# ---- block 1 ----
block_1/pdn.png
Pins as bars on the die edge.
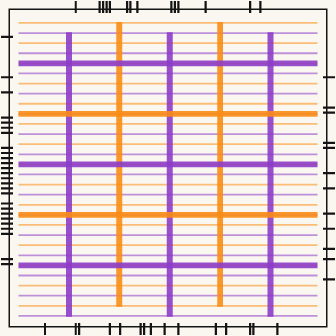
block_1/cell_classes.png
Bar = 20 microns.
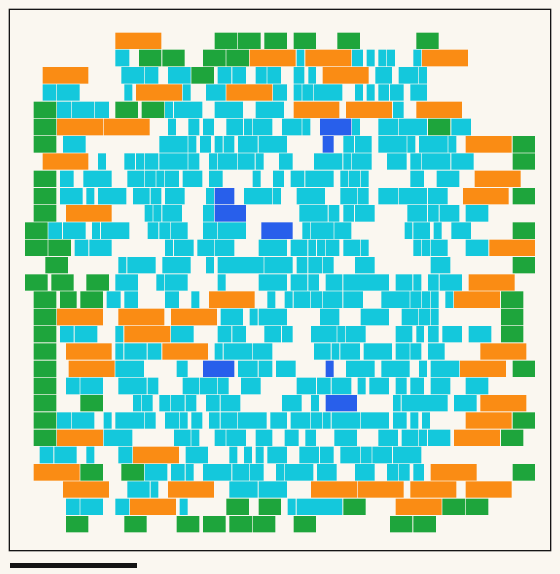
block_1/clock_map.png
Bar = 20 microns.
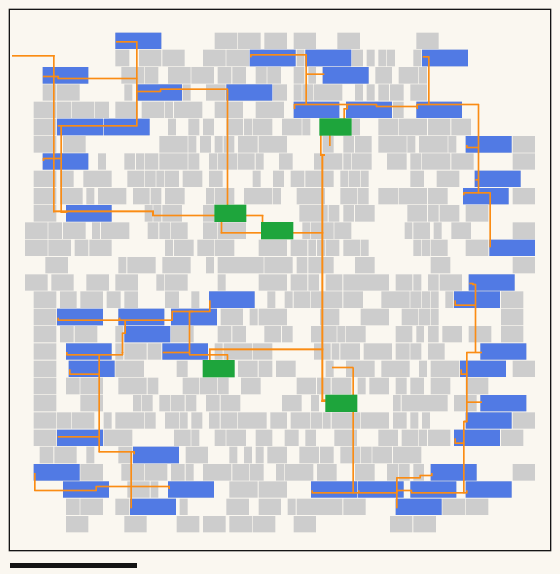
<file path="src/rtl/sprite_pkg.sv">
// sprite_pkg: shared types and constants for the sprite address generator.
//   anim_state_t  - animation sequencer states (IDLE, PLAY, DONE)
//   ROM_AW        - sprite ROM word-address width
//   SCREEN_W/H    - visible screen dimensions of the VGA timing it pairs with
//   frame_base()  - first ROM word of a given animation frame
package sprite_pkg;

  typedef enum logic [1:0] {
    IDLE = 2'd0,
    PLAY = 2'd1,
    DONE = 2'd2
  } anim_state_t;

  localparam int unsigned ROM_AW   = 16;
  localparam int unsigned SCREEN_W = 640;
  localparam int unsigned SCREEN_H = 480;

  // Frames are stored back to back, so frame n starts n full frames in.
  function automatic logic [ROM_AW-1:0] frame_base(
    input int unsigned idx,
    input int unsigned frame_w,
    input int unsigned frame_h
  );
    return ROM_AW'(idx * frame_w * frame_h);
  endfunction

endpackage

</file>
<file path="src/rtl/sprite_anim_fsm.sv">
// sprite_anim_fsm: animation sequencer for sprite_addr_gen.
//   Advances frame_idx once every HOLD frame_start pulses while in PLAY.
//   Optional build macro SPRITE_LOOP_EN: wrap to frame 0 and keep playing
//   instead of stopping in DONE.
// Ports:
//   vga_clk      in   pixel clock
//   reset_n      in   synchronous active-low reset
//   frame_start  in   one-cycle pulse at start of vertical blank
//   anim_start   in   one-cycle pulse, (re)starts the animation
//   frame_idx    out  animation frame currently displayed
//   anim_busy    out  1 while in PLAY
//   anim_done    out  one-cycle pulse when the last frame's hold expires
module sprite_anim_fsm
  import sprite_pkg::*;
#(
  parameter int unsigned NUM_FRAMES = 4,
  parameter int unsigned HOLD       = 6,
  localparam int unsigned FI_W = (NUM_FRAMES > 1) ? $clog2(NUM_FRAMES) : 1
) (
  input  logic            vga_clk,
  input  logic            reset_n,
  input  logic            frame_start,
  input  logic            anim_start,
  output logic [FI_W-1:0] frame_idx,
  output logic            anim_busy,
  output logic            anim_done
);

  localparam int unsigned HW = (HOLD > 1) ? $clog2(HOLD) : 1;

  anim_state_t     state_q, state_d;
  logic [HW-1:0]   hold_q, hold_d;
  logic [FI_W-1:0] frame_q, frame_d;
  logic            done_q, done_d;

  always_ff @(posedge vga_clk) begin
    if (!reset_n) begin
      state_q <= IDLE;
      hold_q  <= '0;
      frame_q <= '0;
      done_q  <= 1'b0;
    end else begin
      state_q <= state_d;
      hold_q  <= hold_d;
      frame_q <= frame_d;
      done_q  <= done_d;
    end
  end

  always_comb begin
    state_d = state_q;
    hold_d  = hold_q;
    frame_d = frame_q;
    done_d  = 1'b0;
    // A start request overrides any concurrent frame_start advance.
    if (anim_start) begin
      state_d = PLAY;
      hold_d  = '0;
      frame_d = '0;
    end else if (frame_start && (state_q == PLAY)) begin
      if (hold_q == HW'(HOLD - 1)) begin
        hold_d = '0;
        if (frame_q == FI_W'(NUM_FRAMES - 1)) begin
          done_d = 1'b1;
`ifdef SPRITE_LOOP_EN
          frame_d = '0;
`else
          state_d = DONE;
`endif
        end else begin
          frame_d = frame_q + FI_W'(1);
        end
      end else begin
        hold_d = hold_q + HW'(1);
      end
    end
  end

  always_comb begin
    frame_idx = frame_q;
    anim_busy = (state_q == PLAY);
    anim_done = done_q;
  end

endmodule

</file>
<file path="src/rtl/sprite_addr_gen.sv">
// sprite_addr_gen: scan position to sprite ROM address generator.
//   Latches sprite position/facing on frame_start, hit-tests the scan
//   position against the latched box, and registers a ROM word address
//   one clock after draw_x/draw_y/blank are sampled.
//   Optional build macro SPRITE_LOOP_EN (see sprite_anim_fsm).
// Ports:
//   vga_clk      in   pixel clock
//   reset_n      in   synchronous active-low reset
//   draw_x/y     in   current scan column / row
//   blank        in   1 = active video
//   frame_start  in   one-cycle pulse at start of vertical blank
//   sprite_x/y   in   requested sprite top-left corner
//   facing_left  in   1 = mirror horizontally
//   anim_start   in   one-cycle pulse, (re)starts the animation
//   rom_address  out  ROM word address (0 on a miss)
//   in_sprite    out  1 = rom_address valid for the current pixel
//   anim_busy    out  1 while the animation is playing
//   anim_done    out  one-cycle pulse when the animation completes
//   frame_idx    out  animation frame currently displayed
module sprite_addr_gen
  import sprite_pkg::*;
#(
  parameter int unsigned FRAME_W    = 96,
  parameter int unsigned FRAME_H    = 128,
  parameter int unsigned NUM_FRAMES = 4,
  parameter int unsigned HOLD       = 6,
  localparam int unsigned FI_W = (NUM_FRAMES > 1) ? $clog2(NUM_FRAMES) : 1
) (
  input  logic              vga_clk,
  input  logic              reset_n,
  input  logic [9:0]        draw_x,
  input  logic [9:0]        draw_y,
  input  logic              blank,
  input  logic              frame_start,
  input  logic [9:0]        sprite_x,
  input  logic [9:0]        sprite_y,
  input  logic              facing_left,
  input  logic              anim_start,
  output logic [15:0]       rom_address,
  output logic              in_sprite,
  output logic              anim_busy,
  output logic              anim_done,
  output logic [FI_W-1:0]   frame_idx
);

  logic [9:0]        lx_q, lx_d;
  logic [9:0]        ly_q, ly_d;
  logic              lface_q, lface_d;
  logic [ROM_AW-1:0] addr_q, addr_d;
  logic              in_q, in_d;

  logic [10:0]       dx, dy, col;
  logic              hit;
  logic [FI_W-1:0]   fsm_frame;

  sprite_anim_fsm #(
    .NUM_FRAMES (NUM_FRAMES),
    .HOLD       (HOLD)
  ) u_fsm (
    .vga_clk     (vga_clk),
    .reset_n     (reset_n),
    .frame_start (frame_start),
    .anim_start  (anim_start),
    .frame_idx   (fsm_frame),
    .anim_busy   (anim_busy),
    .anim_done   (anim_done)
  );

  always_ff @(posedge vga_clk) begin
    if (!reset_n) begin
      lx_q    <= '0;
      ly_q    <= '0;
      lface_q <= 1'b0;
      addr_q  <= '0;
      in_q    <= 1'b0;
    end else begin
      lx_q    <= lx_d;
      ly_q    <= ly_d;
      lface_q <= lface_d;
      addr_q  <= addr_d;
      in_q    <= in_d;
    end
  end

  // Position only moves during vertical blank so a frame never tears.
  always_comb begin
    lx_d    = lx_q;
    ly_d    = ly_q;
    lface_d = lface_q;
    if (frame_start) begin
      lx_d    = sprite_x;
      ly_d    = sprite_y;
      lface_d = facing_left;
    end
  end

  // 11-bit differences: the explicit >= tests reject wrapped negatives,
  // so boxes hanging off the right/bottom edge clip without extra logic.
  always_comb begin
    dx  = {1'b0, draw_x} - {1'b0, lx_q};
    dy  = {1'b0, draw_y} - {1'b0, ly_q};
    hit = blank
        & (draw_x >= lx_q) & (dx < 11'(FRAME_W))
        & (draw_y >= ly_q) & (dy < 11'(FRAME_H));
    col = lface_q ? (11'(FRAME_W - 1) - dx) : dx;
  end

  always_comb begin
    addr_d = '0;
    in_d   = 1'b0;
    if (hit) begin
      in_d   = 1'b1;
      addr_d = frame_base(32'(fsm_frame), FRAME_W, FRAME_H)
             + ROM_AW'(dy) * ROM_AW'(FRAME_W)
             + ROM_AW'(col);
    end
  end

  always_comb begin
    rom_address = addr_q;
    in_sprite   = in_q;
    frame_idx   = fsm_frame;
  end

endmodule

</file>
<file path="config.mk">
export PLATFORM = sky130hd
export DESIGN_NAME = sprite_addr_gen
export DESIGN_NICKNAME = d
export VERILOG_FILES = /design/src/rtl/sprite_pkg.sv /design/src/rtl/sprite_anim_fsm.sv /design/src/rtl/sprite_addr_gen.sv
export SDC_FILE = /design/constraint.sdc
export NUM_CORES = 1
export LEC_CHECK = 0
export ABC_CLOCK_PERIOD_IN_PS = 5900
export CAP_MARGIN = 20
export CORE_MARGIN = 2
export CORE_UTILIZATION = 53
export CTS_CLUSTER_DIAMETER = 60
export DETAILED_ROUTE_END_ITERATION = 12
export PLACE_DENSITY_LB_ADDON = 0.12
export SYNTH_ARGS = -nofsm -noshare
export SYNTH_HDL_FRONTEND = slang
export SYNTH_SLANG_ARGS = --single-unit
</file>
<file path="constraint.sdc">
create_clock -name vga_clk -period 5.9 [get_ports vga_clk]
set_input_delay 1.18 -clock vga_clk [delete_from_list [all_inputs] [get_ports vga_clk]]
set_output_delay 1.18 -clock vga_clk [all_outputs]
set_load 0.01 [all_outputs]
</file>
==> deck_impl_summary.md <==
Implementation Results

Final timing
  • Final WS setup: 0.547 ns
  • Crit share post-route: 90.7%

Flow run
  • OpenROAD warnings: 29

Layout
  • Number of diodes: 0
  • Reg area: 921 sq um
  • Cell area after layout: 0.00429 sq mm
  • Logic area: 0.00236 sq mm

GRT
  • Global-route wire length before repair: 11200 microns
  • Total track usage: 18.6%
  • Pin count of the biggest net entering global routing: 25

Setup path
  • CP startpoint kind: primary input
  • End point of the critical path: rom_address[15]$_SDFF_PN0_
  • Crit Path Max Fanout: 4
  • Highest cell delay on the worst timing path: 0.44 ns
  • R2R Setup Slk: 1.53 ns

Synth
  • Syn Area/Cell: 8.67 sq um
  • Ys Warns: 0
  • Chip Area, Yosys: 0.00348 sq mm
  • Adder Area Share: 18.1%
  • Count leader, synth: dfxtp_1

Clocking
  • Clk root buf: clkbuf_8
  • Post-CTS Repair Setup Buffers: 0

Power
  • Seq power: 326 uW

Placement
  • Placed Area: 0.00421 sq mm

Detailed routing
  • TritonRoute pass-1 iters: 4
  • Average routed wire per standard cell: 12.1 microns

Run status
  • Status: completed
Notes on block_1/pdn.png above:
Key: orange = VDD; purple = VSS
30 met1 rails follow the rows. 5 straps on met5. 67 signal pins sit on the boundary.
Core Area: 0.00635 sq mm
Die Ht: 85.1 microns
Peak VDD IR: 0.165 mV

Notes on block_1/cell_classes.png above:
Key: green = other buffers and delay cells [cells 67]; orange = flip-flops [cells 46]; blue = clock drivers and dummy loads [cells 8]; cyan = all other logic [cells 347]
post-layout util: 67.6%
# rows: 29
Seq/total area: 21.5%

Notes on block_1/clock_map.png above:
Key: orange = clock wires [length 582 microns]; green = cells driving clock nets [count 5]; blue = flip-flops [count 46]
Position of the flops: spread over the die. There are 6 routed clock nets.
Clock group: 193 uW
clock share of power: 15.9%
final clock skew: 0.00654 ns
worst skew pair latency: 0.30 ns


# ---- block 2 ----
block_2/pdn.png
Pins as bars on the die edge.
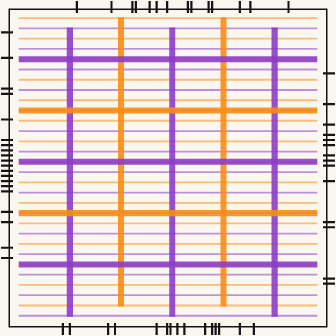
**config.mk**
```make
export PLATFORM = sky130hd
export DESIGN_NAME = edge_toggle_bank
export DESIGN_NICKNAME = d
export VERILOG_FILES = /design/src/rtl/edge_toggle_bank.sv
export SDC_FILE = /design/constraint.sdc
export NUM_CORES = 1
export LEC_CHECK = 0
export CORE_MARGIN = 2
export CORE_UTILIZATION = 40
export CTS_BUF_LIST = sky130_fd_sc_hd__clkbuf_8
export DETAILED_ROUTE_END_ITERATION = 8
export GPL_TIMING_DRIVEN = 0
export PLACE_DENSITY_LB_ADDON = 0.15
export SLEW_MARGIN = 20
export SYNTH_ARGS = -nofsm -noshare
export SYNTH_HDL_FRONTEND = slang
export SYNTH_SLANG_ARGS = --single-unit
export TNS_END_PERCENT = 50
```
**constraint.sdc**
```tcl
create_clock -name clock -period 2.3 [get_ports clock]
set_input_delay 0.69 -clock clock [delete_from_list [all_inputs] [get_ports clock]]
set_output_delay 0.69 -clock clock [all_outputs]
set_load 0.01 [all_outputs]
```
**src/rtl/edge_toggle_bank.sv**
```systemverilog
// ---------------------------------------------------------------------------
// edge_toggle_bank
//   A bank of independent edge monitors. Each channel detects rising and/or
//   falling edges on its input according to a 2-bit mode. On every detected
//   edge the channel inverts its toggle register, bumps its edge counter and
//   raises a sticky pending flag. Pending channels are offered one at a time
//   on a valid/ready event port, lowest channel index first. An edge that
//   arrives while the channel is still pending, and is not being accepted in
//   the same cycle, sets a sticky overflow bit.
//
//   Optional feature (macro EDGE_TOGGLE_SAT_EN):
//     defined   -> edge counters saturate at all-ones
//     undefined -> edge counters wrap modulo 2**CNT_W
//
// Parameters
//   CHANNELS  number of monitored channels (1..16)
//   CNT_W     edge counter width per channel (2..16)
//   CHAN_W    event channel index width, 2**CHAN_W >= CHANNELS
//
// Ports
//   clock      rising-edge clock
//   reset_n    synchronous active-low reset
//   sig_in     monitored inputs, already synchronous to clock
//   mode       per-channel mode, [2i+1:2i]: 00 off, 01 rise, 10 fall, 11 both
//   clr        per-channel clear of toggle, counter, pending and overflow
//   tgl_out    per-channel toggle register
//   cnt_flat   per-channel edge counters, channel i at [CNT_W*i +: CNT_W]
//   evt_valid  an event is offered
//   evt_chan   channel index of the offered event
//   evt_ready  consumer accepts the offered event
//   ovf        sticky per-channel overflow (an edge was lost)
//   all_set    every enabled channel has tgl_out=1, at least one enabled
// ---------------------------------------------------------------------------
module edge_toggle_bank #(
  parameter int CHANNELS = 4,
  parameter int CNT_W    = 8,
  parameter int CHAN_W   = 2
) (
  input  logic                      clock,
  input  logic                      reset_n,
  input  logic [CHANNELS-1:0]       sig_in,
  input  logic [2*CHANNELS-1:0]     mode,
  input  logic [CHANNELS-1:0]       clr,
  output logic [CHANNELS-1:0]       tgl_out,
  output logic [CNT_W*CHANNELS-1:0] cnt_flat,
  output logic                      evt_valid,
  output logic [CHAN_W-1:0]         evt_chan,
  input  logic                      evt_ready,
  output logic [CHANNELS-1:0]       ovf,
  output logic                      all_set
);

  logic                r_evt_valid;
  logic [CHAN_W-1:0]   r_evt_chan;
  logic                r_all_set;

  logic [CHANNELS-1:0] w_pending;  // per-channel pending flags
  logic [CHANNELS-1:0] w_sel;      // one-hot of the offered channel
  logic [CHANNELS-1:0] w_acc;      // one-hot of the channel accepted this cycle
  logic [CHANNELS-1:0] w_arb;      // pending set still standing after this cycle's accept/clear
  logic [CHANNELS-1:0] w_en;       // channel has a non-off mode
  logic [CHAN_W-1:0]   w_low;      // lowest index in w_arb
  logic                w_rearb;    // event port may pick a new channel

  // -------------------------------------------------------------------------
  // Per-channel edge detection, toggle, counter, pending and overflow
  // -------------------------------------------------------------------------
  for (genvar g = 0; g < CHANNELS; g++) begin : g_chan
    logic             r_prev;
    logic             r_tgl;
    logic             r_pend;
    logic             r_ovf;
    logic [CNT_W-1:0] r_cnt;
    logic             w_rise;
    logic             w_fall;
    logic             w_edge;
    logic [CNT_W-1:0] w_cnt_inc;

    assign w_rise = sig_in[g] & ~r_prev;
    assign w_fall = ~sig_in[g] & r_prev;
    assign w_edge = (mode[2*g] & w_rise) | (mode[2*g+1] & w_fall);

`ifdef EDGE_TOGGLE_SAT_EN
    assign w_cnt_inc = (&r_cnt) ? r_cnt : r_cnt + CNT_W'(1);
`else
    assign w_cnt_inc = r_cnt + CNT_W'(1);
`endif

    // NOTE: all sequential state uses non-blocking assignments so every
    // register samples the pre-edge values of its neighbours.
    always_ff @(posedge clock) begin
      // prev tracks sig_in even during reset, so release sees no false edge.
      r_prev <= sig_in[g];
      if (!reset_n) begin
        r_tgl  <= 1'b0;
        r_cnt  <= '0;
        r_pend <= 1'b0;
        r_ovf  <= 1'b0;
      end else if (clr[g]) begin
        r_tgl  <= 1'b0;
        r_cnt  <= '0;
        r_pend <= 1'b0;
        r_ovf  <= 1'b0;
      end else if (w_edge) begin
        r_tgl  <= ~r_tgl;
        r_cnt  <= w_cnt_inc;
        // A new edge wins over a simultaneous accept; only an edge landing on
        // a pending flag that is not being drained loses information.
        r_pend <= 1'b1;
        if (r_pend && !w_acc[g]) r_ovf <= 1'b1;
      end else if (w_acc[g]) begin
        r_pend <= 1'b0;
      end
    end

    assign tgl_out[g]                   = r_tgl;
    assign cnt_flat[CNT_W*g +: CNT_W]   = r_cnt;
    assign w_pending[g]                 = r_pend;
    assign ovf[g]                       = r_ovf;
  end

  // -------------------------------------------------------------------------
  // Event port arbitration
  // -------------------------------------------------------------------------
  always_comb begin
    // NOTE: every variable gets a default before the loop, so no path leaves
    // it unassigned and no latch is inferred.
    w_sel = '0;
    w_en  = '0;
    for (int i = 0; i < CHANNELS; i++) begin
      w_sel[i] = (r_evt_chan == CHAN_W'(i));
      w_en[i]  = mode[2*i] | mode[2*i+1];
    end
  end

  assign w_acc = w_sel & {CHANNELS{r_evt_valid & evt_ready}};
  // The accepted or cleared channel must not be re-offered on its stale flag.
  assign w_arb = w_pending & ~w_acc & ~clr;

  always_comb begin
    w_low = '0;
    for (int i = CHANNELS - 1; i >= 0; i--) begin
      if (w_arb[i]) w_low = CHAN_W'(i);
    end
  end

  // A stalled offer is held; it is replaced only when idle, accepted, or
  // when the offered channel is cleared underneath it.
  assign w_rearb = !r_evt_valid || evt_ready || |(clr & w_sel);

  always_ff @(posedge clock) begin
    if (!reset_n) begin
      r_evt_valid <= 1'b0;
      r_evt_chan  <= '0;
      r_all_set   <= 1'b0;
    end else begin
      if (w_rearb) begin
        r_evt_valid <= |w_arb;
        r_evt_chan  <= w_low;
      end
      r_all_set <= (|w_en) && ((w_en & ~tgl_out) == '0);
    end
  end

  assign evt_valid = r_evt_valid;
  assign evt_chan  = r_evt_chan;
  assign all_set   = r_all_set;

endmodule
```
==> deck_impl_summary.md <==
Implementation Results

Run status
  • Status: completed

Setup path
  • Buf+Inv Stages, Crit Path: 1
  • Crit path depth: 1
  • Crit Path Max Fanout: 8

Detailed routing
  • Via density: 4.92
  • Residual DRC: 0

Clocking
  • CTS buffer count: 5
  • # resized after CTS: 0
  • Clk root buf: clkbuf_8

GRT
  • M2 GR Usage: 24.4%

Layout
  • Clock buffer count: 6
  • Reg area: 0.00104 sq mm

Power
  • P_leak: 1.12 nW
  • Flop pwr share: 57.0%

Synth
  • Simple share: 23.5%
## Picture notes: block_2/pdn.png
Key: purple = VSS; orange = VDD
5 straps on met5. 5 straps on met4.
die width: 83.8 microns
Core Area: 0.00624 sq mm
Die Ht: 83.8 microns


# ---- block 3 ----
block_3/metal_stack.png
Only two layers are drawn.
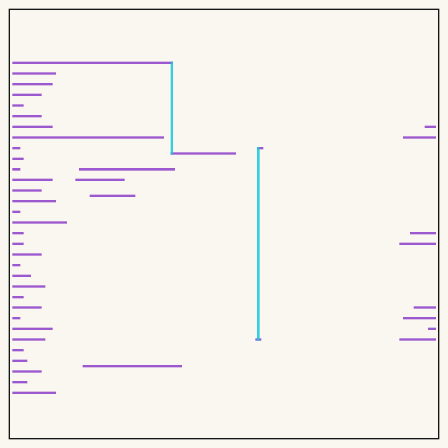
==> config.mk <==
export PLATFORM = sky130hd
export DESIGN_NAME = xmt_arbiter_seq
export DESIGN_NICKNAME = d
export VERILOG_FILES = /design/src/rtl/xmt_arbiter_seq.sv
export SDC_FILE = /design/constraint.sdc
export NUM_CORES = 1
export LEC_CHECK = 0
export CAP_MARGIN = 20
export CORE_UTILIZATION = 45
export CTS_BUF_LIST = sky130_fd_sc_hd__clkbuf_4 sky130_fd_sc_hd__clkbuf_8
export DETAILED_ROUTE_END_ITERATION = 12
export PLACE_DENSITY = 0.83
export REMOVE_ABC_BUFFERS = 1
export SLEW_MARGIN = 20
export SYNTH_ARGS = -nofsm -noshare
export SYNTH_HDL_FRONTEND = slang
export SYNTH_SLANG_ARGS = --single-unit
==> constraint.sdc <==
create_clock -name i_clk -period 5 [get_ports i_clk]
set_clock_uncertainty 0.2 [all_clocks]
set_input_delay 1 -clock i_clk [delete_from_list [all_inputs] [get_ports i_clk]]
set_output_delay 1 -clock i_clk [all_outputs]
set_load 0.02 [all_outputs]
==> src/rtl/xmt_arbiter_seq.sv <==
// Shares one byte-serial transmitter among N_REQ requesters and sequences its load/ready/start strobes.
// Define XMT_ARB_ROUND_ROBIN_EN for round-robin arbitration; otherwise fixed priority (lowest index wins).
module xmt_arbiter_seq #(
  parameter int WORD_SIZE    = 8,
  parameter int N_REQ        = 4,
  parameter int FRAME_CYCLES = WORD_SIZE + 2
) (
  input  logic                         i_clk,
  input  logic                         i_reset,
  input  logic [N_REQ-1:0]             i_req,
  input  logic [N_REQ*WORD_SIZE-1:0]   i_data,
  output logic [N_REQ-1:0]             o_ack,
  output logic                         o_busy,
  output logic [WORD_SIZE-1:0]         o_data_bus,
  output logic                         o_load_xmt_data,
  output logic                         o_byte_rdy,
  output logic                         o_T_byte
);

  localparam int IDX_W = $clog2(N_REQ);
  localparam int CNT_W = $clog2(FRAME_CYCLES + 1);
  localparam logic [IDX_W:0]   N_REQ_W  = (IDX_W+1)'(N_REQ);
  localparam logic [CNT_W-1:0] CNT_LOAD = CNT_W'(FRAME_CYCLES - 1);

  typedef enum logic [2:0] {S_IDLE, S_LOAD, S_RDY, S_START, S_WAIT} state_e;

  state_e                 state_q, state_d;
  logic [CNT_W-1:0]       cnt_q, cnt_d;
  logic [N_REQ-1:0]       ack_q, ack_d;
  logic                   busy_q, busy_d;
  logic [WORD_SIZE-1:0]   data_bus_q, data_bus_d;
  logic                   load_q, load_d;
  logic                   rdy_q, rdy_d;
  logic                   tbyte_q, tbyte_d;

  logic                   grant_valid;
  logic [IDX_W-1:0]       grant_idx;
  logic [IDX_W:0]         cand;

`ifdef XMT_ARB_ROUND_ROBIN_EN
  localparam logic [IDX_W-1:0] LAST_IDX = IDX_W'(N_REQ - 1);
  logic [IDX_W-1:0]       ptr_q, ptr_d;
`endif

  // Scan from the highest search offset down so the smallest offset is the last (winning) write.
  always_comb begin
    grant_valid = 1'b0;
    grant_idx   = '0;
    cand        = '0;
    for (int i = N_REQ - 1; i >= 0; i--) begin
`ifdef XMT_ARB_ROUND_ROBIN_EN
      cand = {1'b0, ptr_q} + (IDX_W+1)'(i);
      if (cand >= N_REQ_W) cand = cand - N_REQ_W;
`else
      cand = (IDX_W+1)'(i);
`endif
      if (i_req[cand[IDX_W-1:0]]) begin
        grant_valid = 1'b1;
        grant_idx   = cand[IDX_W-1:0];
      end
    end
  end

  // NOTE: every signal driven here gets a default before the case so no latch is inferred.
  always_comb begin
    state_d    = state_q;
    cnt_d      = cnt_q;
    ack_d      = '0;
    data_bus_d = data_bus_q;
`ifdef XMT_ARB_ROUND_ROBIN_EN
    ptr_d      = ptr_q;
`endif
    unique case (state_q)
      S_IDLE: begin
        if (grant_valid) begin
          state_d            = S_LOAD;
          ack_d[grant_idx]   = 1'b1;
          data_bus_d         = i_data[grant_idx*WORD_SIZE +: WORD_SIZE];
`ifdef XMT_ARB_ROUND_ROBIN_EN
          ptr_d              = (grant_idx == LAST_IDX) ? '0 : grant_idx + 1'b1;
`endif
        end
      end
      S_LOAD:  state_d = S_RDY;
      S_RDY: begin
        state_d = S_START;
        cnt_d   = CNT_LOAD;
      end
      S_START: state_d = S_WAIT;
      S_WAIT: begin
        if (cnt_q == '0) state_d = S_IDLE;
        else             cnt_d   = cnt_q - 1'b1;
      end
      default: state_d = S_IDLE;
    endcase

    // Outputs are decoded from the next state so they appear registered in the cycle they describe.
    busy_d  = (state_d != S_IDLE);
    load_d  = (state_d == S_LOAD);
    rdy_d   = (state_d == S_RDY);
    tbyte_d = (state_d == S_START);
  end

  // NOTE: sequential state uses non-blocking assignments so all flops update from pre-edge values.
  always_ff @(posedge i_clk or posedge i_reset) begin
    if (i_reset) begin
      state_q    <= S_IDLE;
      cnt_q      <= '0;
      ack_q      <= '0;
      busy_q     <= 1'b0;
      data_bus_q <= '0;
      load_q     <= 1'b0;
      rdy_q      <= 1'b0;
      tbyte_q    <= 1'b0;
    end else begin
      state_q    <= state_d;
      cnt_q      <= cnt_d;
      ack_q      <= ack_d;
      busy_q     <= busy_d;
      data_bus_q <= data_bus_d;
      load_q     <= load_d;
      rdy_q      <= rdy_d;
      tbyte_q    <= tbyte_d;
    end
  end

`ifdef XMT_ARB_ROUND_ROBIN_EN
  always_ff @(posedge i_clk or posedge i_reset) begin
    if (i_reset) ptr_q <= '0;
    else         ptr_q <= ptr_d;
  end
`endif

  assign o_ack           = ack_q;
  assign o_busy          = busy_q;
  assign o_data_bus      = data_bus_q;
  assign o_load_xmt_data = load_q;
  assign o_byte_rdy      = rdy_q;
  assign o_T_byte        = tbyte_q;

endmodule

==> deck_impl_summary.md <==
Implementation Results

Run status
  • Status: completed

Setup path
  • Buf+Inv Stages, Crit Path: 1
  • Setup crit end kind: flip-flop
  • Worst EP required: 5.05 ns
  • Highest cell delay on the worst timing path: 0.83 ns
  • WS Path Type: primary input to flip-flop

Detailed routing
  • Metal3 WL: 193 microns
  • Met2 wire length: 1570 microns

Layout
  • Number of diodes: 0
  • Share of layout cells above drive strength 1: 9.41%
  • Reg area: 576 sq um

Synth
  • Synthesized instance count: 122
  • Simple share: 25.8%
  • Adder Area Share: 1.00%

Clocking
  • Post-CTS Repair Setup Buffers: 0
  • Clk root buf: clkbuf_4
  • H-tree depth: 1
  • Clock tree sinks: 23

Flow run
  • OpenROAD warnings: 25

Power
  • Combinational power share: 48.0%
  • Switch Pwr: 298 uW
  • Internal: 474 uW

Die
  • Die width: 54.7 microns
  • Io pins: 54
  • Floorplan core density: 49.1%
About block_3/metal_stack.png:
Key: cyan = met4 [wire length 36.0 microns]; purple = met3 [wire length 194 microns]
wirelength, routed: 3040 microns
average routed wire per standard cell: 15.2 microns
total track usage: 22.5%
routed vias: 1177


# ---- block 4 ----
block_4/pdn.png
Pins as bars on the die edge.
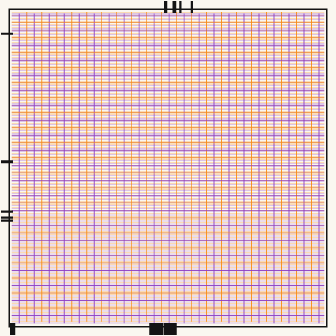
block_4/cell_classes.png
Bar = 200 microns.
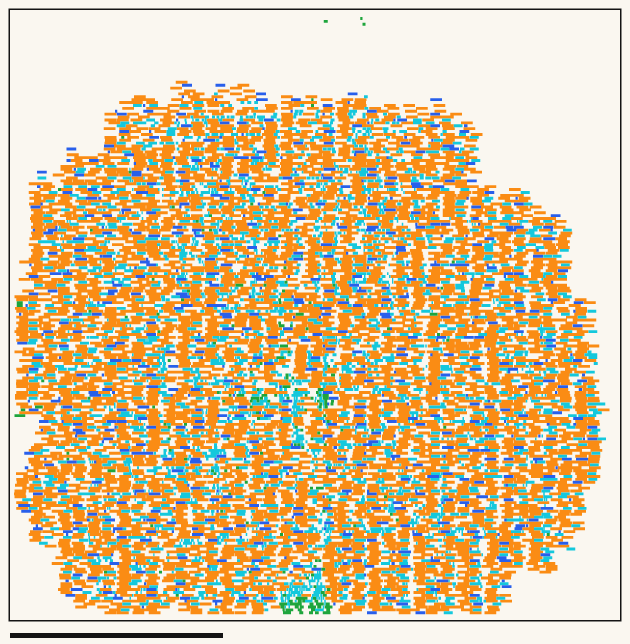
block_4/clock_map.png
Bar = 200 microns.
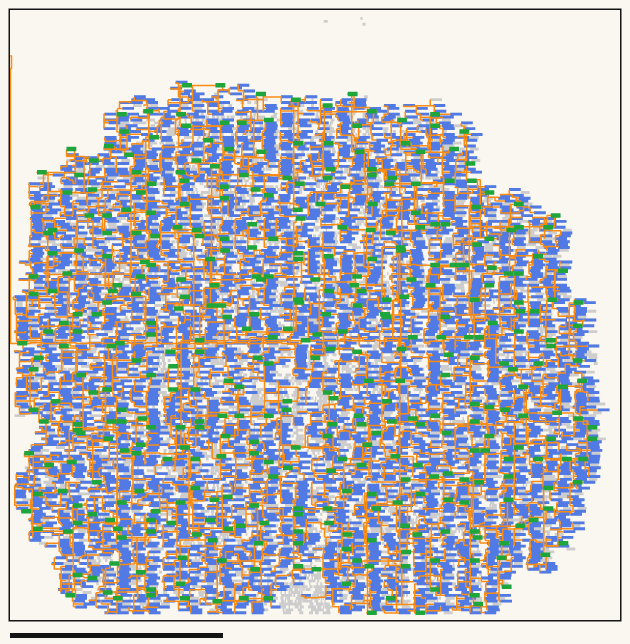
$ cat src/rtl/data_mem_pkg.sv
// Shared definitions for the pipelined data memory.
//   state_e   : controller state (ST_CLEAR while zeroing the array, ST_IDLE when serving accesses)
//   calc_lsb  : number of byte-lane bits in a byte address for a given word width
//   ext_fill  : fill bit used when widening a loaded byte (0 for zero-extend, bit 7 for sign-extend)
package data_mem_pkg;

  typedef enum logic {
    ST_CLEAR = 1'b0,
    ST_IDLE  = 1'b1
  } state_e;

  function automatic int unsigned calc_lsb(input int unsigned data_w);
    return $clog2(data_w / 8);
  endfunction

  function automatic logic ext_fill(input logic [7:0] b, input logic is_unsigned);
    return is_unsigned ? 1'b0 : b[7];
  endfunction

endpackage

$ cat src/rtl/dmem_array.sv
// Word-organised RAM with per-byte write enables and a registered read port.
// Ports:
//   clk, rst_n : clock and async active-low reset (read register only; array is not reset)
//   wbe_i      : per-byte write enable for word waddr_i
//   waddr_i    : write word index
//   wdata_i    : write data, byte b on bits [8b+7:8b]
//   re_i       : read enable; rdata_o only updates when set
//   raddr_i    : read word index
//   rdata_o    : registered read data, write-first against the same-edge write
module dmem_array #(
  parameter int DATA_W     = 16,
  parameter int DEPTH_LOG2 = 8
) (
  input  logic                    clk,
  input  logic                    rst_n,
  input  logic [DATA_W/8-1:0]     wbe_i,
  input  logic [DEPTH_LOG2-1:0]   waddr_i,
  input  logic [DATA_W-1:0]       wdata_i,
  input  logic                    re_i,
  input  logic [DEPTH_LOG2-1:0]   raddr_i,
  output logic [DATA_W-1:0]       rdata_o
);

  localparam int NB = DATA_W / 8;

  logic [DATA_W-1:0] mem_q [2**DEPTH_LOG2];
  logic [DATA_W-1:0] rdata_q, rdata_d;

  always_ff @(posedge clk) begin
    for (int b = 0; b < NB; b++) begin
      if (wbe_i[b]) mem_q[waddr_i][b*8 +: 8] <= wdata_i[b*8 +: 8];
    end
  end

  // Bypass per byte so a byte-merged store in the same cycle is seen by the load.
  always_comb begin
    rdata_d = rdata_q;
    if (re_i) begin
      for (int b = 0; b < NB; b++) begin
        rdata_d[b*8 +: 8] = (wbe_i[b] && (waddr_i == raddr_i)) ? wdata_i[b*8 +: 8]
                                                               : mem_q[raddr_i][b*8 +: 8];
      end
    end
  end

  always_ff @(posedge clk or negedge rst_n) begin
    if (!rst_n) rdata_q <= '0;
    else        rdata_q <= rdata_d;
  end

  assign rdata_o = rdata_q;

endmodule

$ cat src/rtl/data_memory_pipe.sv
// Pipelined data memory: byte-addressed word/byte loads and stores, sign/zero
// extension, RD_LAT (1 or 2) cycle read latency, misalignment flag and a
// post-reset clear sequence.
// Ports:
//   clk, rst_n      : clock, async active-low reset
//   mem_addr        : byte address (bits above the word index alias)
//   mem_wdata       : store data (byte stores use [7:0])
//   mem_write/read  : store / load request
//   mem_byte        : 1 = byte access, 0 = word access
//   mem_unsigned    : byte loads: 1 = zero-extend, 0 = sign-extend
//   ready           : high once the array has been cleared
//   rd_data/rd_valid: load result and its one-cycle valid pulse
//   err_misalign    : one-cycle pulse for a misaligned word access
//
// state    | meaning
// ST_CLEAR | zeroing word clr_ptr_q each cycle, requests ignored
// ST_IDLE  | serving loads and stores
module data_memory_pipe
  import data_mem_pkg::*;
#(
  parameter int DATA_W     = 16,
  parameter int ADDR_W     = 16,
  parameter int DEPTH_LOG2 = 8,
  parameter int RD_LAT     = 1
) (
  input  logic              clk,
  input  logic              rst_n,
  input  logic [ADDR_W-1:0] mem_addr,
  input  logic [DATA_W-1:0] mem_wdata,
  input  logic              mem_write,
  input  logic              mem_read,
  input  logic              mem_byte,
  input  logic              mem_unsigned,
  output logic              ready,
  output logic [DATA_W-1:0] rd_data,
  output logic              rd_valid,
  output logic              err_misalign
);

  localparam int LSB = int'(calc_lsb(DATA_W));
  localparam int NB  = DATA_W / 8;

  logic [DEPTH_LOG2-1:0] idx;
  logic [LSB-1:0]        lane;
  logic                  lane_nz;
  logic                  unused_addr;

  assign idx         = mem_addr[LSB+DEPTH_LOG2-1:LSB];
  assign lane        = mem_addr[LSB-1:0];
  assign lane_nz     = (lane != '0);
  assign unused_addr = ^mem_addr[ADDR_W-1:LSB+DEPTH_LOG2];

  // FSM
  state_e                state_q, state_d;
  logic [DEPTH_LOG2-1:0] clr_ptr_q, clr_ptr_d;
  logic                  clearing;

  always_ff @(posedge clk or negedge rst_n) begin
    if (!rst_n) begin
      state_q   <= ST_CLEAR;
      clr_ptr_q <= '0;
    end else begin
      state_q   <= state_d;
      clr_ptr_q <= clr_ptr_d;
    end
  end

  always_comb begin
    state_d   = state_q;
    clr_ptr_d = clr_ptr_q;
    case (state_q)
      ST_CLEAR: begin
        clr_ptr_d = clr_ptr_q + 1'b1;
        if (clr_ptr_q == '1) state_d = ST_IDLE;
      end
      ST_IDLE:  state_d = ST_IDLE;
      default:  state_d = ST_CLEAR;
    endcase
  end

  always_comb begin
    ready    = (state_q == ST_IDLE);
    clearing = (state_q == ST_CLEAR);
  end

  // Access decode
  logic acc_wr, acc_rd, misalign;

  assign acc_wr   = ready & mem_write;
  assign acc_rd   = ready & mem_read;
  // A combined misaligned load+store is one access and yields one pulse.
  assign misalign = (acc_wr | acc_rd) & ~mem_byte & lane_nz;

  logic [NB-1:0]         arr_wbe;
  logic [DEPTH_LOG2-1:0] arr_waddr;
  logic [DATA_W-1:0]     arr_wdata;
  logic [DATA_W-1:0]     arr_rdata;

  always_comb begin
    arr_wbe   = '0;
    arr_waddr = idx;
    arr_wdata = mem_wdata;
    if (clearing) begin
      arr_wbe   = '1;
      arr_waddr = clr_ptr_q;
      arr_wdata = '0;
    end else if (acc_wr) begin
      if (mem_byte) begin
        arr_wbe   = NB'(1) << lane;
        arr_wdata = {NB{mem_wdata[7:0]}};
      end else if (!lane_nz) begin
        arr_wbe   = '1;
      end
    end
  end

  dmem_array #(
    .DATA_W    (DATA_W),
    .DEPTH_LOG2(DEPTH_LOG2)
  ) u_array (
    .clk    (clk),
    .rst_n  (rst_n),
    .wbe_i  (arr_wbe),
    .waddr_i(arr_waddr),
    .wdata_i(arr_wdata),
    .re_i   (acc_rd),
    .raddr_i(idx),
    .rdata_o(arr_rdata)
  );

  // First stage: load attributes captured at the request edge. They only
  // change on a new load so the formatted result holds between loads.
  logic           s1_valid_q, s1_err_q, s1_byte_q, s1_uns_q, s1_zero_q;
  logic [LSB-1:0] s1_lane_q;

  always_ff @(posedge clk or negedge rst_n) begin
    if (!rst_n) begin
      s1_valid_q <= 1'b0;
      s1_err_q   <= 1'b0;
      s1_byte_q  <= 1'b0;
      s1_uns_q   <= 1'b0;
      s1_zero_q  <= 1'b0;
      s1_lane_q  <= '0;
    end else begin
      s1_valid_q <= acc_rd;
      s1_err_q   <= misalign;
      if (acc_rd) begin
        s1_byte_q <= mem_byte;
        s1_uns_q  <= mem_unsigned;
        s1_zero_q <= ~mem_byte & lane_nz;
        s1_lane_q <= lane;
      end
    end
  end

  logic [7:0]        sel_byte;
  logic [DATA_W-1:0] ld_data;

  always_comb begin
    sel_byte = arr_rdata[{s1_lane_q, 3'b000} +: 8];
    if (s1_zero_q)      ld_data = '0;
    else if (s1_byte_q) ld_data = {{(DATA_W-8){ext_fill(sel_byte, s1_uns_q)}}, sel_byte};
    else                ld_data = arr_rdata;
  end

  if (RD_LAT == 2) begin : g_lat2
    logic [DATA_W-1:0] rd_data_q;
    logic              rd_valid_q, err_q;

    always_ff @(posedge clk or negedge rst_n) begin
      if (!rst_n) begin
        rd_data_q  <= '0;
        rd_valid_q <= 1'b0;
        err_q      <= 1'b0;
      end else begin
        rd_valid_q <= s1_valid_q;
        err_q      <= s1_err_q;
        if (s1_valid_q) rd_data_q <= ld_data;
      end
    end

    assign rd_data      = rd_data_q;
    assign rd_valid     = rd_valid_q;
    assign err_misalign = err_q;
  end else begin : g_lat1
    assign rd_data      = ld_data;
    assign rd_valid     = s1_valid_q;
    assign err_misalign = s1_err_q;
  end

endmodule

$ cat config.mk
export PLATFORM = sky130hd
export DESIGN_NAME = data_memory_pipe
export DESIGN_NICKNAME = d
export VERILOG_FILES = /design/src/rtl/data_mem_pkg.sv /design/src/rtl/dmem_array.sv /design/src/rtl/data_memory_pipe.sv
export SDC_FILE = /design/constraint.sdc
export NUM_CORES = 2
export LEC_CHECK = 0
export CORE_MARGIN = 3
export CORE_UTILIZATION = 50
export DETAILED_ROUTE_END_ITERATION = 10
export PLACE_DENSITY = 0.71
export SLEW_MARGIN = 5
export SYNTH_ARGS = -nofsm -noshare
export SYNTH_HDL_FRONTEND = slang
export SYNTH_SLANG_ARGS = --single-unit
$ cat constraint.sdc
create_clock -name clk -period 14.4 [get_ports clk]
set_clock_uncertainty 0.1 [all_clocks]
set_input_delay 2.16 -clock clk [delete_from_list [all_inputs] [get_ports clk]]
set_output_delay 2.16 -clock clk [all_outputs]
set_load 0.05 [all_outputs]
==> deck_impl_summary.md <==
Implementation Results

Detailed routing
  • Wirelength, routed: 393000 microns
  • Met2 wire length: 186000 microns

Power
  • Switch Pwr: 4.77 mW
  • Comb. pwr: 514 uW

Layout
  • Most frequent logic cell in the layout: edfxtp_1
  • Plain + repair buffers: 206

Synth
  • Main flop type: edfxtp_1
  • Ys Warns: 0

Flow run
  • OpenROAD warnings: 72
  • Max Cap Violations: 0

Clocking
  • Clock-pin slew on the worst setup and hold paths: 0.07 ns
  • CTS Buffer Depth: 4

Placement
  • Placed Cells: 11600

Final timing
  • Final TNS setup: 0 ns
  • Final Hold Viols: 0

Die
  • Die width: 572 microns

Setup path
  • Worst EP required: 15.06 ns
  • Buf+Inv Stages, Crit Path: 3
  • CP startpoint: mem_addr[2]

GRT
  • Pin count of the biggest net entering global routing: 193

Hold path
  • Worst hold path depth: 2

Run status
  • Status: completed
## Picture notes: block_4/pdn.png
Key: orange = VDD; purple = VSS
41 straps on met5. 208 met1 rails follow the rows. 57 signal pins sit on the boundary. The core has 207 rows. 41 straps on met4.
Peak VDD IR: 0.111 mV
Core Area: 0.319 sq mm

## Picture notes: block_4/cell_classes.png
Key: orange = flip-flops [cells 4127]; green = other buffers and delay cells [cells 206]; cyan = all other logic [cells 3105]; blue = clock drivers and dummy loads [cells 729]
cell area after layout: 0.178 sq mm
# rows: 207
Seq/total area: 69.4%

## Picture notes: block_4/clock_map.png
Key: green = cells driving clock nets [count 398]; orange = clock wires [length 43.1 mm]; blue = flip-flops [count 4127]
Position of the flops: spread over the die. There are 399 routed clock nets.
clock share of power: 44.0%
worst skew pair latency: 0.90 ns
Clock group: 10.6 mW


# ---- block 5 ----
<file path="src/rtl/instr_encoder_loader.sv">
// Packs opcode/offset/imm fields into 16-bit picoMIPS words and writes them sequentially
// into program memory, tracking the word count and an XOR checksum of the loaded image.
module instr_encoder_loader #(
  parameter int unsigned ADDR_W     = 6,
  parameter int unsigned MAX_OPCODE = 2
) (
  input  logic              clk,
  input  logic              n_reset,
  input  logic              start,
  input  logic              in_valid,
  output logic              in_ready,
  input  logic [5:0]        opcode,
  input  logic [4:0]        offset,
  input  logic [4:0]        imm,
  input  logic              in_last,
  output logic              pm_we,
  output logic [ADDR_W-1:0] pm_addr,
  output logic [15:0]       pm_wdata,
  output logic [ADDR_W:0]   word_count,
  output logic [15:0]       checksum,
  output logic              done,
  output logic              error
);

  localparam logic [5:0] MaxOp = 6'(MAX_OPCODE);

  typedef enum logic [1:0] {StIdle, StLoad, StDone, StErr} state_e;

  state_e              state_q, state_d;
  logic [ADDR_W-1:0]   addr_q, addr_d;
  logic [ADDR_W:0]     count_q, count_d;
  logic [15:0]         csum_q, csum_d;
  logic                we_q, we_d;
  logic [ADDR_W-1:0]   waddr_q, waddr_d;
  logic [15:0]         wdata_q, wdata_d;

  logic [15:0] word;
  logic        accept;
  logic        legal;
  logic        at_top;

  assign word     = {opcode, offset, imm};
  assign in_ready = (state_q == StLoad);
  assign accept   = in_valid & in_ready;
  assign legal    = (opcode <= MaxOp);
  assign at_top   = (addr_q == {ADDR_W{1'b1}});

  always_comb begin
    state_d = state_q;
    addr_d  = addr_q;
    count_d = count_q;
    csum_d  = csum_q;
    we_d    = 1'b0;
    waddr_d = waddr_q;
    wdata_d = wdata_q;
    // start wins over a same-cycle handshake; that field set is dropped
    if (start) begin
      state_d = StLoad;
      addr_d  = '0;
      count_d = '0;
      csum_d  = '0;
    end else if (accept) begin
      if (!legal) begin
        state_d = StErr;
      end else begin
        we_d    = 1'b1;
        waddr_d = addr_q;
        wdata_d = word;
        count_d = count_q + 1'b1;
        csum_d  = csum_q ^ word;
        if (in_last) begin
          state_d = StDone;
        end else if (at_top) begin
          // last slot filled without in_last: overflow, address is not wrapped
          state_d = StErr;
        end else begin
          addr_d = addr_q + 1'b1;
        end
      end
    end
  end

  always_ff @(posedge clk or negedge n_reset) begin
    if (!n_reset) begin
      state_q <= StIdle;
      addr_q  <= '0;
      count_q <= '0;
      csum_q  <= '0;
      we_q    <= 1'b0;
      waddr_q <= '0;
      wdata_q <= '0;
    end else begin
      state_q <= state_d;
      addr_q  <= addr_d;
      count_q <= count_d;
      csum_q  <= csum_d;
      we_q    <= we_d;
      waddr_q <= waddr_d;
      wdata_q <= wdata_d;
    end
  end

  assign pm_we      = we_q;
  assign pm_addr    = waddr_q;
  assign pm_wdata   = wdata_q;
  assign word_count = count_q;
  assign checksum   = csum_q;
  assign done       = (state_q == StDone);
  assign error      = (state_q == StErr);

endmodule

</file>
<file path="config.mk">
export PLATFORM = sky130hd
export DESIGN_NAME = instr_encoder_loader
export DESIGN_NICKNAME = d
export VERILOG_FILES = /design/src/rtl/instr_encoder_loader.sv
export SDC_FILE = /design/constraint.sdc
export NUM_CORES = 1
export LEC_CHECK = 0
export CELL_PAD_IN_SITES_DETAIL_PLACEMENT = 2
export CELL_PAD_IN_SITES_GLOBAL_PLACEMENT = 2
export CORE_ASPECT_RATIO = 0.8
export CORE_UTILIZATION = 27
export DETAILED_ROUTE_END_ITERATION = 12
export HOLD_SLACK_MARGIN = 0.06
export PLACE_DENSITY = 0.86
export SYNTH_ARGS = -nofsm -noshare
export SYNTH_HDL_FRONTEND = slang
export SYNTH_SLANG_ARGS = --single-unit
</file>
<file path="constraint.sdc">
create_clock -name clk -period 1.9 [get_ports clk]
set_clock_uncertainty 0.2 [all_clocks]
set_input_delay 0.475 -clock clk [delete_from_list [all_inputs] [get_ports clk]]
set_output_delay 0.475 -clock clk [all_outputs]
set_load 0.01 [all_outputs]
</file>
block_5/pdn.png
Pins as bars on the die edge.
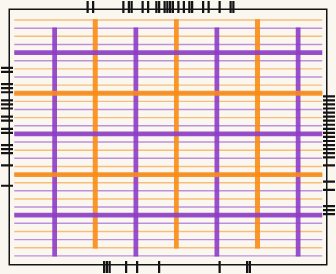
Key: orange = VDD; purple = VSS
30 met1 rails follow the rows. The core has 29 rows. 70 signal pins sit on the boundary. 5 straps on met5.
Die Ht: 85.0 microns
Core Area: 0.00813 sq mm
die width: 106 microns
Peak VDD IR: 0.302 mV

block_5/cell_classes.png
Bar = 20 microns.
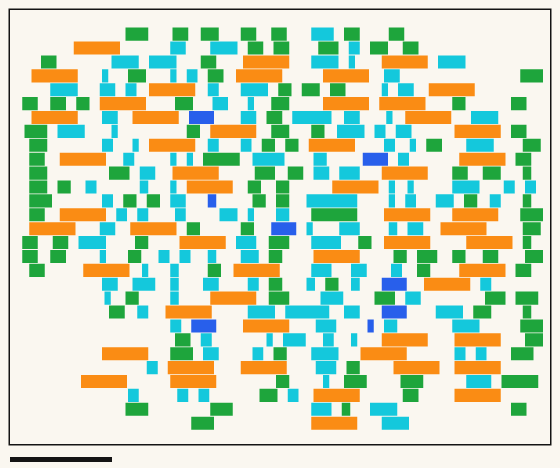
Key: cyan = all other logic [cells 130]; green = other buffers and delay cells [cells 112]; blue = clock drivers and dummy loads [cells 8]; orange = flip-flops [cells 54]
post-layout util: 46.2%
cell area after layout: 0.00375 sq mm
# rows: 29

==> deck_impl_summary.md <==
Implementation Results

Run status
  • Failing checks: negative setup slack
  • Status: complete, but fails checks

Synth
  • Nets at Floorplan: 219
  • Ys Warns: 0
  • Cell Type Count: 31

Power
  • Max power group: registers
  • Overall power: 2.27 mW

Layout
  • Seq/total area: 36.0%
  • Reg area: 0.00135 sq mm
  • Plain + repair buffers: 112
  • Layout Cells excl Fill: 412

Die
  • Floorplan core density: 28.6%

Setup path
  • R2R Setup Slk: -0.10 ns
  • WP data arrival: 2.01 ns
  • Setup crit end kind: flip-flop
  • Buf+Inv Stages, Crit Path: 2
  • Worst reg2reg path startpoint: state_q[1]$_DFFE_PN0P_

Final timing
  • Final setup vio count: 33
  • Final WS setup: -0.102 ns
  • Final Hold Viols: 0
  • Hold_ws: 0.306 ns

Detailed routing
  • Metal-1 WL: 3630 microns
  • Antenna Nets Post-Route: 0

GRT
  • Vias in the first global route: 2276
  • Met3 Resource Use GR: 3.46%
  • M2 GR Usage: 32.1%

Flow run
  • Max Cap Violations: 0
  • OpenROAD warnings: 29

Clocking
  • CTS Buffer Depth: 2

# ---- block 6 ----
block_6/clock_map.png
Bar = 50 microns.
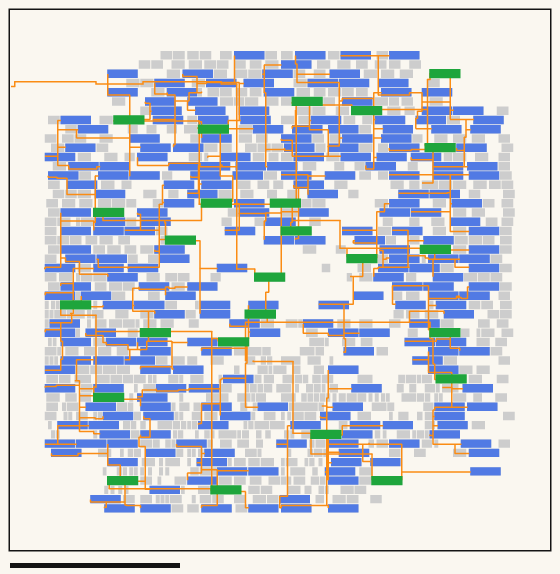
block_6/cell_classes.png
Bar = 50 microns.
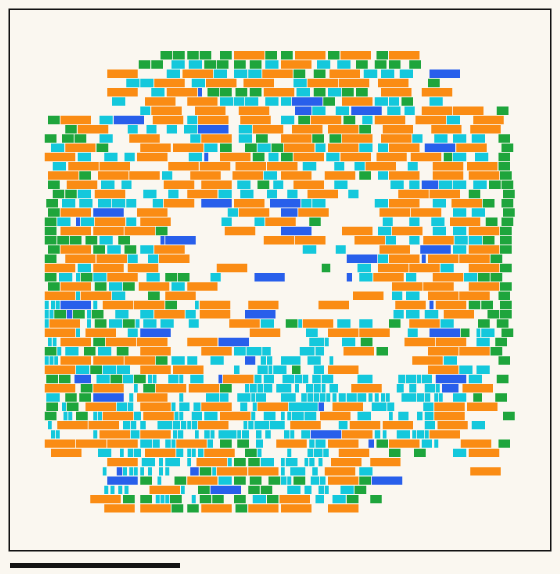
--- src/rtl/input_stream_loader_pkg.sv ---
// Shared types and stream framing constants for the input stream loader.
package loader_pkg;

  typedef enum logic [1:0] {
    IDLE,
    NODES,
    LEAVES,
    QUERIES
  } state_e;

  localparam int unsigned PATCH_SIZE_DEF   = 5;
  localparam int unsigned NODE_WORDS       = 2;
  localparam int unsigned LEAF_PATCH_WORDS = PATCH_SIZE_DEF + 1;
  localparam int unsigned QUERY_WORDS      = PATCH_SIZE_DEF;

  function automatic int unsigned cnt_w(input int unsigned n);
    return (n <= 1) ? 1 : $clog2(n);
  endfunction

endpackage

--- src/rtl/input_stream_loader_patch_deserializer.sv ---
// Shift register that assembles PATCH_SIZE stream words (word0 ends in LSBs),
// with a word counter that also spans the trailing index word of a leaf patch.
module patch_deserializer #(
  parameter int unsigned DATA_WIDTH = 11,
  parameter int unsigned PATCH_SIZE = 5,
  parameter int unsigned MAX_WORDS  = 6
) (
  input  logic                             clk,
  input  logic                             rst,
  input  logic                             clr_i,
  input  logic                             en_i,
  input  logic                             long_i,
  input  logic [DATA_WIDTH-1:0]            word_i,
  output logic [PATCH_SIZE*DATA_WIDTH-1:0] patch_o,
  output logic [PATCH_SIZE*DATA_WIDTH-1:0] patch_nxt_o,
  output logic                             last_o
);

  localparam int unsigned PW = PATCH_SIZE * DATA_WIDTH;
  localparam int unsigned CW = $clog2(MAX_WORDS);

  logic [CW-1:0] wcnt_q;
  logic [PW-1:0] patch_q;
  logic [CW-1:0] last_idx;

  assign last_idx    = long_i ? CW'(MAX_WORDS - 1) : CW'(PATCH_SIZE - 1);
  assign last_o      = en_i && (wcnt_q == last_idx);
  assign patch_nxt_o = {word_i, patch_q[PW-1:DATA_WIDTH]};
  assign patch_o     = patch_q;

  always_ff @(posedge clk or posedge rst) begin
    if (rst) begin
      wcnt_q  <= '0;
      patch_q <= '0;
    end else if (clr_i) begin
      wcnt_q  <= '0;
      patch_q <= '0;
    end else if (en_i) begin
      // Words past PATCH_SIZE (the leaf index) bypass the shift register.
      if (wcnt_q < CW'(PATCH_SIZE)) patch_q <= patch_nxt_o;
      wcnt_q <= last_o ? '0 : wcnt_q + CW'(1);
    end
  end

endmodule

--- src/rtl/input_stream_loader.sv ---
// Deserializes the FIFO word stream into internal-node, leaf-patch and
// query-patch memory writes; a kdtree load runs nodes, leaves, then queries.
module input_stream_loader
  import loader_pkg::*;
#(
  parameter int unsigned DATA_WIDTH  = 11,
  parameter int unsigned IDX_WIDTH   = 9,
  parameter int unsigned DIM_WIDTH   = 3,
  parameter int unsigned PATCH_SIZE  = PATCH_SIZE_DEF,
  parameter int unsigned LEAF_SIZE   = 8,
  parameter int unsigned NUM_LEAVES  = 64,
  parameter int unsigned NUM_QUERYS  = 494,
  parameter int unsigned LEAF_ADDRW  = $clog2(NUM_LEAVES),
  parameter int unsigned QUERY_ADDRW = $clog2(NUM_QUERYS)
) (
  input  logic                             clk,
  input  logic                             rst,
  input  logic                             load_kdtree,
  input  logic                             load_query,
  input  logic [DATA_WIDTH-1:0]            fifo_rdata,
  input  logic                             fifo_rempty_n,
  output logic                             fifo_deq,
  output logic                             node_wen,
  output logic [LEAF_ADDRW-1:0]            node_waddr,
  output logic [DIM_WIDTH-1:0]             node_wdim,
  output logic [DATA_WIDTH-1:0]            node_wmedian,
  output logic                             leaf_wen,
  output logic [LEAF_ADDRW-1:0]            leaf_waddr,
  output logic [$clog2(LEAF_SIZE)-1:0]     leaf_wsel,
  output logic [PATCH_SIZE*DATA_WIDTH-1:0] leaf_wpatch,
  output logic [IDX_WIDTH-1:0]             leaf_widx,
  output logic                             query_wen,
  output logic [QUERY_ADDRW-1:0]           query_waddr,
  output logic [PATCH_SIZE*DATA_WIDTH-1:0] query_wpatch,
  output logic                             busy,
  output logic                             load_done
);

  localparam int unsigned NUM_NODES  = NUM_LEAVES - 1;
  localparam int unsigned SELW       = $clog2(LEAF_SIZE);
  localparam int unsigned PW         = PATCH_SIZE * DATA_WIDTH;
  localparam int unsigned NPW        = cnt_w(NODE_WORDS);
  localparam int unsigned LEAF_WORDS = PATCH_SIZE + (LEAF_PATCH_WORDS - QUERY_WORDS);

  state_e                 state_q;
  logic [NPW-1:0]         node_ph_q;
  logic [DIM_WIDTH-1:0]   dim_q;
  logic [LEAF_ADDRW-1:0]  node_cnt_q;
  logic [LEAF_ADDRW-1:0]  leaf_cnt_q;
  logic [SELW-1:0]        slot_cnt_q;
  logic [QUERY_ADDRW-1:0] query_cnt_q;

  logic          ds_en;
  logic          ds_last;
  logic [PW-1:0] ds_patch;
  logic [PW-1:0] ds_patch_nxt;

  assign busy     = (state_q != IDLE);
  assign fifo_deq = busy && fifo_rempty_n;
  assign ds_en    = fifo_deq && ((state_q == LEAVES) || (state_q == QUERIES));

  patch_deserializer #(
    .DATA_WIDTH (DATA_WIDTH),
    .PATCH_SIZE (PATCH_SIZE),
    .MAX_WORDS  (LEAF_WORDS)
  ) u_deser (
    .clk         (clk),
    .rst         (rst),
    .clr_i       (state_q == IDLE),
    .en_i        (ds_en),
    .long_i      (state_q == LEAVES),
    .word_i      (fifo_rdata),
    .patch_o     (ds_patch),
    .patch_nxt_o (ds_patch_nxt),
    .last_o      (ds_last)
  );

  always_ff @(posedge clk or posedge rst) begin
    if (rst) begin
      state_q      <= IDLE;
      node_ph_q    <= '0;
      dim_q        <= '0;
      node_cnt_q   <= '0;
      leaf_cnt_q   <= '0;
      slot_cnt_q   <= '0;
      query_cnt_q  <= '0;
      node_wen     <= 1'b0;
      node_waddr   <= '0;
      node_wdim    <= '0;
      node_wmedian <= '0;
      leaf_wen     <= 1'b0;
      leaf_waddr   <= '0;
      leaf_wsel    <= '0;
      leaf_wpatch  <= '0;
      leaf_widx    <= '0;
      query_wen    <= 1'b0;
      query_waddr  <= '0;
      query_wpatch <= '0;
      load_done    <= 1'b0;
    end else begin
      node_wen  <= 1'b0;
      leaf_wen  <= 1'b0;
      query_wen <= 1'b0;
      load_done <= 1'b0;
      case (state_q)
        IDLE: begin
          node_ph_q   <= '0;
          node_cnt_q  <= '0;
          leaf_cnt_q  <= '0;
          slot_cnt_q  <= '0;
          query_cnt_q <= '0;
          if (load_kdtree)     state_q <= NODES;
          else if (load_query) state_q <= QUERIES;
        end
        NODES: if (fifo_deq) begin
          if (node_ph_q == NPW'(NODE_WORDS - 1)) begin
            node_wen     <= 1'b1;
            node_waddr   <= node_cnt_q;
            node_wdim    <= dim_q;
            node_wmedian <= fifo_rdata;
            node_ph_q    <= '0;
            if (node_cnt_q == LEAF_ADDRW'(NUM_NODES - 1)) begin
              node_cnt_q <= '0;
              state_q    <= LEAVES;
            end else begin
              node_cnt_q <= node_cnt_q + LEAF_ADDRW'(1);
            end
          end else begin
            dim_q     <= fifo_rdata[DIM_WIDTH-1:0];
            node_ph_q <= node_ph_q + NPW'(1);
          end
        end
        LEAVES: if (ds_last) begin
          // Index word is the live FIFO head; the patch register already holds all data words.
          leaf_wen    <= 1'b1;
          leaf_waddr  <= leaf_cnt_q;
          leaf_wsel   <= slot_cnt_q;
          leaf_wpatch <= ds_patch;
          leaf_widx   <= fifo_rdata[IDX_WIDTH-1:0];
          if (slot_cnt_q == SELW'(LEAF_SIZE - 1)) begin
            slot_cnt_q <= '0;
            if (leaf_cnt_q == LEAF_ADDRW'(NUM_LEAVES - 1)) begin
              leaf_cnt_q <= '0;
              state_q    <= QUERIES;
            end else begin
              leaf_cnt_q <= leaf_cnt_q + LEAF_ADDRW'(1);
            end
          end else begin
            slot_cnt_q <= slot_cnt_q + SELW'(1);
          end
        end
        QUERIES: if (ds_last) begin
          query_wen    <= 1'b1;
          query_waddr  <= query_cnt_q;
          query_wpatch <= ds_patch_nxt;
          if (query_cnt_q == QUERY_ADDRW'(NUM_QUERYS - 1)) begin
            query_cnt_q <= '0;
            load_done   <= 1'b1;
            state_q     <= IDLE;
          end else begin
            query_cnt_q <= query_cnt_q + QUERY_ADDRW'(1);
          end
        end
        default: state_q <= IDLE;
      endcase
    end
  end

endmodule

--- config.mk ---
export PLATFORM = sky130hd
export DESIGN_NAME = input_stream_loader
export DESIGN_NICKNAME = d
export VERILOG_FILES = /design/src/rtl/input_stream_loader_pkg.sv /design/src/rtl/input_stream_loader_patch_deserializer.sv /design/src/rtl/input_stream_loader.sv
export SDC_FILE = /design/constraint.sdc
export NUM_CORES = 1
export LEC_CHECK = 0
export CORE_MARGIN = 10
export CORE_UTILIZATION = 53
export DETAILED_ROUTE_END_ITERATION = 7
export PLACE_DENSITY = 0.88
export SETUP_SLACK_MARGIN = 0.3
export SYNTH_ARGS = -nofsm -noshare
export SYNTH_HDL_FRONTEND = slang
export SYNTH_HIERARCHICAL = 1
export SYNTH_SLANG_ARGS = --single-unit
--- constraint.sdc ---
create_clock -name clk -period 7.1 [get_ports clk]
set_input_delay 1.42 -clock clk [delete_from_list [all_inputs] [get_ports clk]]
set_output_delay 1.42 -clock clk [all_outputs]
set_load 0.005 [all_outputs]
==> deck_impl_summary.md <==
Implementation Results

Run status
  • Status: completed

Layout
  • Number of fill cells: 1325
  • Logic area: 0.00329 sq mm

Clocking
  • Post-CTS Repair Setup Buffers: 0
  • Clk root buf: clkbuf_16
  • CTS Hold Bufs: 0

Detailed routing
  • Metal3 WL: 1850 microns
  • Residual DRC: 0

GRT
  • GRT met1 Usage: 23.1%
  • Vias in the first global route: 6371
  • Gr ovfl total: 0

Synth
  • Post-synth EDFFs: 0
  • Asr flop ratio synth: 100%
  • Simple share: 6.39%
  • Cell Type Count: 47

Placement
  • Placed Cells: 1109

Setup path
  • Worst reg2reg endpoint: leaf_wpatch[16]$_DFFE_PP0P_
  • CP Cell Sequence: clkdlybuf4s50_1, nand2b_1, nor2_1, and2_1, nand2_2, inv_2, buf_4, mux2_2
  • CP startpoint: fifo_rempty_n

Power
  • Flop pwr share: 48.8%
## Picture notes: block_6/clock_map.png
Key: green = cells driving clock nets [count 25]; orange = clock wires [length 2880 microns]; blue = flip-flops [count 249]
Position of the flops: spread over the die.
clock share of power: 29.6%
worst skew pair latency: 0.51 ns
final clock skew: 0.0138 ns
Clock group: 1.23 mW

## Picture notes: block_6/cell_classes.png
Key: blue = clock drivers and dummy loads [cells 44]; green = other buffers and delay cells [cells 183]; cyan = all other logic [cells 417]; orange = flip-flops [cells 249]
Seq/total area: 49.9%
# rows: 50


# ---- block 7 ----
==> config.mk <==
export PLATFORM = sky130hd
export DESIGN_NAME = mux_reg_stage
export DESIGN_NICKNAME = d
export VERILOG_FILES = /design/src/rtl/mux_reg_pkg.sv /design/src/rtl/mux_nway_sel.sv /design/src/rtl/mux_reg_stage.sv
export SDC_FILE = /design/constraint.sdc
export NUM_CORES = 1
export LEC_CHECK = 0
export CAP_MARGIN = 20
export CORE_UTILIZATION = 31
export CTS_CLUSTER_SIZE = 30
export DETAILED_ROUTE_END_ITERATION = 10
export GPL_ROUTABILITY_DRIVEN = 0
export PLACE_DENSITY = 0.77
export SYNTH_ARGS = -nofsm -noshare
export SYNTH_HDL_FRONTEND = slang
export SYNTH_SLANG_ARGS = --single-unit
==> constraint.sdc <==
create_clock -name clk -period 1.3 [get_ports clk]
set_input_delay 0.325 -clock clk [delete_from_list [all_inputs] [get_ports clk]]
set_output_delay 0.325 -clock clk [all_outputs]
set_load 0.02 [all_outputs]
==> src/rtl/mux_reg_pkg.sv <==
// Shared definitions for the registered N-way operand mux stage.
package mux_reg_pkg;

  localparam int unsigned OP_W = 2;

  localparam logic [OP_W-1:0] OP_HOLD  = 2'b00;
  localparam logic [OP_W-1:0] OP_LOAD  = 2'b01;
  localparam logic [OP_W-1:0] OP_CLEAR = 2'b10;
  localparam logic [OP_W-1:0] OP_RSVD  = 2'b11;

  localparam int unsigned    DEF_WIDTH     = 16;
  localparam logic [DEF_WIDTH-1:0] DEF_CLEAR_VAL = 16'h0000;

endpackage

==> src/rtl/mux_nway_sel.sv <==
// Combinational N-way channel select; out-of-range selects yield CLEAR_VAL and raise oor_c.
module mux_nway_sel
  import mux_reg_pkg::*;
#(
  parameter int unsigned     WIDTH     = DEF_WIDTH,
  parameter int unsigned     NUM_IN    = 4,
  parameter int unsigned     SEL_W     = 2,
  parameter logic [WIDTH-1:0] CLEAR_VAL = WIDTH'(DEF_CLEAR_VAL)
) (
  input  logic [NUM_IN*WIDTH-1:0] in_data,
  input  logic [SEL_W-1:0]        sel,
  output logic [WIDTH-1:0]        sel_data_c,
  output logic                    oor_c
);

  always_comb begin
    sel_data_c = CLEAR_VAL;
    oor_c      = 1'b1;
    for (int unsigned k = 0; k < NUM_IN; k++) begin
      if (sel == SEL_W'(k)) begin
        sel_data_c = in_data[k*WIDTH +: WIDTH];
        oor_c      = 1'b0;
      end
    end
  end

endmodule

==> src/rtl/mux_reg_stage.sv <==
// Registered N-way operand mux with HOLD/LOAD/CLEAR modes, one-entry valid/ready
// output buffer, sticky select-error flag and an accepted-load counter.
module mux_reg_stage
  import mux_reg_pkg::*;
#(
  parameter int unsigned      WIDTH     = DEF_WIDTH,
  parameter int unsigned      NUM_IN    = 4,
  parameter int unsigned      SEL_W     = 2,
  parameter int unsigned      COUNT_W   = 8,
  parameter logic [WIDTH-1:0] CLEAR_VAL = WIDTH'(DEF_CLEAR_VAL)
) (
  input  logic                    clk,
  input  logic                    rst_n,
  input  logic [NUM_IN*WIDTH-1:0] in_data,
  input  logic [SEL_W-1:0]        sel,
  input  logic [OP_W-1:0]         op,
  input  logic                    in_valid,
  output logic                    in_ready,
  output logic [WIDTH-1:0]        out_data,
  output logic                    out_valid,
  input  logic                    out_ready,
  output logic                    sel_err,
  output logic [COUNT_W-1:0]      load_count
);

  logic [WIDTH-1:0] sel_data_c;
  logic             oor_c;
  logic             accept_c;
  logic             drain_c;

  mux_nway_sel #(
    .WIDTH     (WIDTH),
    .NUM_IN    (NUM_IN),
    .SEL_W     (SEL_W),
    .CLEAR_VAL (CLEAR_VAL)
  ) u_sel (
    .in_data    (in_data),
    .sel        (sel),
    .sel_data_c (sel_data_c),
    .oor_c      (oor_c)
  );

  // Buffer is free when empty or being drained this cycle, so loads stream at 1/cycle.
  assign in_ready = (op == OP_LOAD) && (!out_valid || out_ready);
  assign accept_c = in_valid && in_ready;
  assign drain_c  = out_valid && out_ready;

  // out_valid encodes EMPTY/FULL; CLEAR discards any pending value without draining it.
  always_ff @(posedge clk) begin
    if (!rst_n) begin
      out_data   <= CLEAR_VAL;
      out_valid  <= 1'b0;
      sel_err    <= 1'b0;
      load_count <= '0;
    end else if (op == OP_CLEAR) begin
      out_data   <= CLEAR_VAL;
      out_valid  <= 1'b0;
      sel_err    <= 1'b0;
      load_count <= '0;
    end else if (accept_c) begin
      out_data   <= sel_data_c;
      out_valid  <= 1'b1;
      load_count <= load_count + COUNT_W'(1);
      if (oor_c) begin
        sel_err <= 1'b1;
      end
    end else if (drain_c) begin
      out_valid <= 1'b0;
    end
  end

endmodule

block_7/metal_stack.png
Only two layers are drawn.
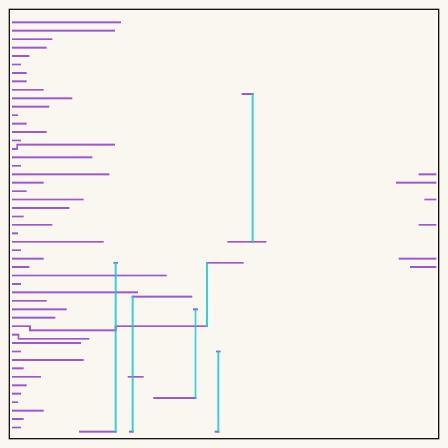
Key: cyan = met4 [wire length 110 microns]; purple = met3 [wire length 401 microns]
average routed wire per standard cell: 15.7 microns
wirelength, routed: 4330 microns
total track usage: 19.9%

==> deck_impl_summary.md <==
Implementation Results

Run status
  • Status: complete, but fails checks
  • Failing checks: negative setup slack

Hold path
  • Hold/Removal Path Class: flip-flop to flip-flop

Detailed routing
  • 1st-iter DRT viols: 39
  • Metal-1 WL: 1590 microns

Setup path
  • Worst EP required: 0.98 ns
  • CP max-delay cell: dlygate4sd2_1

Synth
  • Ys Warns: 0
  • Adder Area Share: 0.900%

Layout
  • Seq/total area: 19.6%
  • Multi-In Gates: 73
  • Biggest regs: out_data x16, load_count x8
  • Logic area: 842 sq um
  • Max reg flops: 16
  • Non-clock inverters: 3

Final timing
  • Final clock skew: 0.00510 ns
  • Final setup vio count: 1
  • Final WS setup: -0.00263 ns

GRT
  • Gr ovfl total: 0

Power
  • Switch Pwr: 410 uW
  • P_leak: 1.08 nW

Die
  • Io pins: 99

# ---- block 8 ----
block_8/pdn.png
Pins as bars on the die edge.
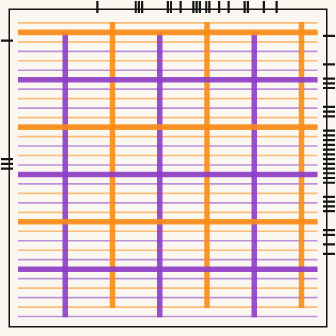
block_8/cell_classes.png
Bar = 20 microns.
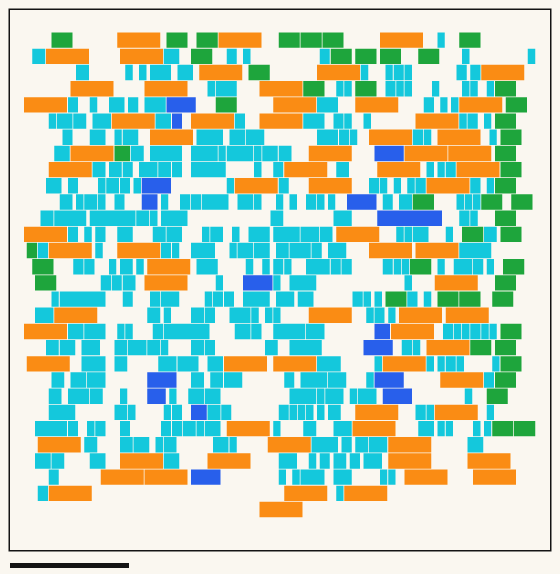
block_8/clock_map.png
Bar = 20 microns.
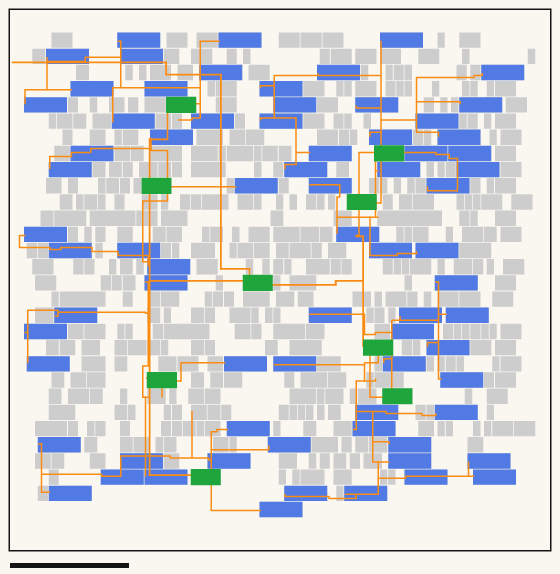
[config.mk]
export PLATFORM = sky130hd
export DESIGN_NAME = clkgen_prog_ctrl
export DESIGN_NICKNAME = d
export VERILOG_FILES = /design/src/rtl/clkgen_prog_pkg.sv /design/src/rtl/clkgen_prog_ctrl_lock_qualifier.sv /design/src/rtl/clkgen_prog_ctrl.sv
export SDC_FILE = /design/constraint.sdc
export NUM_CORES = 1
export LEC_CHECK = 0
export CAP_MARGIN = 20
export CORE_MARGIN = 2
export CORE_UTILIZATION = 50
export CTS_CLUSTER_DIAMETER = 200
export CTS_CLUSTER_SIZE = 25
export DETAILED_ROUTE_END_ITERATION = 10
export HOLD_SLACK_MARGIN = 0.05
export PLACE_DENSITY_LB_ADDON = 0.2
export SLEW_MARGIN = 20
export SYNTH_ARGS = -nofsm -noshare
export SYNTH_HDL_FRONTEND = slang
export SYNTH_SLANG_ARGS = --single-unit
[constraint.sdc]
create_clock -name clk -period 5.6 [get_ports clk]
set_clock_uncertainty 0.2 [all_clocks]
set_input_delay 1.12 -clock clk [delete_from_list [all_inputs] [get_ports clk]]
set_output_delay 1.12 -clock clk [all_outputs]
set_load 0.02 [all_outputs]
[src/rtl/clkgen_prog_pkg.sv]
// Shared types and constants for the DCM_CLKGEN programming sequencer.
package clkgen_prog_pkg;

   typedef enum logic [2:0] {
      IDLE,
      CHECK,
      GO,
      WAIT_BUSY_HI,
      WAIT_BUSY_LO,
      WAIT_LOCK,
      REPORT
   } state_t;

   // ASCII status bytes returned to the UART TX FIFO
   localparam logic [7:0] STAT_OK         = 8'h4B;  // 'K'
   localparam logic [7:0] STAT_ERR        = 8'h45;  // 'E'
   localparam logic [7:0] STAT_BUSY_TO    = 8'h42;  // 'B'
   localparam logic [7:0] STAT_LOCK_TO    = 8'h54;  // 'T'
   localparam logic [7:0] STAT_RETRY_FAIL = 8'h52;  // 'R'

   // Power-on DCM_CLKGEN setting: M=31, D=21 (codes are value minus 1)
   localparam logic [7:0] RST_M = 8'd30;
   localparam logic [7:0] RST_D = 8'd20;

   function automatic int max3(input int a, input int b, input int c);
      int m;
      m = (a > b) ? a : b;
      return (m > c) ? m : c;
   endfunction

endpackage

[src/rtl/clkgen_prog_ctrl_lock_qualifier.sv]
// LOCKED synchroniser followed by a run-length counter; lock_qual is high on
// the cycle the synchronised LOCKED completes LOCK_STABLE consecutive highs.
module lock_qualifier
   import clkgen_prog_pkg::*;
#(
   parameter int SYNC_STAGES = 2,
   parameter int LOCK_STABLE = 256
) (
   input  logic clk,
   input  logic rst,
   input  logic lock_async,
   input  logic clear,
   output logic lock_qual
);

   localparam int SW = (SYNC_STAGES < 2) ? 2 : SYNC_STAGES;
   localparam int RW = $clog2(LOCK_STABLE) + 1;

   logic [SW-1:0] sync_reg;
   logic [RW-1:0] run_reg;
   logic [RW-1:0] run_next;
   logic          lock_sync;

   assign lock_sync = sync_reg[SW-1];

   always_ff @(posedge clk) begin
      if (rst) begin
         sync_reg <= '0;
         run_reg  <= '0;
      end else begin
         sync_reg <= {sync_reg[SW-2:0], lock_async};
         run_reg  <= run_next;
      end
   end

   // run_reg counts earlier high cycles, so the current high cycle completes the run
   always_comb begin
      run_next = run_reg;
      if (clear || !lock_sync)
         run_next = '0;
      else if (run_reg != RW'(LOCK_STABLE))
         run_next = run_reg + 1'b1;
   end

   assign lock_qual = lock_sync && !clear && (run_reg >= RW'(LOCK_STABLE - 1));

endmodule

[src/rtl/clkgen_prog_ctrl.sv]
// Sequencer from M/D request to DCM_CLKGEN programming, lock qualification and status byte.
// Optional automatic single retry on timeout when CLKGEN_PROG_RETRY_EN is defined.
module clkgen_prog_ctrl
   import clkgen_prog_pkg::*;
#(
   parameter int LOCK_TIMEOUT = 500000,
   parameter int BUSY_TIMEOUT = 4096,
   parameter int LOCK_STABLE  = 256,
   parameter int SYNC_STAGES  = 2
) (
   input  logic       clk,
   input  logic       rst,
   input  logic       req_valid,
   output logic       req_ready,
   input  logic [7:0] req_m,
   input  logic [7:0] req_d,
   output logic [7:0] prog_m,
   output logic [7:0] prog_d,
   output logic       prog_go,
   input  logic       prog_busy,
   input  logic       dcm_locked,
   input  logic       stat_full,
   output logic       stat_wr,
   output logic [7:0] stat_data,
   output logic       lock_ok
);

   localparam int CNT_W = $clog2(max3(LOCK_TIMEOUT, BUSY_TIMEOUT, LOCK_STABLE)) + 1;

   state_t             state_reg, state_next;
   logic [CNT_W-1:0]   cnt_reg, cnt_next, cnt_inc;
   logic [7:0]         pend_m_reg, pend_m_next;
   logic [7:0]         pend_d_reg, pend_d_next;
   logic [7:0]         prog_m_reg, prog_m_next;
   logic [7:0]         prog_d_reg, prog_d_next;
   logic [7:0]         stat_data_reg, stat_data_next;
   logic               lock_ok_reg, lock_ok_next;
   logic               fail;
   logic               lock_qual;
`ifdef CLKGEN_PROG_RETRY_EN
   logic               retry_reg, retry_next;
`endif

   lock_qualifier #(
      .SYNC_STAGES (SYNC_STAGES),
      .LOCK_STABLE (LOCK_STABLE)
   ) u_lock_qualifier (
      .clk        (clk),
      .rst        (rst),
      .lock_async (dcm_locked),
      .clear      (state_reg != WAIT_LOCK),
      .lock_qual  (lock_qual)
   );

   always_ff @(posedge clk) begin
      if (rst) begin
         state_reg     <= IDLE;
         cnt_reg       <= '0;
         pend_m_reg    <= '0;
         pend_d_reg    <= '0;
         prog_m_reg    <= RST_M;
         prog_d_reg    <= RST_D;
         stat_data_reg <= '0;
         lock_ok_reg   <= 1'b0;
`ifdef CLKGEN_PROG_RETRY_EN
         retry_reg     <= 1'b0;
`endif
      end else begin
         state_reg     <= state_next;
         cnt_reg       <= cnt_next;
         pend_m_reg    <= pend_m_next;
         pend_d_reg    <= pend_d_next;
         prog_m_reg    <= prog_m_next;
         prog_d_reg    <= prog_d_next;
         stat_data_reg <= stat_data_next;
         lock_ok_reg   <= lock_ok_next;
`ifdef CLKGEN_PROG_RETRY_EN
         retry_reg     <= retry_next;
`endif
      end
   end

   always_comb begin
      state_next     = state_reg;
      cnt_next       = cnt_reg;
      pend_m_next    = pend_m_reg;
      pend_d_next    = pend_d_reg;
      prog_m_next    = prog_m_reg;
      prog_d_next    = prog_d_reg;
      stat_data_next = stat_data_reg;
      lock_ok_next   = lock_ok_reg;
      fail           = 1'b0;
      cnt_inc        = (&cnt_reg) ? cnt_reg : cnt_reg + 1'b1;
`ifdef CLKGEN_PROG_RETRY_EN
      retry_next     = retry_reg;
`endif

      case (state_reg)
         IDLE: begin
            if (req_valid) begin
               pend_m_next = req_m;
               pend_d_next = req_d;
               state_next  = CHECK;
            end
         end
         CHECK: begin
            // multiply code 0 (M=1) is rejected by DCM_CLKGEN
            if (pend_m_reg == 8'd0) begin
               stat_data_next = STAT_ERR;
               state_next     = REPORT;
            end else begin
               prog_m_next = pend_m_reg;
               prog_d_next = pend_d_reg;
               state_next  = GO;
            end
         end
         GO: begin
            lock_ok_next = 1'b0;
            cnt_next     = '0;
            state_next   = WAIT_BUSY_HI;
         end
         WAIT_BUSY_HI: begin
            if (prog_busy) begin
               cnt_next   = '0;
               state_next = WAIT_BUSY_LO;
            end else if (cnt_reg == CNT_W'(BUSY_TIMEOUT - 1))
               fail = 1'b1;
            else
               cnt_next = cnt_inc;
         end
         WAIT_BUSY_LO: begin
            if (!prog_busy) begin
               cnt_next   = '0;
               state_next = WAIT_LOCK;
            end else if (cnt_reg == CNT_W'(BUSY_TIMEOUT - 1))
               fail = 1'b1;
            else
               cnt_next = cnt_inc;
         end
         WAIT_LOCK: begin
            // qualified lock takes priority over a coincident timeout
            if (lock_qual) begin
               lock_ok_next   = 1'b1;
               stat_data_next = STAT_OK;
               state_next     = REPORT;
            end else if (cnt_reg == CNT_W'(LOCK_TIMEOUT - 1))
               fail = 1'b1;
            else
               cnt_next = cnt_inc;
         end
         REPORT: begin
            if (!stat_full)
               state_next = IDLE;
         end
         default: state_next = IDLE;
      endcase

      if (fail) begin
`ifdef CLKGEN_PROG_RETRY_EN
         if (retry_reg) begin
            stat_data_next = STAT_RETRY_FAIL;
            state_next     = REPORT;
         end else begin
            retry_next = 1'b1;
            state_next = GO;
         end
`else
         stat_data_next = (state_reg == WAIT_LOCK) ? STAT_LOCK_TO : STAT_BUSY_TO;
         state_next     = REPORT;
`endif
      end

`ifdef CLKGEN_PROG_RETRY_EN
      if (state_next == IDLE)
         retry_next = 1'b0;
`endif
   end

   assign req_ready = (state_reg == IDLE);
   assign prog_go   = (state_reg == GO);
   assign stat_wr   = (state_reg == REPORT) && !stat_full;
   assign prog_m    = prog_m_reg;
   assign prog_d    = prog_d_reg;
   assign stat_data = stat_data_reg;
   assign lock_ok   = lock_ok_reg;

endmodule

==> deck_impl_summary.md <==
Implementation Results

Setup path
  • CP most frequent cell: clkdlybuf4s50_1
  • Top Family by Delay on Critical Path: buffers and inverters
  • Worst-case reg-to-reg path depth: 8
  • Worst reg2reg endpoint: cnt_reg[1]$_SDFFE_PP0P_
  • Worst EP required: 4.28 ns
  • CP max-delay cell: clkdlybuf4s50_1

GRT
  • Global routing's busiest layer: met2
  • Vias in the first global route: 3170
  • Global-route wire length before repair: 15400 microns
  • Antenna violations before repair: 0

Die
  • Tapcell Cnt: 99
  • Io pins: 50

Synth
  • Yosys top cell area share: 38.8%
  • Post-synthesis instance area: 0.00376 sq mm
  • Top non-seq family: simple AND/OR/NAND/NOR gates
  • Simple share: 28.8%
  • Ys flops: 73

Power
  • P_leak: 1.52 nW
  • Comb. pwr: 372 uW
  • Internal: 921 uW

Layout
  • Number of fill cells: 650
  • Reg area: 0.00146 sq mm

Run status
  • Status: completed

Detailed routing
  • Antenna Nets Post-Route: 0

Hold path
  • Hold endpoint: u_lock_qualifier.sync_reg[1]$_SDFF_PP0_

Final timing
  • Tightest Pin Transition: 0.969 ns

Placement
  • Post-placement worst setup slack: 1.81 ns
  • Placed Cells: 569
About block_8/pdn.png:
Key: purple = VSS; orange = VDD
The core has 31 rows. 32 met1 rails follow the rows. 6 straps on met5. 6 straps on met4. 50 signal pins sit on the boundary.
Core Area: 0.00725 sq mm
Peak VDD IR: 0.131 mV
Die Ht: 90.7 microns
die width: 90.7 microns

About block_8/cell_classes.png:
Key: green = other buffers and delay cells [cells 48]; orange = flip-flops [cells 73]; cyan = all other logic [cells 349]; blue = clock drivers and dummy loads [cells 16]
# rows: 31
cell area after layout: 0.00439 sq mm
post-layout util: 60.5%
Seq/total area: 33.3%

About block_8/clock_map.png:
Key: green = cells driving clock nets [count 9]; blue = flip-flops [count 73]; orange = clock wires [length 947 microns]
There are 10 routed clock nets.
worst skew pair latency: 0.35 ns
clock share of power: 30.5%


# ---- block 9 ----
block_9/pdn.png
Pins as bars on the die edge.
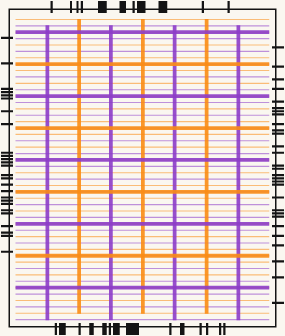
block_9/cell_classes.png
Bar = 20 microns.
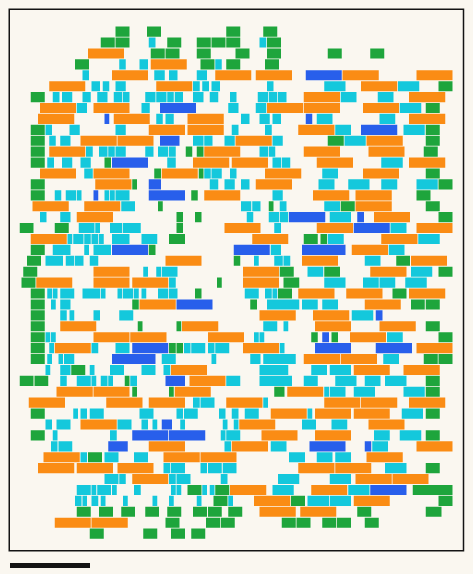
--- src/rtl/serial_arith_pkg.sv ---
// Shared types and helpers for the serial arithmetic blocks.
package serial_arith_pkg;

  typedef enum logic [1:0] {
    IDLE = 2'd0,
    RUN  = 2'd1,
    DONE = 2'd2
  } state_t;

  localparam int unsigned DEF_WIDTH = 32;
  localparam int unsigned DEF_DIGIT = 4;

  // Digit counter width for a WIDTH/DIGIT slice schedule. A single-slice
  // schedule still keeps a 1-bit counter so the compare stays legal.
  function automatic int unsigned cnt_width(input int unsigned width, input int unsigned digit);
    return ((width / digit) > 1) ? $clog2(width / digit) : 1;
  endfunction

  // Signed overflow of x - y. Operands of different sign can overflow, and
  // it shows as a result whose sign differs from the minuend.
  function automatic logic sub_overflow(input logic sign_x, input logic sign_y, input logic sign_r);
    return (sign_x != sign_y) && (sign_r != sign_x);
  endfunction

endpackage

--- src/rtl/serial_sub_digit.sv ---
// DIGIT-wide combinational ripple-carry slice: {cout, s} = x + y + cin.
module serial_sub_digit
  import serial_arith_pkg::*;
#(
  parameter int DIGIT = DEF_DIGIT
) (
  input  logic [DIGIT-1:0] x,
  input  logic [DIGIT-1:0] y,
  input  logic             cin,
  output logic [DIGIT-1:0] s,
  output logic             cout
);

  logic [DIGIT:0] w_c;

  // Bit-serial ripple across the slice.
  always_comb begin
    s      = '0;
    w_c    = '0;
    w_c[0] = cin;
    for (int i = 0; i < DIGIT; i++) begin
      s[i]     = x[i] ^ y[i] ^ w_c[i];
      w_c[i+1] = (x[i] & y[i]) | (x[i] & w_c[i]) | (y[i] & w_c[i]);
    end
    cout = w_c[DIGIT];
  end

endmodule

--- src/rtl/serial_subtractor.sv ---
// Multi-cycle subtractor: diff = a - b computed as a + ~b + 1, DIGIT bits
// per clock LSB first through one slice with a registered carry.
module serial_subtractor
  import serial_arith_pkg::*;
#(
  parameter int WIDTH = DEF_WIDTH,
  parameter int DIGIT = DEF_DIGIT
) (
  input  logic             clk,
  input  logic             rst_n,
  input  logic             start,
  input  logic [WIDTH-1:0] a,
  input  logic [WIDTH-1:0] b,
  output logic             busy,
  output logic             done,
  output logic [WIDTH-1:0] diff,
  output logic             borrow,
  output logic             overflow
);

  localparam int CW = cnt_width(WIDTH, DIGIT);
  localparam logic [CW-1:0] LAST_CNT = CW'((WIDTH / DIGIT) - 1);

  if ((DIGIT < 1) || (DIGIT > WIDTH) || ((WIDTH % DIGIT) != 0)) begin : g_bad_digit
    $error("serial_subtractor: DIGIT must be a divisor of WIDTH");
  end

  state_t           r_state;
  state_t           w_next;
  logic             w_accept;
  logic             w_last;
  logic [WIDTH-1:0] r_op_a;
  logic [WIDTH-1:0] r_op_nb;
  logic [WIDTH-1:0] r_acc;
  logic             r_carry;
  logic [CW-1:0]    r_cnt;
  logic             r_sign_a;
  logic             r_sign_b;
  logic [WIDTH-1:0] r_diff;
  logic             r_borrow;
  logic             r_overflow;
  logic [DIGIT-1:0] w_s;
  logic             w_cout;
  logic [WIDTH-1:0] w_acc_next;

  serial_sub_digit #(.DIGIT(DIGIT)) u_digit (
    .x    (r_op_a[DIGIT-1:0]),
    .y    (r_op_nb[DIGIT-1:0]),
    .cin  (r_carry),
    .s    (w_s),
    .cout (w_cout)
  );

  // New slice enters at the MSB end; after the last slice the sum is aligned.
  if (DIGIT < WIDTH) begin : g_shift
    assign w_acc_next = {w_s, r_acc[WIDTH-1:DIGIT]};
  end else begin : g_single
    assign w_acc_next = w_s;
  end

  // State register.
  always_ff @(posedge clk or negedge rst_n) begin
    if (!rst_n) r_state <= IDLE;
    else        r_state <= w_next;
  end

  // Next-state decode and status outputs.
  always_comb begin
    w_next   = r_state;
    w_accept = 1'b0;
    w_last   = 1'b0;
    busy     = 1'b0;
    done     = 1'b0;
    case (r_state)
      IDLE: begin
        if (start) begin
          w_accept = 1'b1;
          w_next   = RUN;
        end
      end
      RUN: begin
        busy = 1'b1;
        if (r_cnt == LAST_CNT) begin
          w_last = 1'b1;
          w_next = DONE;
        end
      end
      DONE: begin
        busy   = 1'b1;
        done   = 1'b1;
        w_next = IDLE;
      end
      default: w_next = IDLE;
    endcase
  end

  // Operand capture, per-slice shifting, and result load on the final slice.
  always_ff @(posedge clk or negedge rst_n) begin
    if (!rst_n) begin
      r_op_a     <= '0;
      r_op_nb    <= '0;
      r_acc      <= '0;
      r_carry    <= 1'b0;
      r_cnt      <= '0;
      r_sign_a   <= 1'b0;
      r_sign_b   <= 1'b0;
      r_diff     <= '0;
      r_borrow   <= 1'b0;
      r_overflow <= 1'b0;
    end else if (w_accept) begin
      r_op_a   <= a;
      r_op_nb  <= ~b;
      r_carry  <= 1'b1;
      r_cnt    <= '0;
      r_sign_a <= a[WIDTH-1];
      r_sign_b <= b[WIDTH-1];
    end else if (r_state == RUN) begin
      r_acc   <= w_acc_next;
      r_carry <= w_cout;
      r_op_a  <= r_op_a >> DIGIT;
      r_op_nb <= r_op_nb >> DIGIT;
      r_cnt   <= r_cnt + CW'(1);
      if (w_last) begin
        r_diff     <= w_acc_next;
        r_borrow   <= ~w_cout;
        r_overflow <= sub_overflow(r_sign_a, r_sign_b, w_acc_next[WIDTH-1]);
      end
    end
  end

  assign diff     = r_diff;
  assign borrow   = r_borrow;
  assign overflow = r_overflow;

endmodule
--- config.mk ---
export PLATFORM = sky130hd
export DESIGN_NAME = serial_subtractor
export DESIGN_NICKNAME = d
export VERILOG_FILES = /design/src/rtl/serial_arith_pkg.sv /design/src/rtl/serial_sub_digit.sv /design/src/rtl/serial_subtractor.sv
export SDC_FILE = /design/constraint.sdc
export NUM_CORES = 1
export LEC_CHECK = 0
export CORE_ASPECT_RATIO = 1.2
export CORE_MARGIN = 2
export CORE_UTILIZATION = 41
export CTS_CLUSTER_DIAMETER = 100
export DETAILED_ROUTE_END_ITERATION = 10
export GPL_TIMING_DRIVEN = 0
export PLACE_DENSITY_LB_ADDON = 0.1
export SETUP_SLACK_MARGIN = 0.2
export SLEW_MARGIN = 0
export SYNTH_ARGS = -nofsm -noshare
export SYNTH_HDL_FRONTEND = slang
export SYNTH_SLANG_ARGS = --single-unit
--- constraint.sdc ---
create_clock -name clk -period 2.9 [get_ports clk]
set_clock_uncertainty 0.05 [all_clocks]
set_input_delay 0.435 -clock clk [delete_from_list [all_inputs] [get_ports clk]]
set_output_delay 0.435 -clock clk [all_outputs]
set_load 0.01 [all_outputs]
==> deck_impl_summary.md <==
Implementation Results

Run status
  • Status: completed

Setup path
  • Highest cell delay on the worst timing path: 0.62 ns
  • CP startpoint: r_op_a[0]$_DFFE_PN0P_
  • CP startpoint kind: flip-flop

Flow run
  • OpenROAD warnings: 30

Die
  • Io pins: 103
  • Floorplan core density: 42.2%

Synth
  • XOR-XNOR Cells, Area Fraction: 0.150%
  • Main area contributors: dfrtp_1 58%, mux2_4 7.2%, mux2_2 6.2%, mux2i_1 5.7%, a211oi_1 3.5%
  • Count leader, synth: dfrtp_1
  • Ao+oa area frac: 9.32%
  • Ys flops: 134
  • Post-synth top cells: 134 x dfrtp_1, 43 x nand2_1, 34 x o21ai_0, 33 x mux2i_1, 32 x mux2_2

Layout
  • Flop count: 134
  • Clock buffer count: 22
  • Share of layout cells above drive strength 1: 20.5%
  • Synth-to-Final Area Change: 32.0%
  • Clock-cell share of area: 7.48%
  • Logic share of the area: 29.5%
  • Non-clock inverters: 10

Final timing
  • Crit share post-route: 90.1%
  • Max-slew violations: 0

Power
  • Sw frac: 32.1%

Hold path
  • Hold endpoint: diff[2]$_DFFE_PN0P_

Detailed routing
  • Residual DRC: 0

Placement
  • Post-placement worst setup slack: 0.232 ns
  • GP Congestion: 0.751
## Picture notes: block_9/pdn.png
Key: purple = VSS; orange = VDD
9 straps on met5. 48 met1 rails follow the rows. 103 signal pins sit on the boundary. 7 straps on met4.
Peak VDD IR: 0.603 mV
Core Area: 0.0138 sq mm
Die Ht: 135 microns
die width: 113 microns

## Picture notes: block_9/cell_classes.png
Key: cyan = all other logic [cells 294]; orange = flip-flops [cells 134]; green = other buffers and delay cells [cells 137]; blue = clock drivers and dummy loads [cells 31]
cell area after layout: 0.00769 sq mm
# rows: 47
post-layout util: 55.7%
Seq/total area: 43.6%


# ---- block 10 ----
--- src/rtl/rgbled_pkg.sv ---
// Shared types and defaults for the multi-string WS2812-style LED driver.
// Default timing targets a 10 MHz clock (100 ns per cycle).
package rgbled_pkg;

  typedef enum logic [2:0] {
    IDLE,
    FETCH,
    LOAD,
    BIT,
    LATCH
  } state_t;

  localparam int DEF_T0H_CYCLES    = 4;
  localparam int DEF_T1H_CYCLES    = 8;
  localparam int DEF_TBIT_CYCLES   = 13;
  localparam int DEF_TRESET_CYCLES = 3000;

  // Bits needed for a counter that takes n distinct values (0..n-1), at least 1.
  function automatic int cnt_width(input int n);
    return (n > 1) ? $clog2(n) : 1;
  endfunction

endpackage

--- src/rtl/rgbled_multi_driver_if.sv ---
// Control, pixel-store read port and LED outputs of rgbled_multi_driver.
// RGBLED_BLANK_EN adds the blank input sampled at frame start.
interface rgbled_multi_driver_if #(
  parameter int CHANNELS     = 4,
  parameter int BITS_PER_LED = 24,
  parameter int AW           = 4
);
  logic                             start;
  logic                             busy;
  logic                             done;
  logic                             pix_rd;
  logic [AW-1:0]                    pix_addr;
  logic [CHANNELS*BITS_PER_LED-1:0] pix_data;
  logic [CHANNELS-1:0]              led;
`ifdef RGBLED_BLANK_EN
  logic                             blank;

  modport master (
    input  start, blank, pix_data,
    output busy, done, pix_rd, pix_addr, led
  );
  modport slave (
    output start, blank, pix_data,
    input  busy, done, pix_rd, pix_addr, led
  );
`else
  modport master (
    input  start, pix_data,
    output busy, done, pix_rd, pix_addr, led
  );
  modport slave (
    output start, pix_data,
    input  busy, done, pix_rd, pix_addr, led
  );
`endif
endinterface

--- src/rtl/rgbled_bit_timer.sv ---
// Shared bit-period phase counter and per-channel high-time compare.
module rgbled_bit_timer
  import rgbled_pkg::*;
#(
  parameter int CHANNELS    = 4,
  parameter int T0H_CYCLES  = DEF_T0H_CYCLES,
  parameter int T1H_CYCLES  = DEF_T1H_CYCLES,
  parameter int TBIT_CYCLES = DEF_TBIT_CYCLES
) (
  input  logic                clk,
  input  logic                nreset,
  input  logic                run,
  input  logic [CHANNELS-1:0] bit_value,
  output logic [CHANNELS-1:0] led,
  output logic                bit_end
);

  localparam int PW = cnt_width(TBIT_CYCLES);
  localparam logic [PW-1:0] PHASE_LAST = PW'(TBIT_CYCLES - 1);
  localparam logic [PW-1:0] T0H_PH     = PW'(T0H_CYCLES);
  localparam logic [PW-1:0] T1H_PH     = PW'(T1H_CYCLES);

  logic [PW-1:0] phase;

  always_ff @(posedge clk or negedge nreset) begin
    if (!nreset) begin
      phase <= '0;
    end else if (!run || phase == PHASE_LAST) begin
      phase <= '0;
    end else begin
      phase <= phase + PW'(1);
    end
  end

  assign bit_end = run && (phase == PHASE_LAST);

  // led goes low combinationally with run, so an async reset blanks it at once
  always_comb begin
    led = '0;
    for (int c = 0; c < CHANNELS; c++) begin
      led[c] = run && (phase < (bit_value[c] ? T1H_PH : T0H_PH));
    end
  end

endmodule

--- src/rtl/rgbled_multi_driver.sv ---
// Drives CHANNELS WS2812-style strings in lockstep, fetching one LED per read.
// Optional RGBLED_BLANK_EN: frames started with blank=1 shift zeros and skip reads.
module rgbled_multi_driver
  import rgbled_pkg::*;
#(
  parameter int CHANNELS      = 4,
  parameter int LEDS          = 10,
  parameter int BITS_PER_LED  = 24,
  parameter int T0H_CYCLES    = DEF_T0H_CYCLES,
  parameter int T1H_CYCLES    = DEF_T1H_CYCLES,
  parameter int TBIT_CYCLES   = DEF_TBIT_CYCLES,
  parameter int TRESET_CYCLES = DEF_TRESET_CYCLES,
  parameter int AW            = cnt_width(LEDS)
) (
  input logic                   clk,
  input logic                   nreset,
  rgbled_multi_driver_if.master bus
);

  if (!(T0H_CYCLES > 0 && T0H_CYCLES < T1H_CYCLES &&
        T1H_CYCLES < TBIT_CYCLES && TBIT_CYCLES >= 3)) begin : g_bad_timing
    $error("rgbled_multi_driver: illegal bit timing parameters");
  end

  localparam int BW = cnt_width(BITS_PER_LED);
  localparam int LW = cnt_width(TRESET_CYCLES);
  localparam logic [BW-1:0] BIT_LAST   = BW'(BITS_PER_LED - 1);
  localparam logic [AW-1:0] LED_LAST   = AW'(LEDS - 1);
  localparam logic [LW-1:0] LATCH_LAST = LW'(TRESET_CYCLES - 1);

  state_t                               state;
  logic [BW-1:0]                        bit_cnt;
  logic [AW-1:0]                        led_cnt;
  logic [LW-1:0]                        latch_cnt;
  logic [CHANNELS-1:0][BITS_PER_LED-1:0] shift;
  logic [CHANNELS-1:0][BITS_PER_LED-1:0] prefetch;
  logic                                 pf_pend;
  logic                                 blank_r;
  logic                                 blank_in;
  logic                                 busy;
  logic                                 done;
  logic                                 pix_rd;
  logic [AW-1:0]                        pix_addr;
  logic                                 run;
  logic                                 bit_end;
  logic [CHANNELS-1:0]                  msb;

`ifdef RGBLED_BLANK_EN
  assign blank_in = bus.blank;
`else
  assign blank_in = 1'b0;
`endif

  assign bus.busy     = busy;
  assign bus.done     = done;
  assign bus.pix_rd   = pix_rd;
  assign bus.pix_addr = pix_addr;
  assign run          = (state == BIT);

  always_comb begin
    msb = '0;
    for (int c = 0; c < CHANNELS; c++) begin
      msb[c] = shift[c][BITS_PER_LED-1];
    end
  end

  rgbled_bit_timer #(
    .CHANNELS   (CHANNELS),
    .T0H_CYCLES (T0H_CYCLES),
    .T1H_CYCLES (T1H_CYCLES),
    .TBIT_CYCLES(TBIT_CYCLES)
  ) u_bit_timer (
    .clk      (clk),
    .nreset   (nreset),
    .run      (run),
    .bit_value(msb),
    .led      (bus.led),
    .bit_end  (bit_end)
  );

  always_ff @(posedge clk or negedge nreset) begin
    if (!nreset) begin
      state     <= IDLE;
      busy      <= 1'b0;
      done      <= 1'b0;
      pix_rd    <= 1'b0;
      pix_addr  <= '0;
      bit_cnt   <= '0;
      led_cnt   <= '0;
      latch_cnt <= '0;
      shift     <= '0;
      prefetch  <= '0;
      pf_pend   <= 1'b0;
      blank_r   <= 1'b0;
    end else begin
      pix_rd  <= 1'b0;
      done    <= 1'b0;
      // read data arrives the cycle after a prefetch strobe
      pf_pend <= pix_rd && (state == BIT);
      if (pf_pend) begin
        prefetch <= blank_r ? '0 : bus.pix_data;
      end

      case (state)
        IDLE: begin
          if (bus.start) begin
            state     <= FETCH;
            busy      <= 1'b1;
            blank_r   <= blank_in;
            pix_rd    <= !blank_in;
            pix_addr  <= '0;
            bit_cnt   <= '0;
            led_cnt   <= '0;
            latch_cnt <= '0;
          end
        end
        FETCH: state <= LOAD;
        LOAD: begin
          shift <= blank_r ? '0 : bus.pix_data;
          state <= BIT;
          if (LEDS > 1) begin
            pix_rd   <= !blank_r;
            pix_addr <= AW'(1);
          end
        end
        BIT: begin
          if (bit_end) begin
            if (bit_cnt == BIT_LAST) begin
              bit_cnt <= '0;
              if (led_cnt == LED_LAST) begin
                state     <= LATCH;
                latch_cnt <= '0;
                if (TRESET_CYCLES == 1) begin
                  done <= 1'b1;
                  busy <= 1'b0;
                end
              end else begin
                // next LED starts immediately; its successor is requested now
                shift   <= prefetch;
                led_cnt <= led_cnt + AW'(1);
                if (int'(led_cnt) + 2 < LEDS) begin
                  pix_rd   <= !blank_r;
                  pix_addr <= AW'(int'(led_cnt) + 2);
                end
              end
            end else begin
              for (int c = 0; c < CHANNELS; c++) begin
                shift[c] <= shift[c] << 1;
              end
              bit_cnt <= bit_cnt + BW'(1);
            end
          end
        end
        LATCH: begin
          if (latch_cnt == LATCH_LAST) begin
            state <= IDLE;
          end else begin
            latch_cnt <= latch_cnt + LW'(1);
            if (int'(latch_cnt) + 2 == TRESET_CYCLES) begin
              done <= 1'b1;
              busy <= 1'b0;
            end
          end
        end
        default: state <= IDLE;
      endcase
    end
  end

endmodule

--- src/flat_wrapper.sv ---
// flat-port wrapper written by rule: the top's interface ports become plain ports
module rgbled_multi_driver_flat import rgbled_pkg::*;
#(
  parameter int CHANNELS      = 4,
  parameter int LEDS          = 10,
  parameter int BITS_PER_LED  = 24,
  parameter int T0H_CYCLES    = DEF_T0H_CYCLES,
  parameter int T1H_CYCLES    = DEF_T1H_CYCLES,
  parameter int TBIT_CYCLES   = DEF_TBIT_CYCLES,
  parameter int TRESET_CYCLES = DEF_TRESET_CYCLES,
  parameter int AW            = cnt_width(LEDS)
)
  (clk, nreset, bus_start, bus_pix_data, bus_busy, bus_done, bus_pix_rd, bus_pix_addr, bus_led);
  rgbled_multi_driver_if #(.CHANNELS(CHANNELS), .BITS_PER_LED(BITS_PER_LED), .AW(AW)) bus_i ();
  input logic clk;
  input logic nreset;
  input wire logic [$bits(bus_i.start)-1:0] bus_start;
  input wire logic [$bits(bus_i.pix_data)-1:0] bus_pix_data;
  output wire logic [$bits(bus_i.busy)-1:0] bus_busy;
  output wire logic [$bits(bus_i.done)-1:0] bus_done;
  output wire logic [$bits(bus_i.pix_rd)-1:0] bus_pix_rd;
  output wire logic [$bits(bus_i.pix_addr)-1:0] bus_pix_addr;
  output wire logic [$bits(bus_i.led)-1:0] bus_led;
  assign bus_i.start = bus_start;
  assign bus_i.pix_data = bus_pix_data;
  assign bus_busy = bus_i.busy;
  assign bus_done = bus_i.done;
  assign bus_pix_rd = bus_i.pix_rd;
  assign bus_pix_addr = bus_i.pix_addr;
  assign bus_led = bus_i.led;
  rgbled_multi_driver #(.CHANNELS(CHANNELS), .LEDS(LEDS), .BITS_PER_LED(BITS_PER_LED), .T0H_CYCLES(T0H_CYCLES), .T1H_CYCLES(T1H_CYCLES), .TBIT_CYCLES(TBIT_CYCLES), .TRESET_CYCLES(TRESET_CYCLES), .AW(AW)) u_core (.clk(clk), .nreset(nreset), .bus(bus_i));
endmodule
--- config.mk ---
export PLATFORM = sky130hd
export DESIGN_NAME = rgbled_multi_driver_flat
export DESIGN_NICKNAME = d
export VERILOG_FILES = /design/src/rtl/rgbled_pkg.sv /design/src/rtl/rgbled_multi_driver_if.sv /design/src/rtl/rgbled_bit_timer.sv /design/src/rtl/rgbled_multi_driver.sv /design/src/flat_wrapper.sv
export SDC_FILE = /design/constraint.sdc
export NUM_CORES = 1
export LEC_CHECK = 0
export ABC_CLOCK_PERIOD_IN_PS = 3300
export CAP_MARGIN = 20
export CORE_MARGIN = 1.5
export CORE_UTILIZATION = 61
export CTS_CLUSTER_DIAMETER = 30
export DETAILED_ROUTE_END_ITERATION = 10
export HOLD_SLACK_MARGIN = 0.08
export MAX_ROUTING_LAYER = met4
export PLACE_DENSITY = 0.87
export SKIP_CTS_REPAIR_TIMING = 1
export SYNTH_ARGS = -nofsm -noshare
export SYNTH_HDL_FRONTEND = slang
export SYNTH_SLANG_ARGS = --single-unit
--- constraint.sdc ---
create_clock -name clk -period 3.3 [get_ports clk]
set_input_delay 0.66 -clock clk [delete_from_list [all_inputs] [get_ports clk]]
set_output_delay 0.66 -clock clk [all_outputs]
set_load 0.02 [all_outputs]
==> deck_impl_summary.md <==
Implementation Results

Layout
  • Clock buffer count: 56
  • Number of fill cells: 1041
  • Most flop-heavy register: u_core.prefetch

Placement
  • Port Buf Inserts: 109

Final timing
  • Final Hold Viols: 0
  • Crit share post-route: 95.1%

Detailed routing
  • Average routed wire per standard cell: 18.1 microns
  • TritonRoute pass-1 iters: 6
  • Residual DRC: 0

Synth
  • Post-synth top cells: 304 x nand2_1, 228 x dfrtp_1, 191 x a21oi_1, 103 x o21ai_1, 96 x mux2_2
  • Post-synth seq share: 52.4%
  • Chip Area, Yosys: 0.0109 sq mm
  • Nets at Floorplan: 1271

Flow run
  • OpenROAD warnings: 29

Run status
  • Status: completed

Clocking
  • CTS buffer count: 45
block_10/pdn.png
Pins as bars on the die edge.
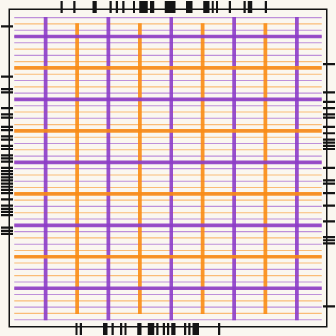
Key: orange = VDD; purple = VSS
The core has 48 rows. 49 met1 rails follow the rows. 9 straps on met4.
die width: 137 microns
Core Area: 0.0174 sq mm
Peak VDD IR: 0.837 mV
Die Ht: 137 microns


# ---- block 11 ----
block_11/pdn.png
Pins as bars on the die edge.
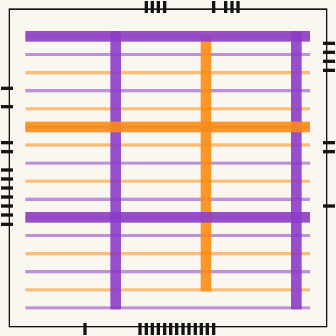
block_11/cell_classes.png
Bar = 10 microns.
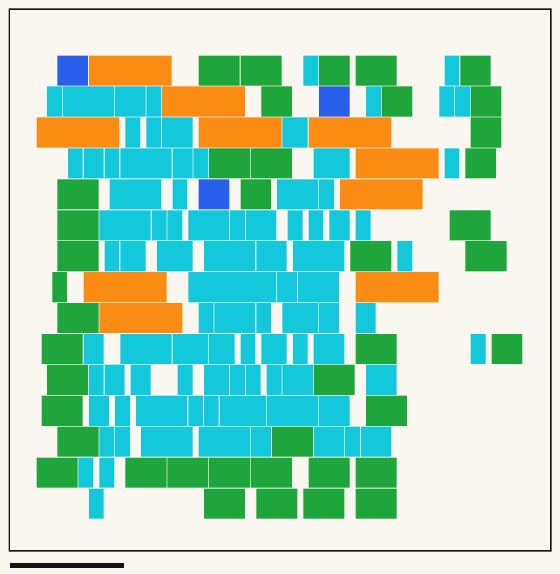
### src/rtl/npi_ict_arb_if.sv
// Request/grant bundle between the NPI port queues, the transfer FSM and the
// round-robin arbiter.
interface npi_ict_arb_if #(
  parameter int unsigned C_NUM_PORTS = 4
);
  logic                   PIM_InitDone;
  logic [C_NUM_PORTS-1:0] ReqPending;
  logic [C_NUM_PORTS-1:0] ReqRNW;
  logic                   rdsts_afull;
  logic                   upd_last_master;
  logic [C_NUM_PORTS-1:0] current_master;
  logic [C_NUM_PORTS-1:0] ReqGrant;
  logic [2:0]             ReqGrant_nr;
  logic [15:0]            arb_state;

  modport master (
    output PIM_InitDone, ReqPending, ReqRNW, rdsts_afull, upd_last_master, current_master,
    input  ReqGrant, ReqGrant_nr, arb_state
  );

  modport slave (
    input  PIM_InitDone, ReqPending, ReqRNW, rdsts_afull, upd_last_master, current_master,
    output ReqGrant, ReqGrant_nr, arb_state
  );
endinterface

### src/rtl/npi_ict_arb.sv
// Round-robin arbiter sharing the PIM address/write path between NPI ports.
// Optional macro NPI_ICT_ARB_PRIO0_EN makes port 0 a fixed high-priority port.
module npi_ict_arb #(
  parameter int unsigned C_NUM_PORTS = 4,
  parameter int unsigned C_LAST_INIT = 0
) (
  input  logic          Clk,
  input  logic          Rst,
  npi_ict_arb_if.slave  arb_if
);

  localparam int unsigned C_IDX_W = 3;

  typedef enum logic [1:0] {
    S_INIT  = 2'd0,
    S_IDLE  = 2'd1,
    S_GRANT = 2'd2,
    S_GAP   = 2'd3
  } state_t;

  state_t                 r_state, w_state_nxt;
  logic [C_NUM_PORTS-1:0] r_grant, w_grant_nxt;
  logic [C_IDX_W-1:0]     r_grant_nr, w_grant_nr_nxt;
  logic [C_IDX_W-1:0]     r_last, w_last_nxt;
  logic [C_NUM_PORTS-1:0] w_eligible;
  logic [C_IDX_W-1:0]     w_rr_idx, w_cm_idx, w_win_idx;
  logic                   w_rr_found, w_cm_found;
  logic [7:0]             w_dbg_elig;
`ifdef NPI_ICT_ARB_PRIO0_EN
  logic                   r_prio, w_prio_nxt, w_prio_win;
`endif

  function automatic logic f_bit(input logic [C_NUM_PORTS-1:0] v, input int unsigned i);
    return |(v & (C_NUM_PORTS'(1) << i));
  endfunction

  // Reads to a nearly full read-status queue are held back.
  assign w_eligible = arb_if.ReqPending & ~(arb_if.ReqRNW & {C_NUM_PORTS{arb_if.rdsts_afull}});

  // Round-robin scan starting one past the last served port.
  always_comb begin
    int unsigned v_idx;
    v_idx      = 0;
    w_rr_idx   = '0;
    w_rr_found = 1'b0;
    for (int unsigned i = 1; i <= C_NUM_PORTS; i++) begin
      v_idx = (32'(r_last) + i) % C_NUM_PORTS;
      if (!w_rr_found && f_bit(w_eligible, v_idx)) begin
        w_rr_found = 1'b1;
        w_rr_idx   = C_IDX_W'(v_idx);
      end
    end
  end

  // Lowest set bit of current_master; a zero vector leaves the pointer alone.
  always_comb begin
    w_cm_idx   = '0;
    w_cm_found = 1'b0;
    for (int unsigned i = 0; i < C_NUM_PORTS; i++) begin
      if (!w_cm_found && f_bit(arb_if.current_master, i)) begin
        w_cm_found = 1'b1;
        w_cm_idx   = C_IDX_W'(i);
      end
    end
  end

`ifdef NPI_ICT_ARB_PRIO0_EN
  assign w_prio_win = w_eligible[0];
  assign w_win_idx  = w_prio_win ? '0 : w_rr_idx;
`else
  assign w_win_idx  = w_rr_idx;
`endif

  always_ff @(posedge Clk) begin
    if (Rst) begin
      r_state    <= S_INIT;
      r_grant    <= '0;
      r_grant_nr <= '0;
      r_last     <= C_IDX_W'(C_LAST_INIT);
`ifdef NPI_ICT_ARB_PRIO0_EN
      r_prio     <= 1'b0;
`endif
    end else begin
      r_state    <= w_state_nxt;
      r_grant    <= w_grant_nxt;
      r_grant_nr <= w_grant_nr_nxt;
      r_last     <= w_last_nxt;
`ifdef NPI_ICT_ARB_PRIO0_EN
      r_prio     <= w_prio_nxt;
`endif
    end
  end

  always_comb begin
    w_state_nxt    = r_state;
    w_grant_nxt    = r_grant;
    w_grant_nr_nxt = r_grant_nr;
    w_last_nxt     = r_last;
`ifdef NPI_ICT_ARB_PRIO0_EN
    w_prio_nxt     = r_prio;
`endif
    case (r_state)
      S_INIT: begin
        w_grant_nxt    = '0;
        w_grant_nr_nxt = '0;
        if (arb_if.PIM_InitDone) w_state_nxt = S_IDLE;
      end
      S_IDLE: begin
        if (|w_eligible) begin
          w_grant_nxt    = C_NUM_PORTS'(1) << w_win_idx;
          w_grant_nr_nxt = w_win_idx;
          w_state_nxt    = S_GRANT;
`ifdef NPI_ICT_ARB_PRIO0_EN
          w_prio_nxt     = w_prio_win;
`endif
        end else begin
          w_grant_nxt    = '0;
          w_grant_nr_nxt = '0;
        end
      end
      S_GRANT: begin
        if (arb_if.upd_last_master) begin
          if (w_cm_found) w_last_nxt = w_cm_idx;
          w_grant_nxt = '0;
          w_state_nxt = S_GAP;
        end
      end
      S_GAP: begin
        // Dead cycle lets the registered FIFO pop settle the empty flags.
        w_state_nxt = S_IDLE;
      end
      default: w_state_nxt = S_INIT;
    endcase
  end

  always_comb begin
    w_dbg_elig = 8'(w_eligible);
`ifdef NPI_ICT_ARB_PRIO0_EN
    w_dbg_elig[7] = r_prio;
`endif
  end

  assign arb_if.ReqGrant    = r_grant;
  assign arb_if.ReqGrant_nr = r_grant_nr;
  assign arb_if.arb_state   = {w_dbg_elig, r_grant_nr, r_last, r_state};

endmodule

### src/flat_wrapper.sv
// flat-port wrapper written by rule: the top's interface ports become plain ports
module npi_ict_arb_flat 
#(
  parameter int unsigned C_NUM_PORTS = 4,
  parameter int unsigned C_LAST_INIT = 0
)
  (Clk, Rst, arb_if_PIM_InitDone, arb_if_ReqPending, arb_if_ReqRNW, arb_if_rdsts_afull, arb_if_upd_last_master, arb_if_current_master, arb_if_ReqGrant, arb_if_ReqGrant_nr, arb_if_arb_state);
  npi_ict_arb_if #(.C_NUM_PORTS(C_NUM_PORTS)) arb_if_i ();
  input  logic Clk;
  input  logic Rst;
  input wire logic [$bits(arb_if_i.PIM_InitDone)-1:0] arb_if_PIM_InitDone;
  input wire logic [$bits(arb_if_i.ReqPending)-1:0] arb_if_ReqPending;
  input wire logic [$bits(arb_if_i.ReqRNW)-1:0] arb_if_ReqRNW;
  input wire logic [$bits(arb_if_i.rdsts_afull)-1:0] arb_if_rdsts_afull;
  input wire logic [$bits(arb_if_i.upd_last_master)-1:0] arb_if_upd_last_master;
  input wire logic [$bits(arb_if_i.current_master)-1:0] arb_if_current_master;
  output wire logic [$bits(arb_if_i.ReqGrant)-1:0] arb_if_ReqGrant;
  output wire logic [$bits(arb_if_i.ReqGrant_nr)-1:0] arb_if_ReqGrant_nr;
  output wire logic [$bits(arb_if_i.arb_state)-1:0] arb_if_arb_state;
  assign arb_if_i.PIM_InitDone = arb_if_PIM_InitDone;
  assign arb_if_i.ReqPending = arb_if_ReqPending;
  assign arb_if_i.ReqRNW = arb_if_ReqRNW;
  assign arb_if_i.rdsts_afull = arb_if_rdsts_afull;
  assign arb_if_i.upd_last_master = arb_if_upd_last_master;
  assign arb_if_i.current_master = arb_if_current_master;
  assign arb_if_ReqGrant = arb_if_i.ReqGrant;
  assign arb_if_ReqGrant_nr = arb_if_i.ReqGrant_nr;
  assign arb_if_arb_state = arb_if_i.arb_state;
  npi_ict_arb #(.C_NUM_PORTS(C_NUM_PORTS), .C_LAST_INIT(C_LAST_INIT)) u_core (.Clk(Clk), .Rst(Rst), .arb_if(arb_if_i));
endmodule
### config.mk
export PLATFORM = sky130hd
export DESIGN_NAME = npi_ict_arb_flat
export DESIGN_NICKNAME = d
export VERILOG_FILES = /design/src/rtl/npi_ict_arb_if.sv /design/src/rtl/npi_ict_arb.sv /design/src/flat_wrapper.sv
export SDC_FILE = /design/constraint.sdc
export NUM_CORES = 1
export LEC_CHECK = 0
export CORE_MARGIN = 2
export CORE_UTILIZATION = 43
export DETAILED_ROUTE_END_ITERATION = 10
export GPL_TIMING_DRIVEN = 0
export HOLD_SLACK_MARGIN = 0.02
export PLACE_DENSITY = 0.93
export SLEW_MARGIN = 10
export SYNTH_ARGS = -nofsm -noshare
export SYNTH_HDL_FRONTEND = slang
export SYNTH_SLANG_ARGS = --single-unit
### constraint.sdc
create_clock -name Clk -period 4.9 [get_ports Clk]
set_clock_uncertainty 0.1 [all_clocks]
set_input_delay 1.225 -clock Clk [delete_from_list [all_inputs] [get_ports Clk]]
set_output_delay 1.225 -clock Clk [all_outputs]
set_load 0.03 [all_outputs]
==> deck_impl_summary.md <==
Implementation Results

Hold path
  • Worst hold path depth: 2

Clocking
  • H-tree depth: 1
  • CTS Hold Bufs: 0

Layout
  • Most frequent logic cell in the layout: clkdlybuf4s50_1
  • Top class by area: multi-input combinational cells
  • Synth-to-Final Area Change: 47.5%
  • Max reg flops: 4

Placement
  • Port Buf Inserts: 31

Synth
  • Syn Area/Cell: 7.90 sq um
  • Adder Area Share: 13.8%

Final timing
  • Final min period: 4.25 ns
  • Crit share post-route: 86.7%
  • Final TNS setup: 0 ns
  • Max-slew headroom: 64.5%

Detailed routing
  • Metal-1 WL: 758 microns

Flow run
  • OpenROAD warnings: 33

Setup path
  • R2R Setup Slk: 2.61 ns
  • End point of the critical path: arb_if_arb_state[10]

Run status
  • Status: completed

Power
  • Switch Pwr: 213 uW

GRT
  • Gr ovfl total: 0
About block_11/pdn.png:
Key: orange = VDD; purple = VSS
16 met1 rails follow the rows. The core has 15 rows. 3 straps on met4. 40 signal pins sit on the boundary. 3 straps on met5.
Core Area: 0.00175 sq mm
die width: 47.5 microns
Die Ht: 47.5 microns
Peak VDD IR: 0.311 mV

About block_11/cell_classes.png:
Key: blue = cells driving clock nets [cells 3]; cyan = all other logic [cells 89]; green = other buffers and delay cells [cells 41]; orange = flip-flops [cells 10]
Seq/total area: 16.7%
# rows: 15
post-layout util: 68.7%
cell area after layout: 0.00120 sq mm


# ---- block 12 ----
block_12/pdn.png
Pins as bars on the die edge.
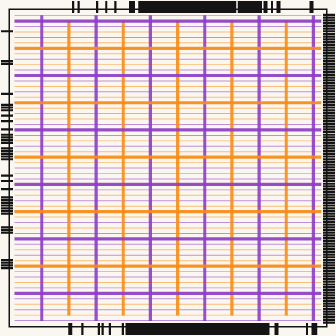
### src/rtl/writeback_irq.sv
// writeback_irq: writeback stage with prioritised interrupts, WFI sleep and instret counter
module writeback_irq #(
  parameter int XLEN = 32,
  parameter int NUM_IRQ = 3,
  parameter logic [NUM_IRQ*4-1:0] IRQ_CAUSE = {4'd3, 4'd7, 4'd11},
  parameter int RET_CNT_W = 64
) (
  input  logic                 clk,
  input  logic                 reset,
  input  logic                 valid_in,
  input  logic [XLEN-1:0]      pc_in,
  input  logic [XLEN-1:0]      next_pc_in,
  input  logic [XLEN-1:0]      alu_data_in,
  input  logic [XLEN-1:0]      csr_data_in,
  input  logic [XLEN-1:0]      load_data_in,
  input  logic [1:0]           write_select_in,
  input  logic [4:0]           rd_address_in,
  input  logic                 mret_in,
  input  logic                 wfi_in,
  input  logic                 exception_in,
  input  logic [3:0]           ecause_in,
  input  logic [NUM_IRQ-1:0]   irq_in,
  output logic [4:0]           rd_address,
  output logic [XLEN-1:0]      rd_data,
  output logic                 traped,
  output logic                 mret,
  output logic                 retired,
  output logic [3:0]           ecause,
  output logic                 interupt,
  output logic [XLEN-1:0]      ecp,
  output logic                 stall_wfi,
  output logic [RET_CNT_W-1:0] instret
);
  localparam logic [1:0] WRITE_SEL_ALU = 2'd0;
  localparam logic [1:0] WRITE_SEL_CSR = 2'd1;
  localparam logic [1:0] WRITE_SEL_LOAD = 2'd2;
  typedef enum logic {S_RUN, S_WAIT} state_t;
  state_t state_q, state_d;
  logic [XLEN-1:0] resume_pc_q, resume_pc_d;
  logic [RET_CNT_W-1:0] instret_q, instret_d;
  logic irq_hit, in_wait;
  logic [3:0] irq_cause;
  always_comb begin
    irq_cause = 4'd0;
    // Scan downwards so the lowest set index is the last, winning, assignment
    for (int i = NUM_IRQ - 1; i >= 0; i--)
      if (irq_in[i]) irq_cause = IRQ_CAUSE[4*i +: 4];
    irq_hit = |irq_in;
    in_wait = state_q == S_WAIT;
    traped = in_wait ? irq_hit : valid_in & (irq_hit | exception_in);
    interupt = in_wait ? irq_hit : valid_in & irq_hit;
    ecause = interupt ? irq_cause : traped ? ecause_in : 4'd0;
    ecp = in_wait ? resume_pc_q : wfi_in ? next_pc_in : pc_in;
    retired = ~in_wait & valid_in & ~traped;
    mret = mret_in & retired;
    rd_address = retired ? rd_address_in : 5'd0;
    rd_data = write_select_in == WRITE_SEL_ALU ? alu_data_in :
              write_select_in == WRITE_SEL_CSR ? csr_data_in :
              write_select_in == WRITE_SEL_LOAD ? load_data_in : next_pc_in;
    state_d = in_wait ? (irq_hit ? S_RUN : S_WAIT) : (retired & wfi_in ? S_WAIT : S_RUN);
    resume_pc_d = retired & wfi_in ? next_pc_in : resume_pc_q;
    instret_d = instret_q + RET_CNT_W'(retired);
  end
  always_ff @(posedge clk or posedge reset)
    if (reset) begin
      state_q <= S_RUN;
      resume_pc_q <= '0;
      instret_q <= '0;
    end else begin
      state_q <= state_d;
      resume_pc_q <= resume_pc_d;
      instret_q <= instret_d;
    end
  assign stall_wfi = state_q == S_WAIT;
  assign instret = instret_q;
endmodule

### config.mk
export PLATFORM = sky130hd
export DESIGN_NAME = writeback_irq
export DESIGN_NICKNAME = d
export VERILOG_FILES = /design/src/rtl/writeback_irq.sv
export SDC_FILE = /design/constraint.sdc
export NUM_CORES = 1
export LEC_CHECK = 0
export CAP_MARGIN = 20
export CELL_PAD_IN_SITES_DETAIL_PLACEMENT = 1
export CELL_PAD_IN_SITES_GLOBAL_PLACEMENT = 2
export CORE_MARGIN = 2
export CORE_UTILIZATION = 24
export DETAILED_ROUTE_END_ITERATION = 16
export GPL_TIMING_DRIVEN = 0
export PLACE_DENSITY_LB_ADDON = 0.1
export SLEW_MARGIN = 15
export SYNTH_ARGS = -nofsm -noshare
export SYNTH_HDL_FRONTEND = slang
export SYNTH_SLANG_ARGS = --single-unit
### constraint.sdc
create_clock -name clk -period 5.35 [get_ports clk]
set_input_delay 1.3375 -clock clk [delete_from_list [all_inputs] [get_ports clk]]
set_output_delay 1.3375 -clock clk [all_outputs]
set_load 0.1 [all_outputs]
==> deck_impl_summary.md <==
Implementation Results

Placement
  • Post-DP HPWL: 19100 microns
  • Post-placement worst setup slack: -0.372 ns
  • Port Buf Inserts: 319

Synth
  • Simple share: 16.7%
  • Top non-seq family: multiplexers
  • Post-synth EDFFs: 0

Layout
  • Number of diodes: 2
  • Max reg flops: 64
  • Clock buffer count: 10
  • Reg area: 0.00243 sq mm
  • Cell area after layout: 0.00962 sq mm
  • NonClk Buf Share: 34.8%

Detailed routing
  • Antenna Nets Post-Route: 0
  • Average routed wire per standard cell: 20.3 microns

Setup path
  • Crit path depth: 4
  • R2R Setup Slk: 2.49 ns
  • CP Cell Sequence: clkdlybuf4s50_1, clkbuf_1, mux4_2, clkdlybuf4s15_1

Clocking
  • CTS Hold Bufs: 0
  • Clk root buf: clkbuf_16

Final timing
  • Final clock skew: 0.0155 ns
  • Final WS setup: 0.0911 ns
  • Max-slew violations: 0
  • Hold_ws: 0.498 ns

Hold path
  • Worst hold path depth: 1

GRT
  • Met3 Resource Use GR: 4.98%

Flow run
  • OpenROAD warnings: 26

Run status
  • Status: completed
Notes on block_12/pdn.png above:
Key: purple = VSS; orange = VDD
11 straps on met4. 11 straps on met5. The core has 56 rows.
die width: 158 microns
Core Area: 0.0233 sq mm



==> screenshots <==
Clock wires, drivers and flops.
shot_01.png
Bar = 20 microns.
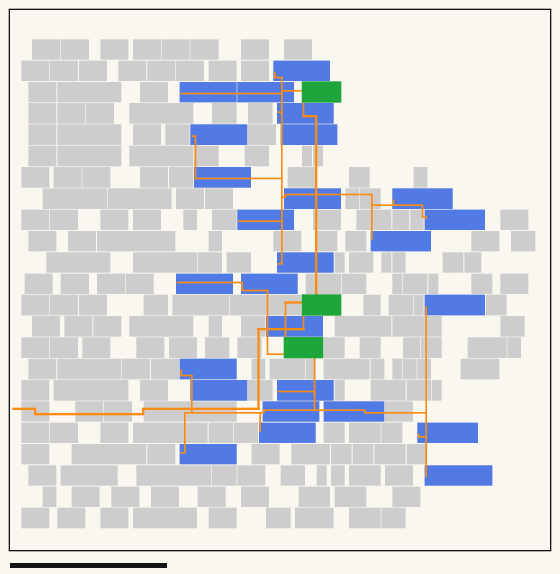
shot_02.png
Bar = 50 microns.
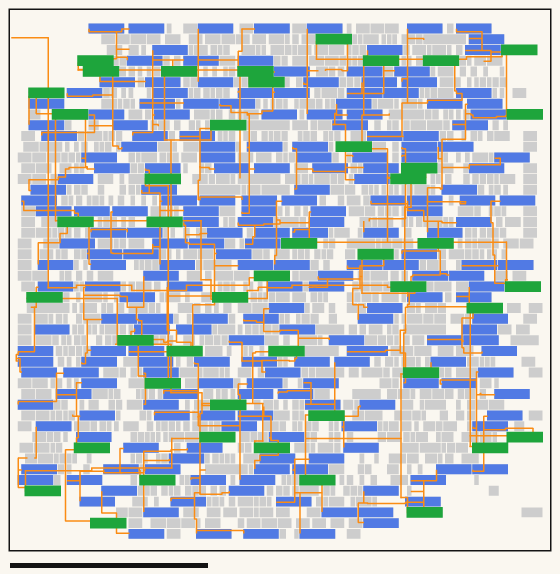
shot_03.png
Bar = 50 microns.
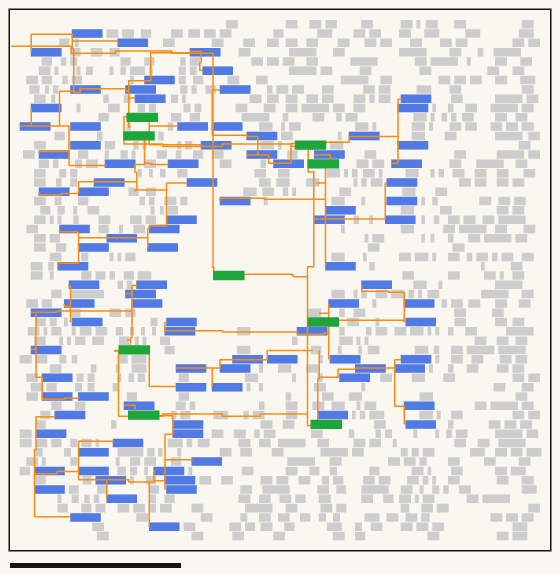
shot_04.png
Bar = 10 microns.
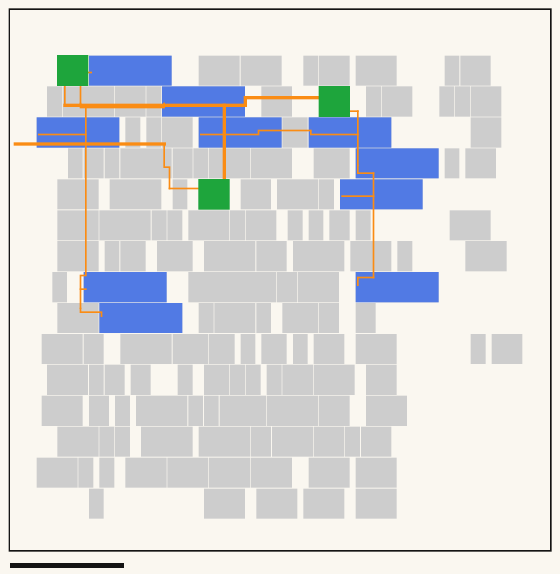
shot_05.png
Bar = 20 microns.
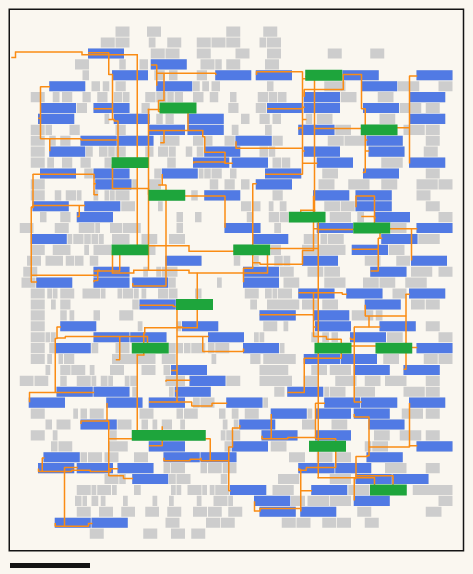
shot_06.png
Bar = 20 microns.
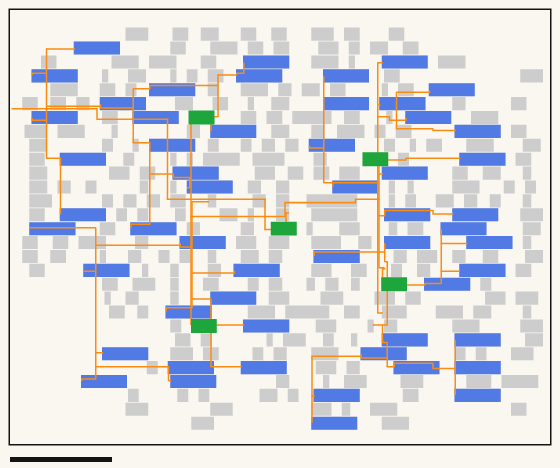
shot_05.png comes from block 9.
shot_01.png comes from block 7.
shot_02.png comes from block 10.
shot_06.png comes from block 5.
shot_04.png comes from block 11.
shot_03.png comes from block 12.
Of these, largest die: shot_03.png
Of these, fewest sequential cells: shot_04.png

Key to shot_03.png:
Key: orange = clock wires [length 1500 microns]; green = cells driving clock nets [count 9]; blue = flip-flops [count 97]
There are 10 routed clock nets. Position of the flops: spread over the die.


==> notes/layouts.md <==
Pictures saved along the way, in no particular order.

Wiring by layer.
Only two layers are drawn.
(a)
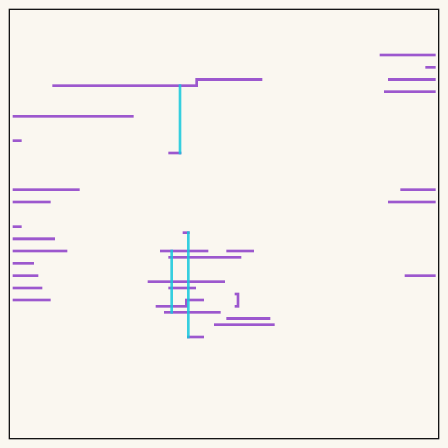
(b)
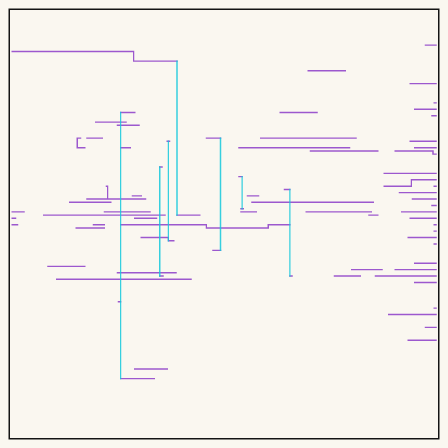
(c)
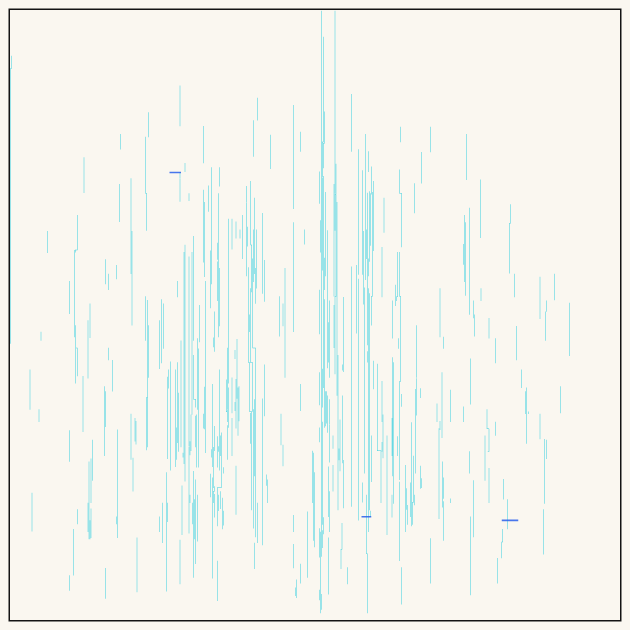
(d)
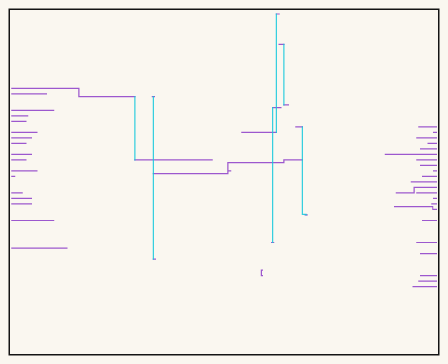
(e)
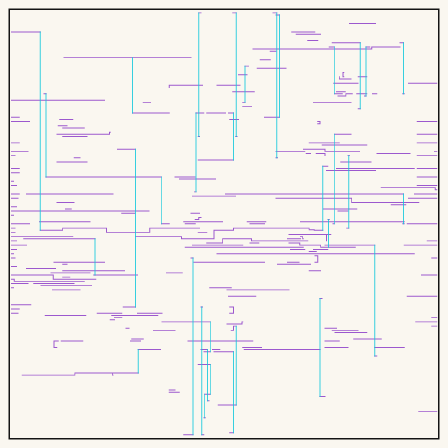
(f)
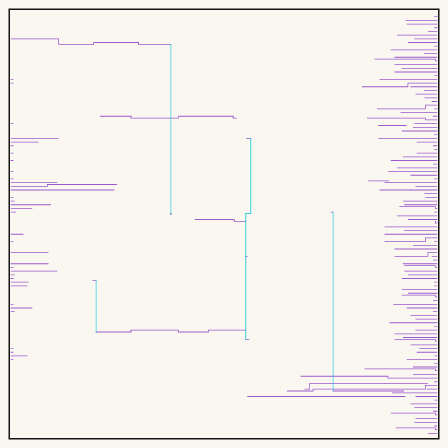
Block 5 is (d).
Block 8 is (b).
Block 11 is (a).
Block 4 is (c).
Block 10 is (e).
Block 12 is (f).

Power is estimated from default activity; no workload was simulated.
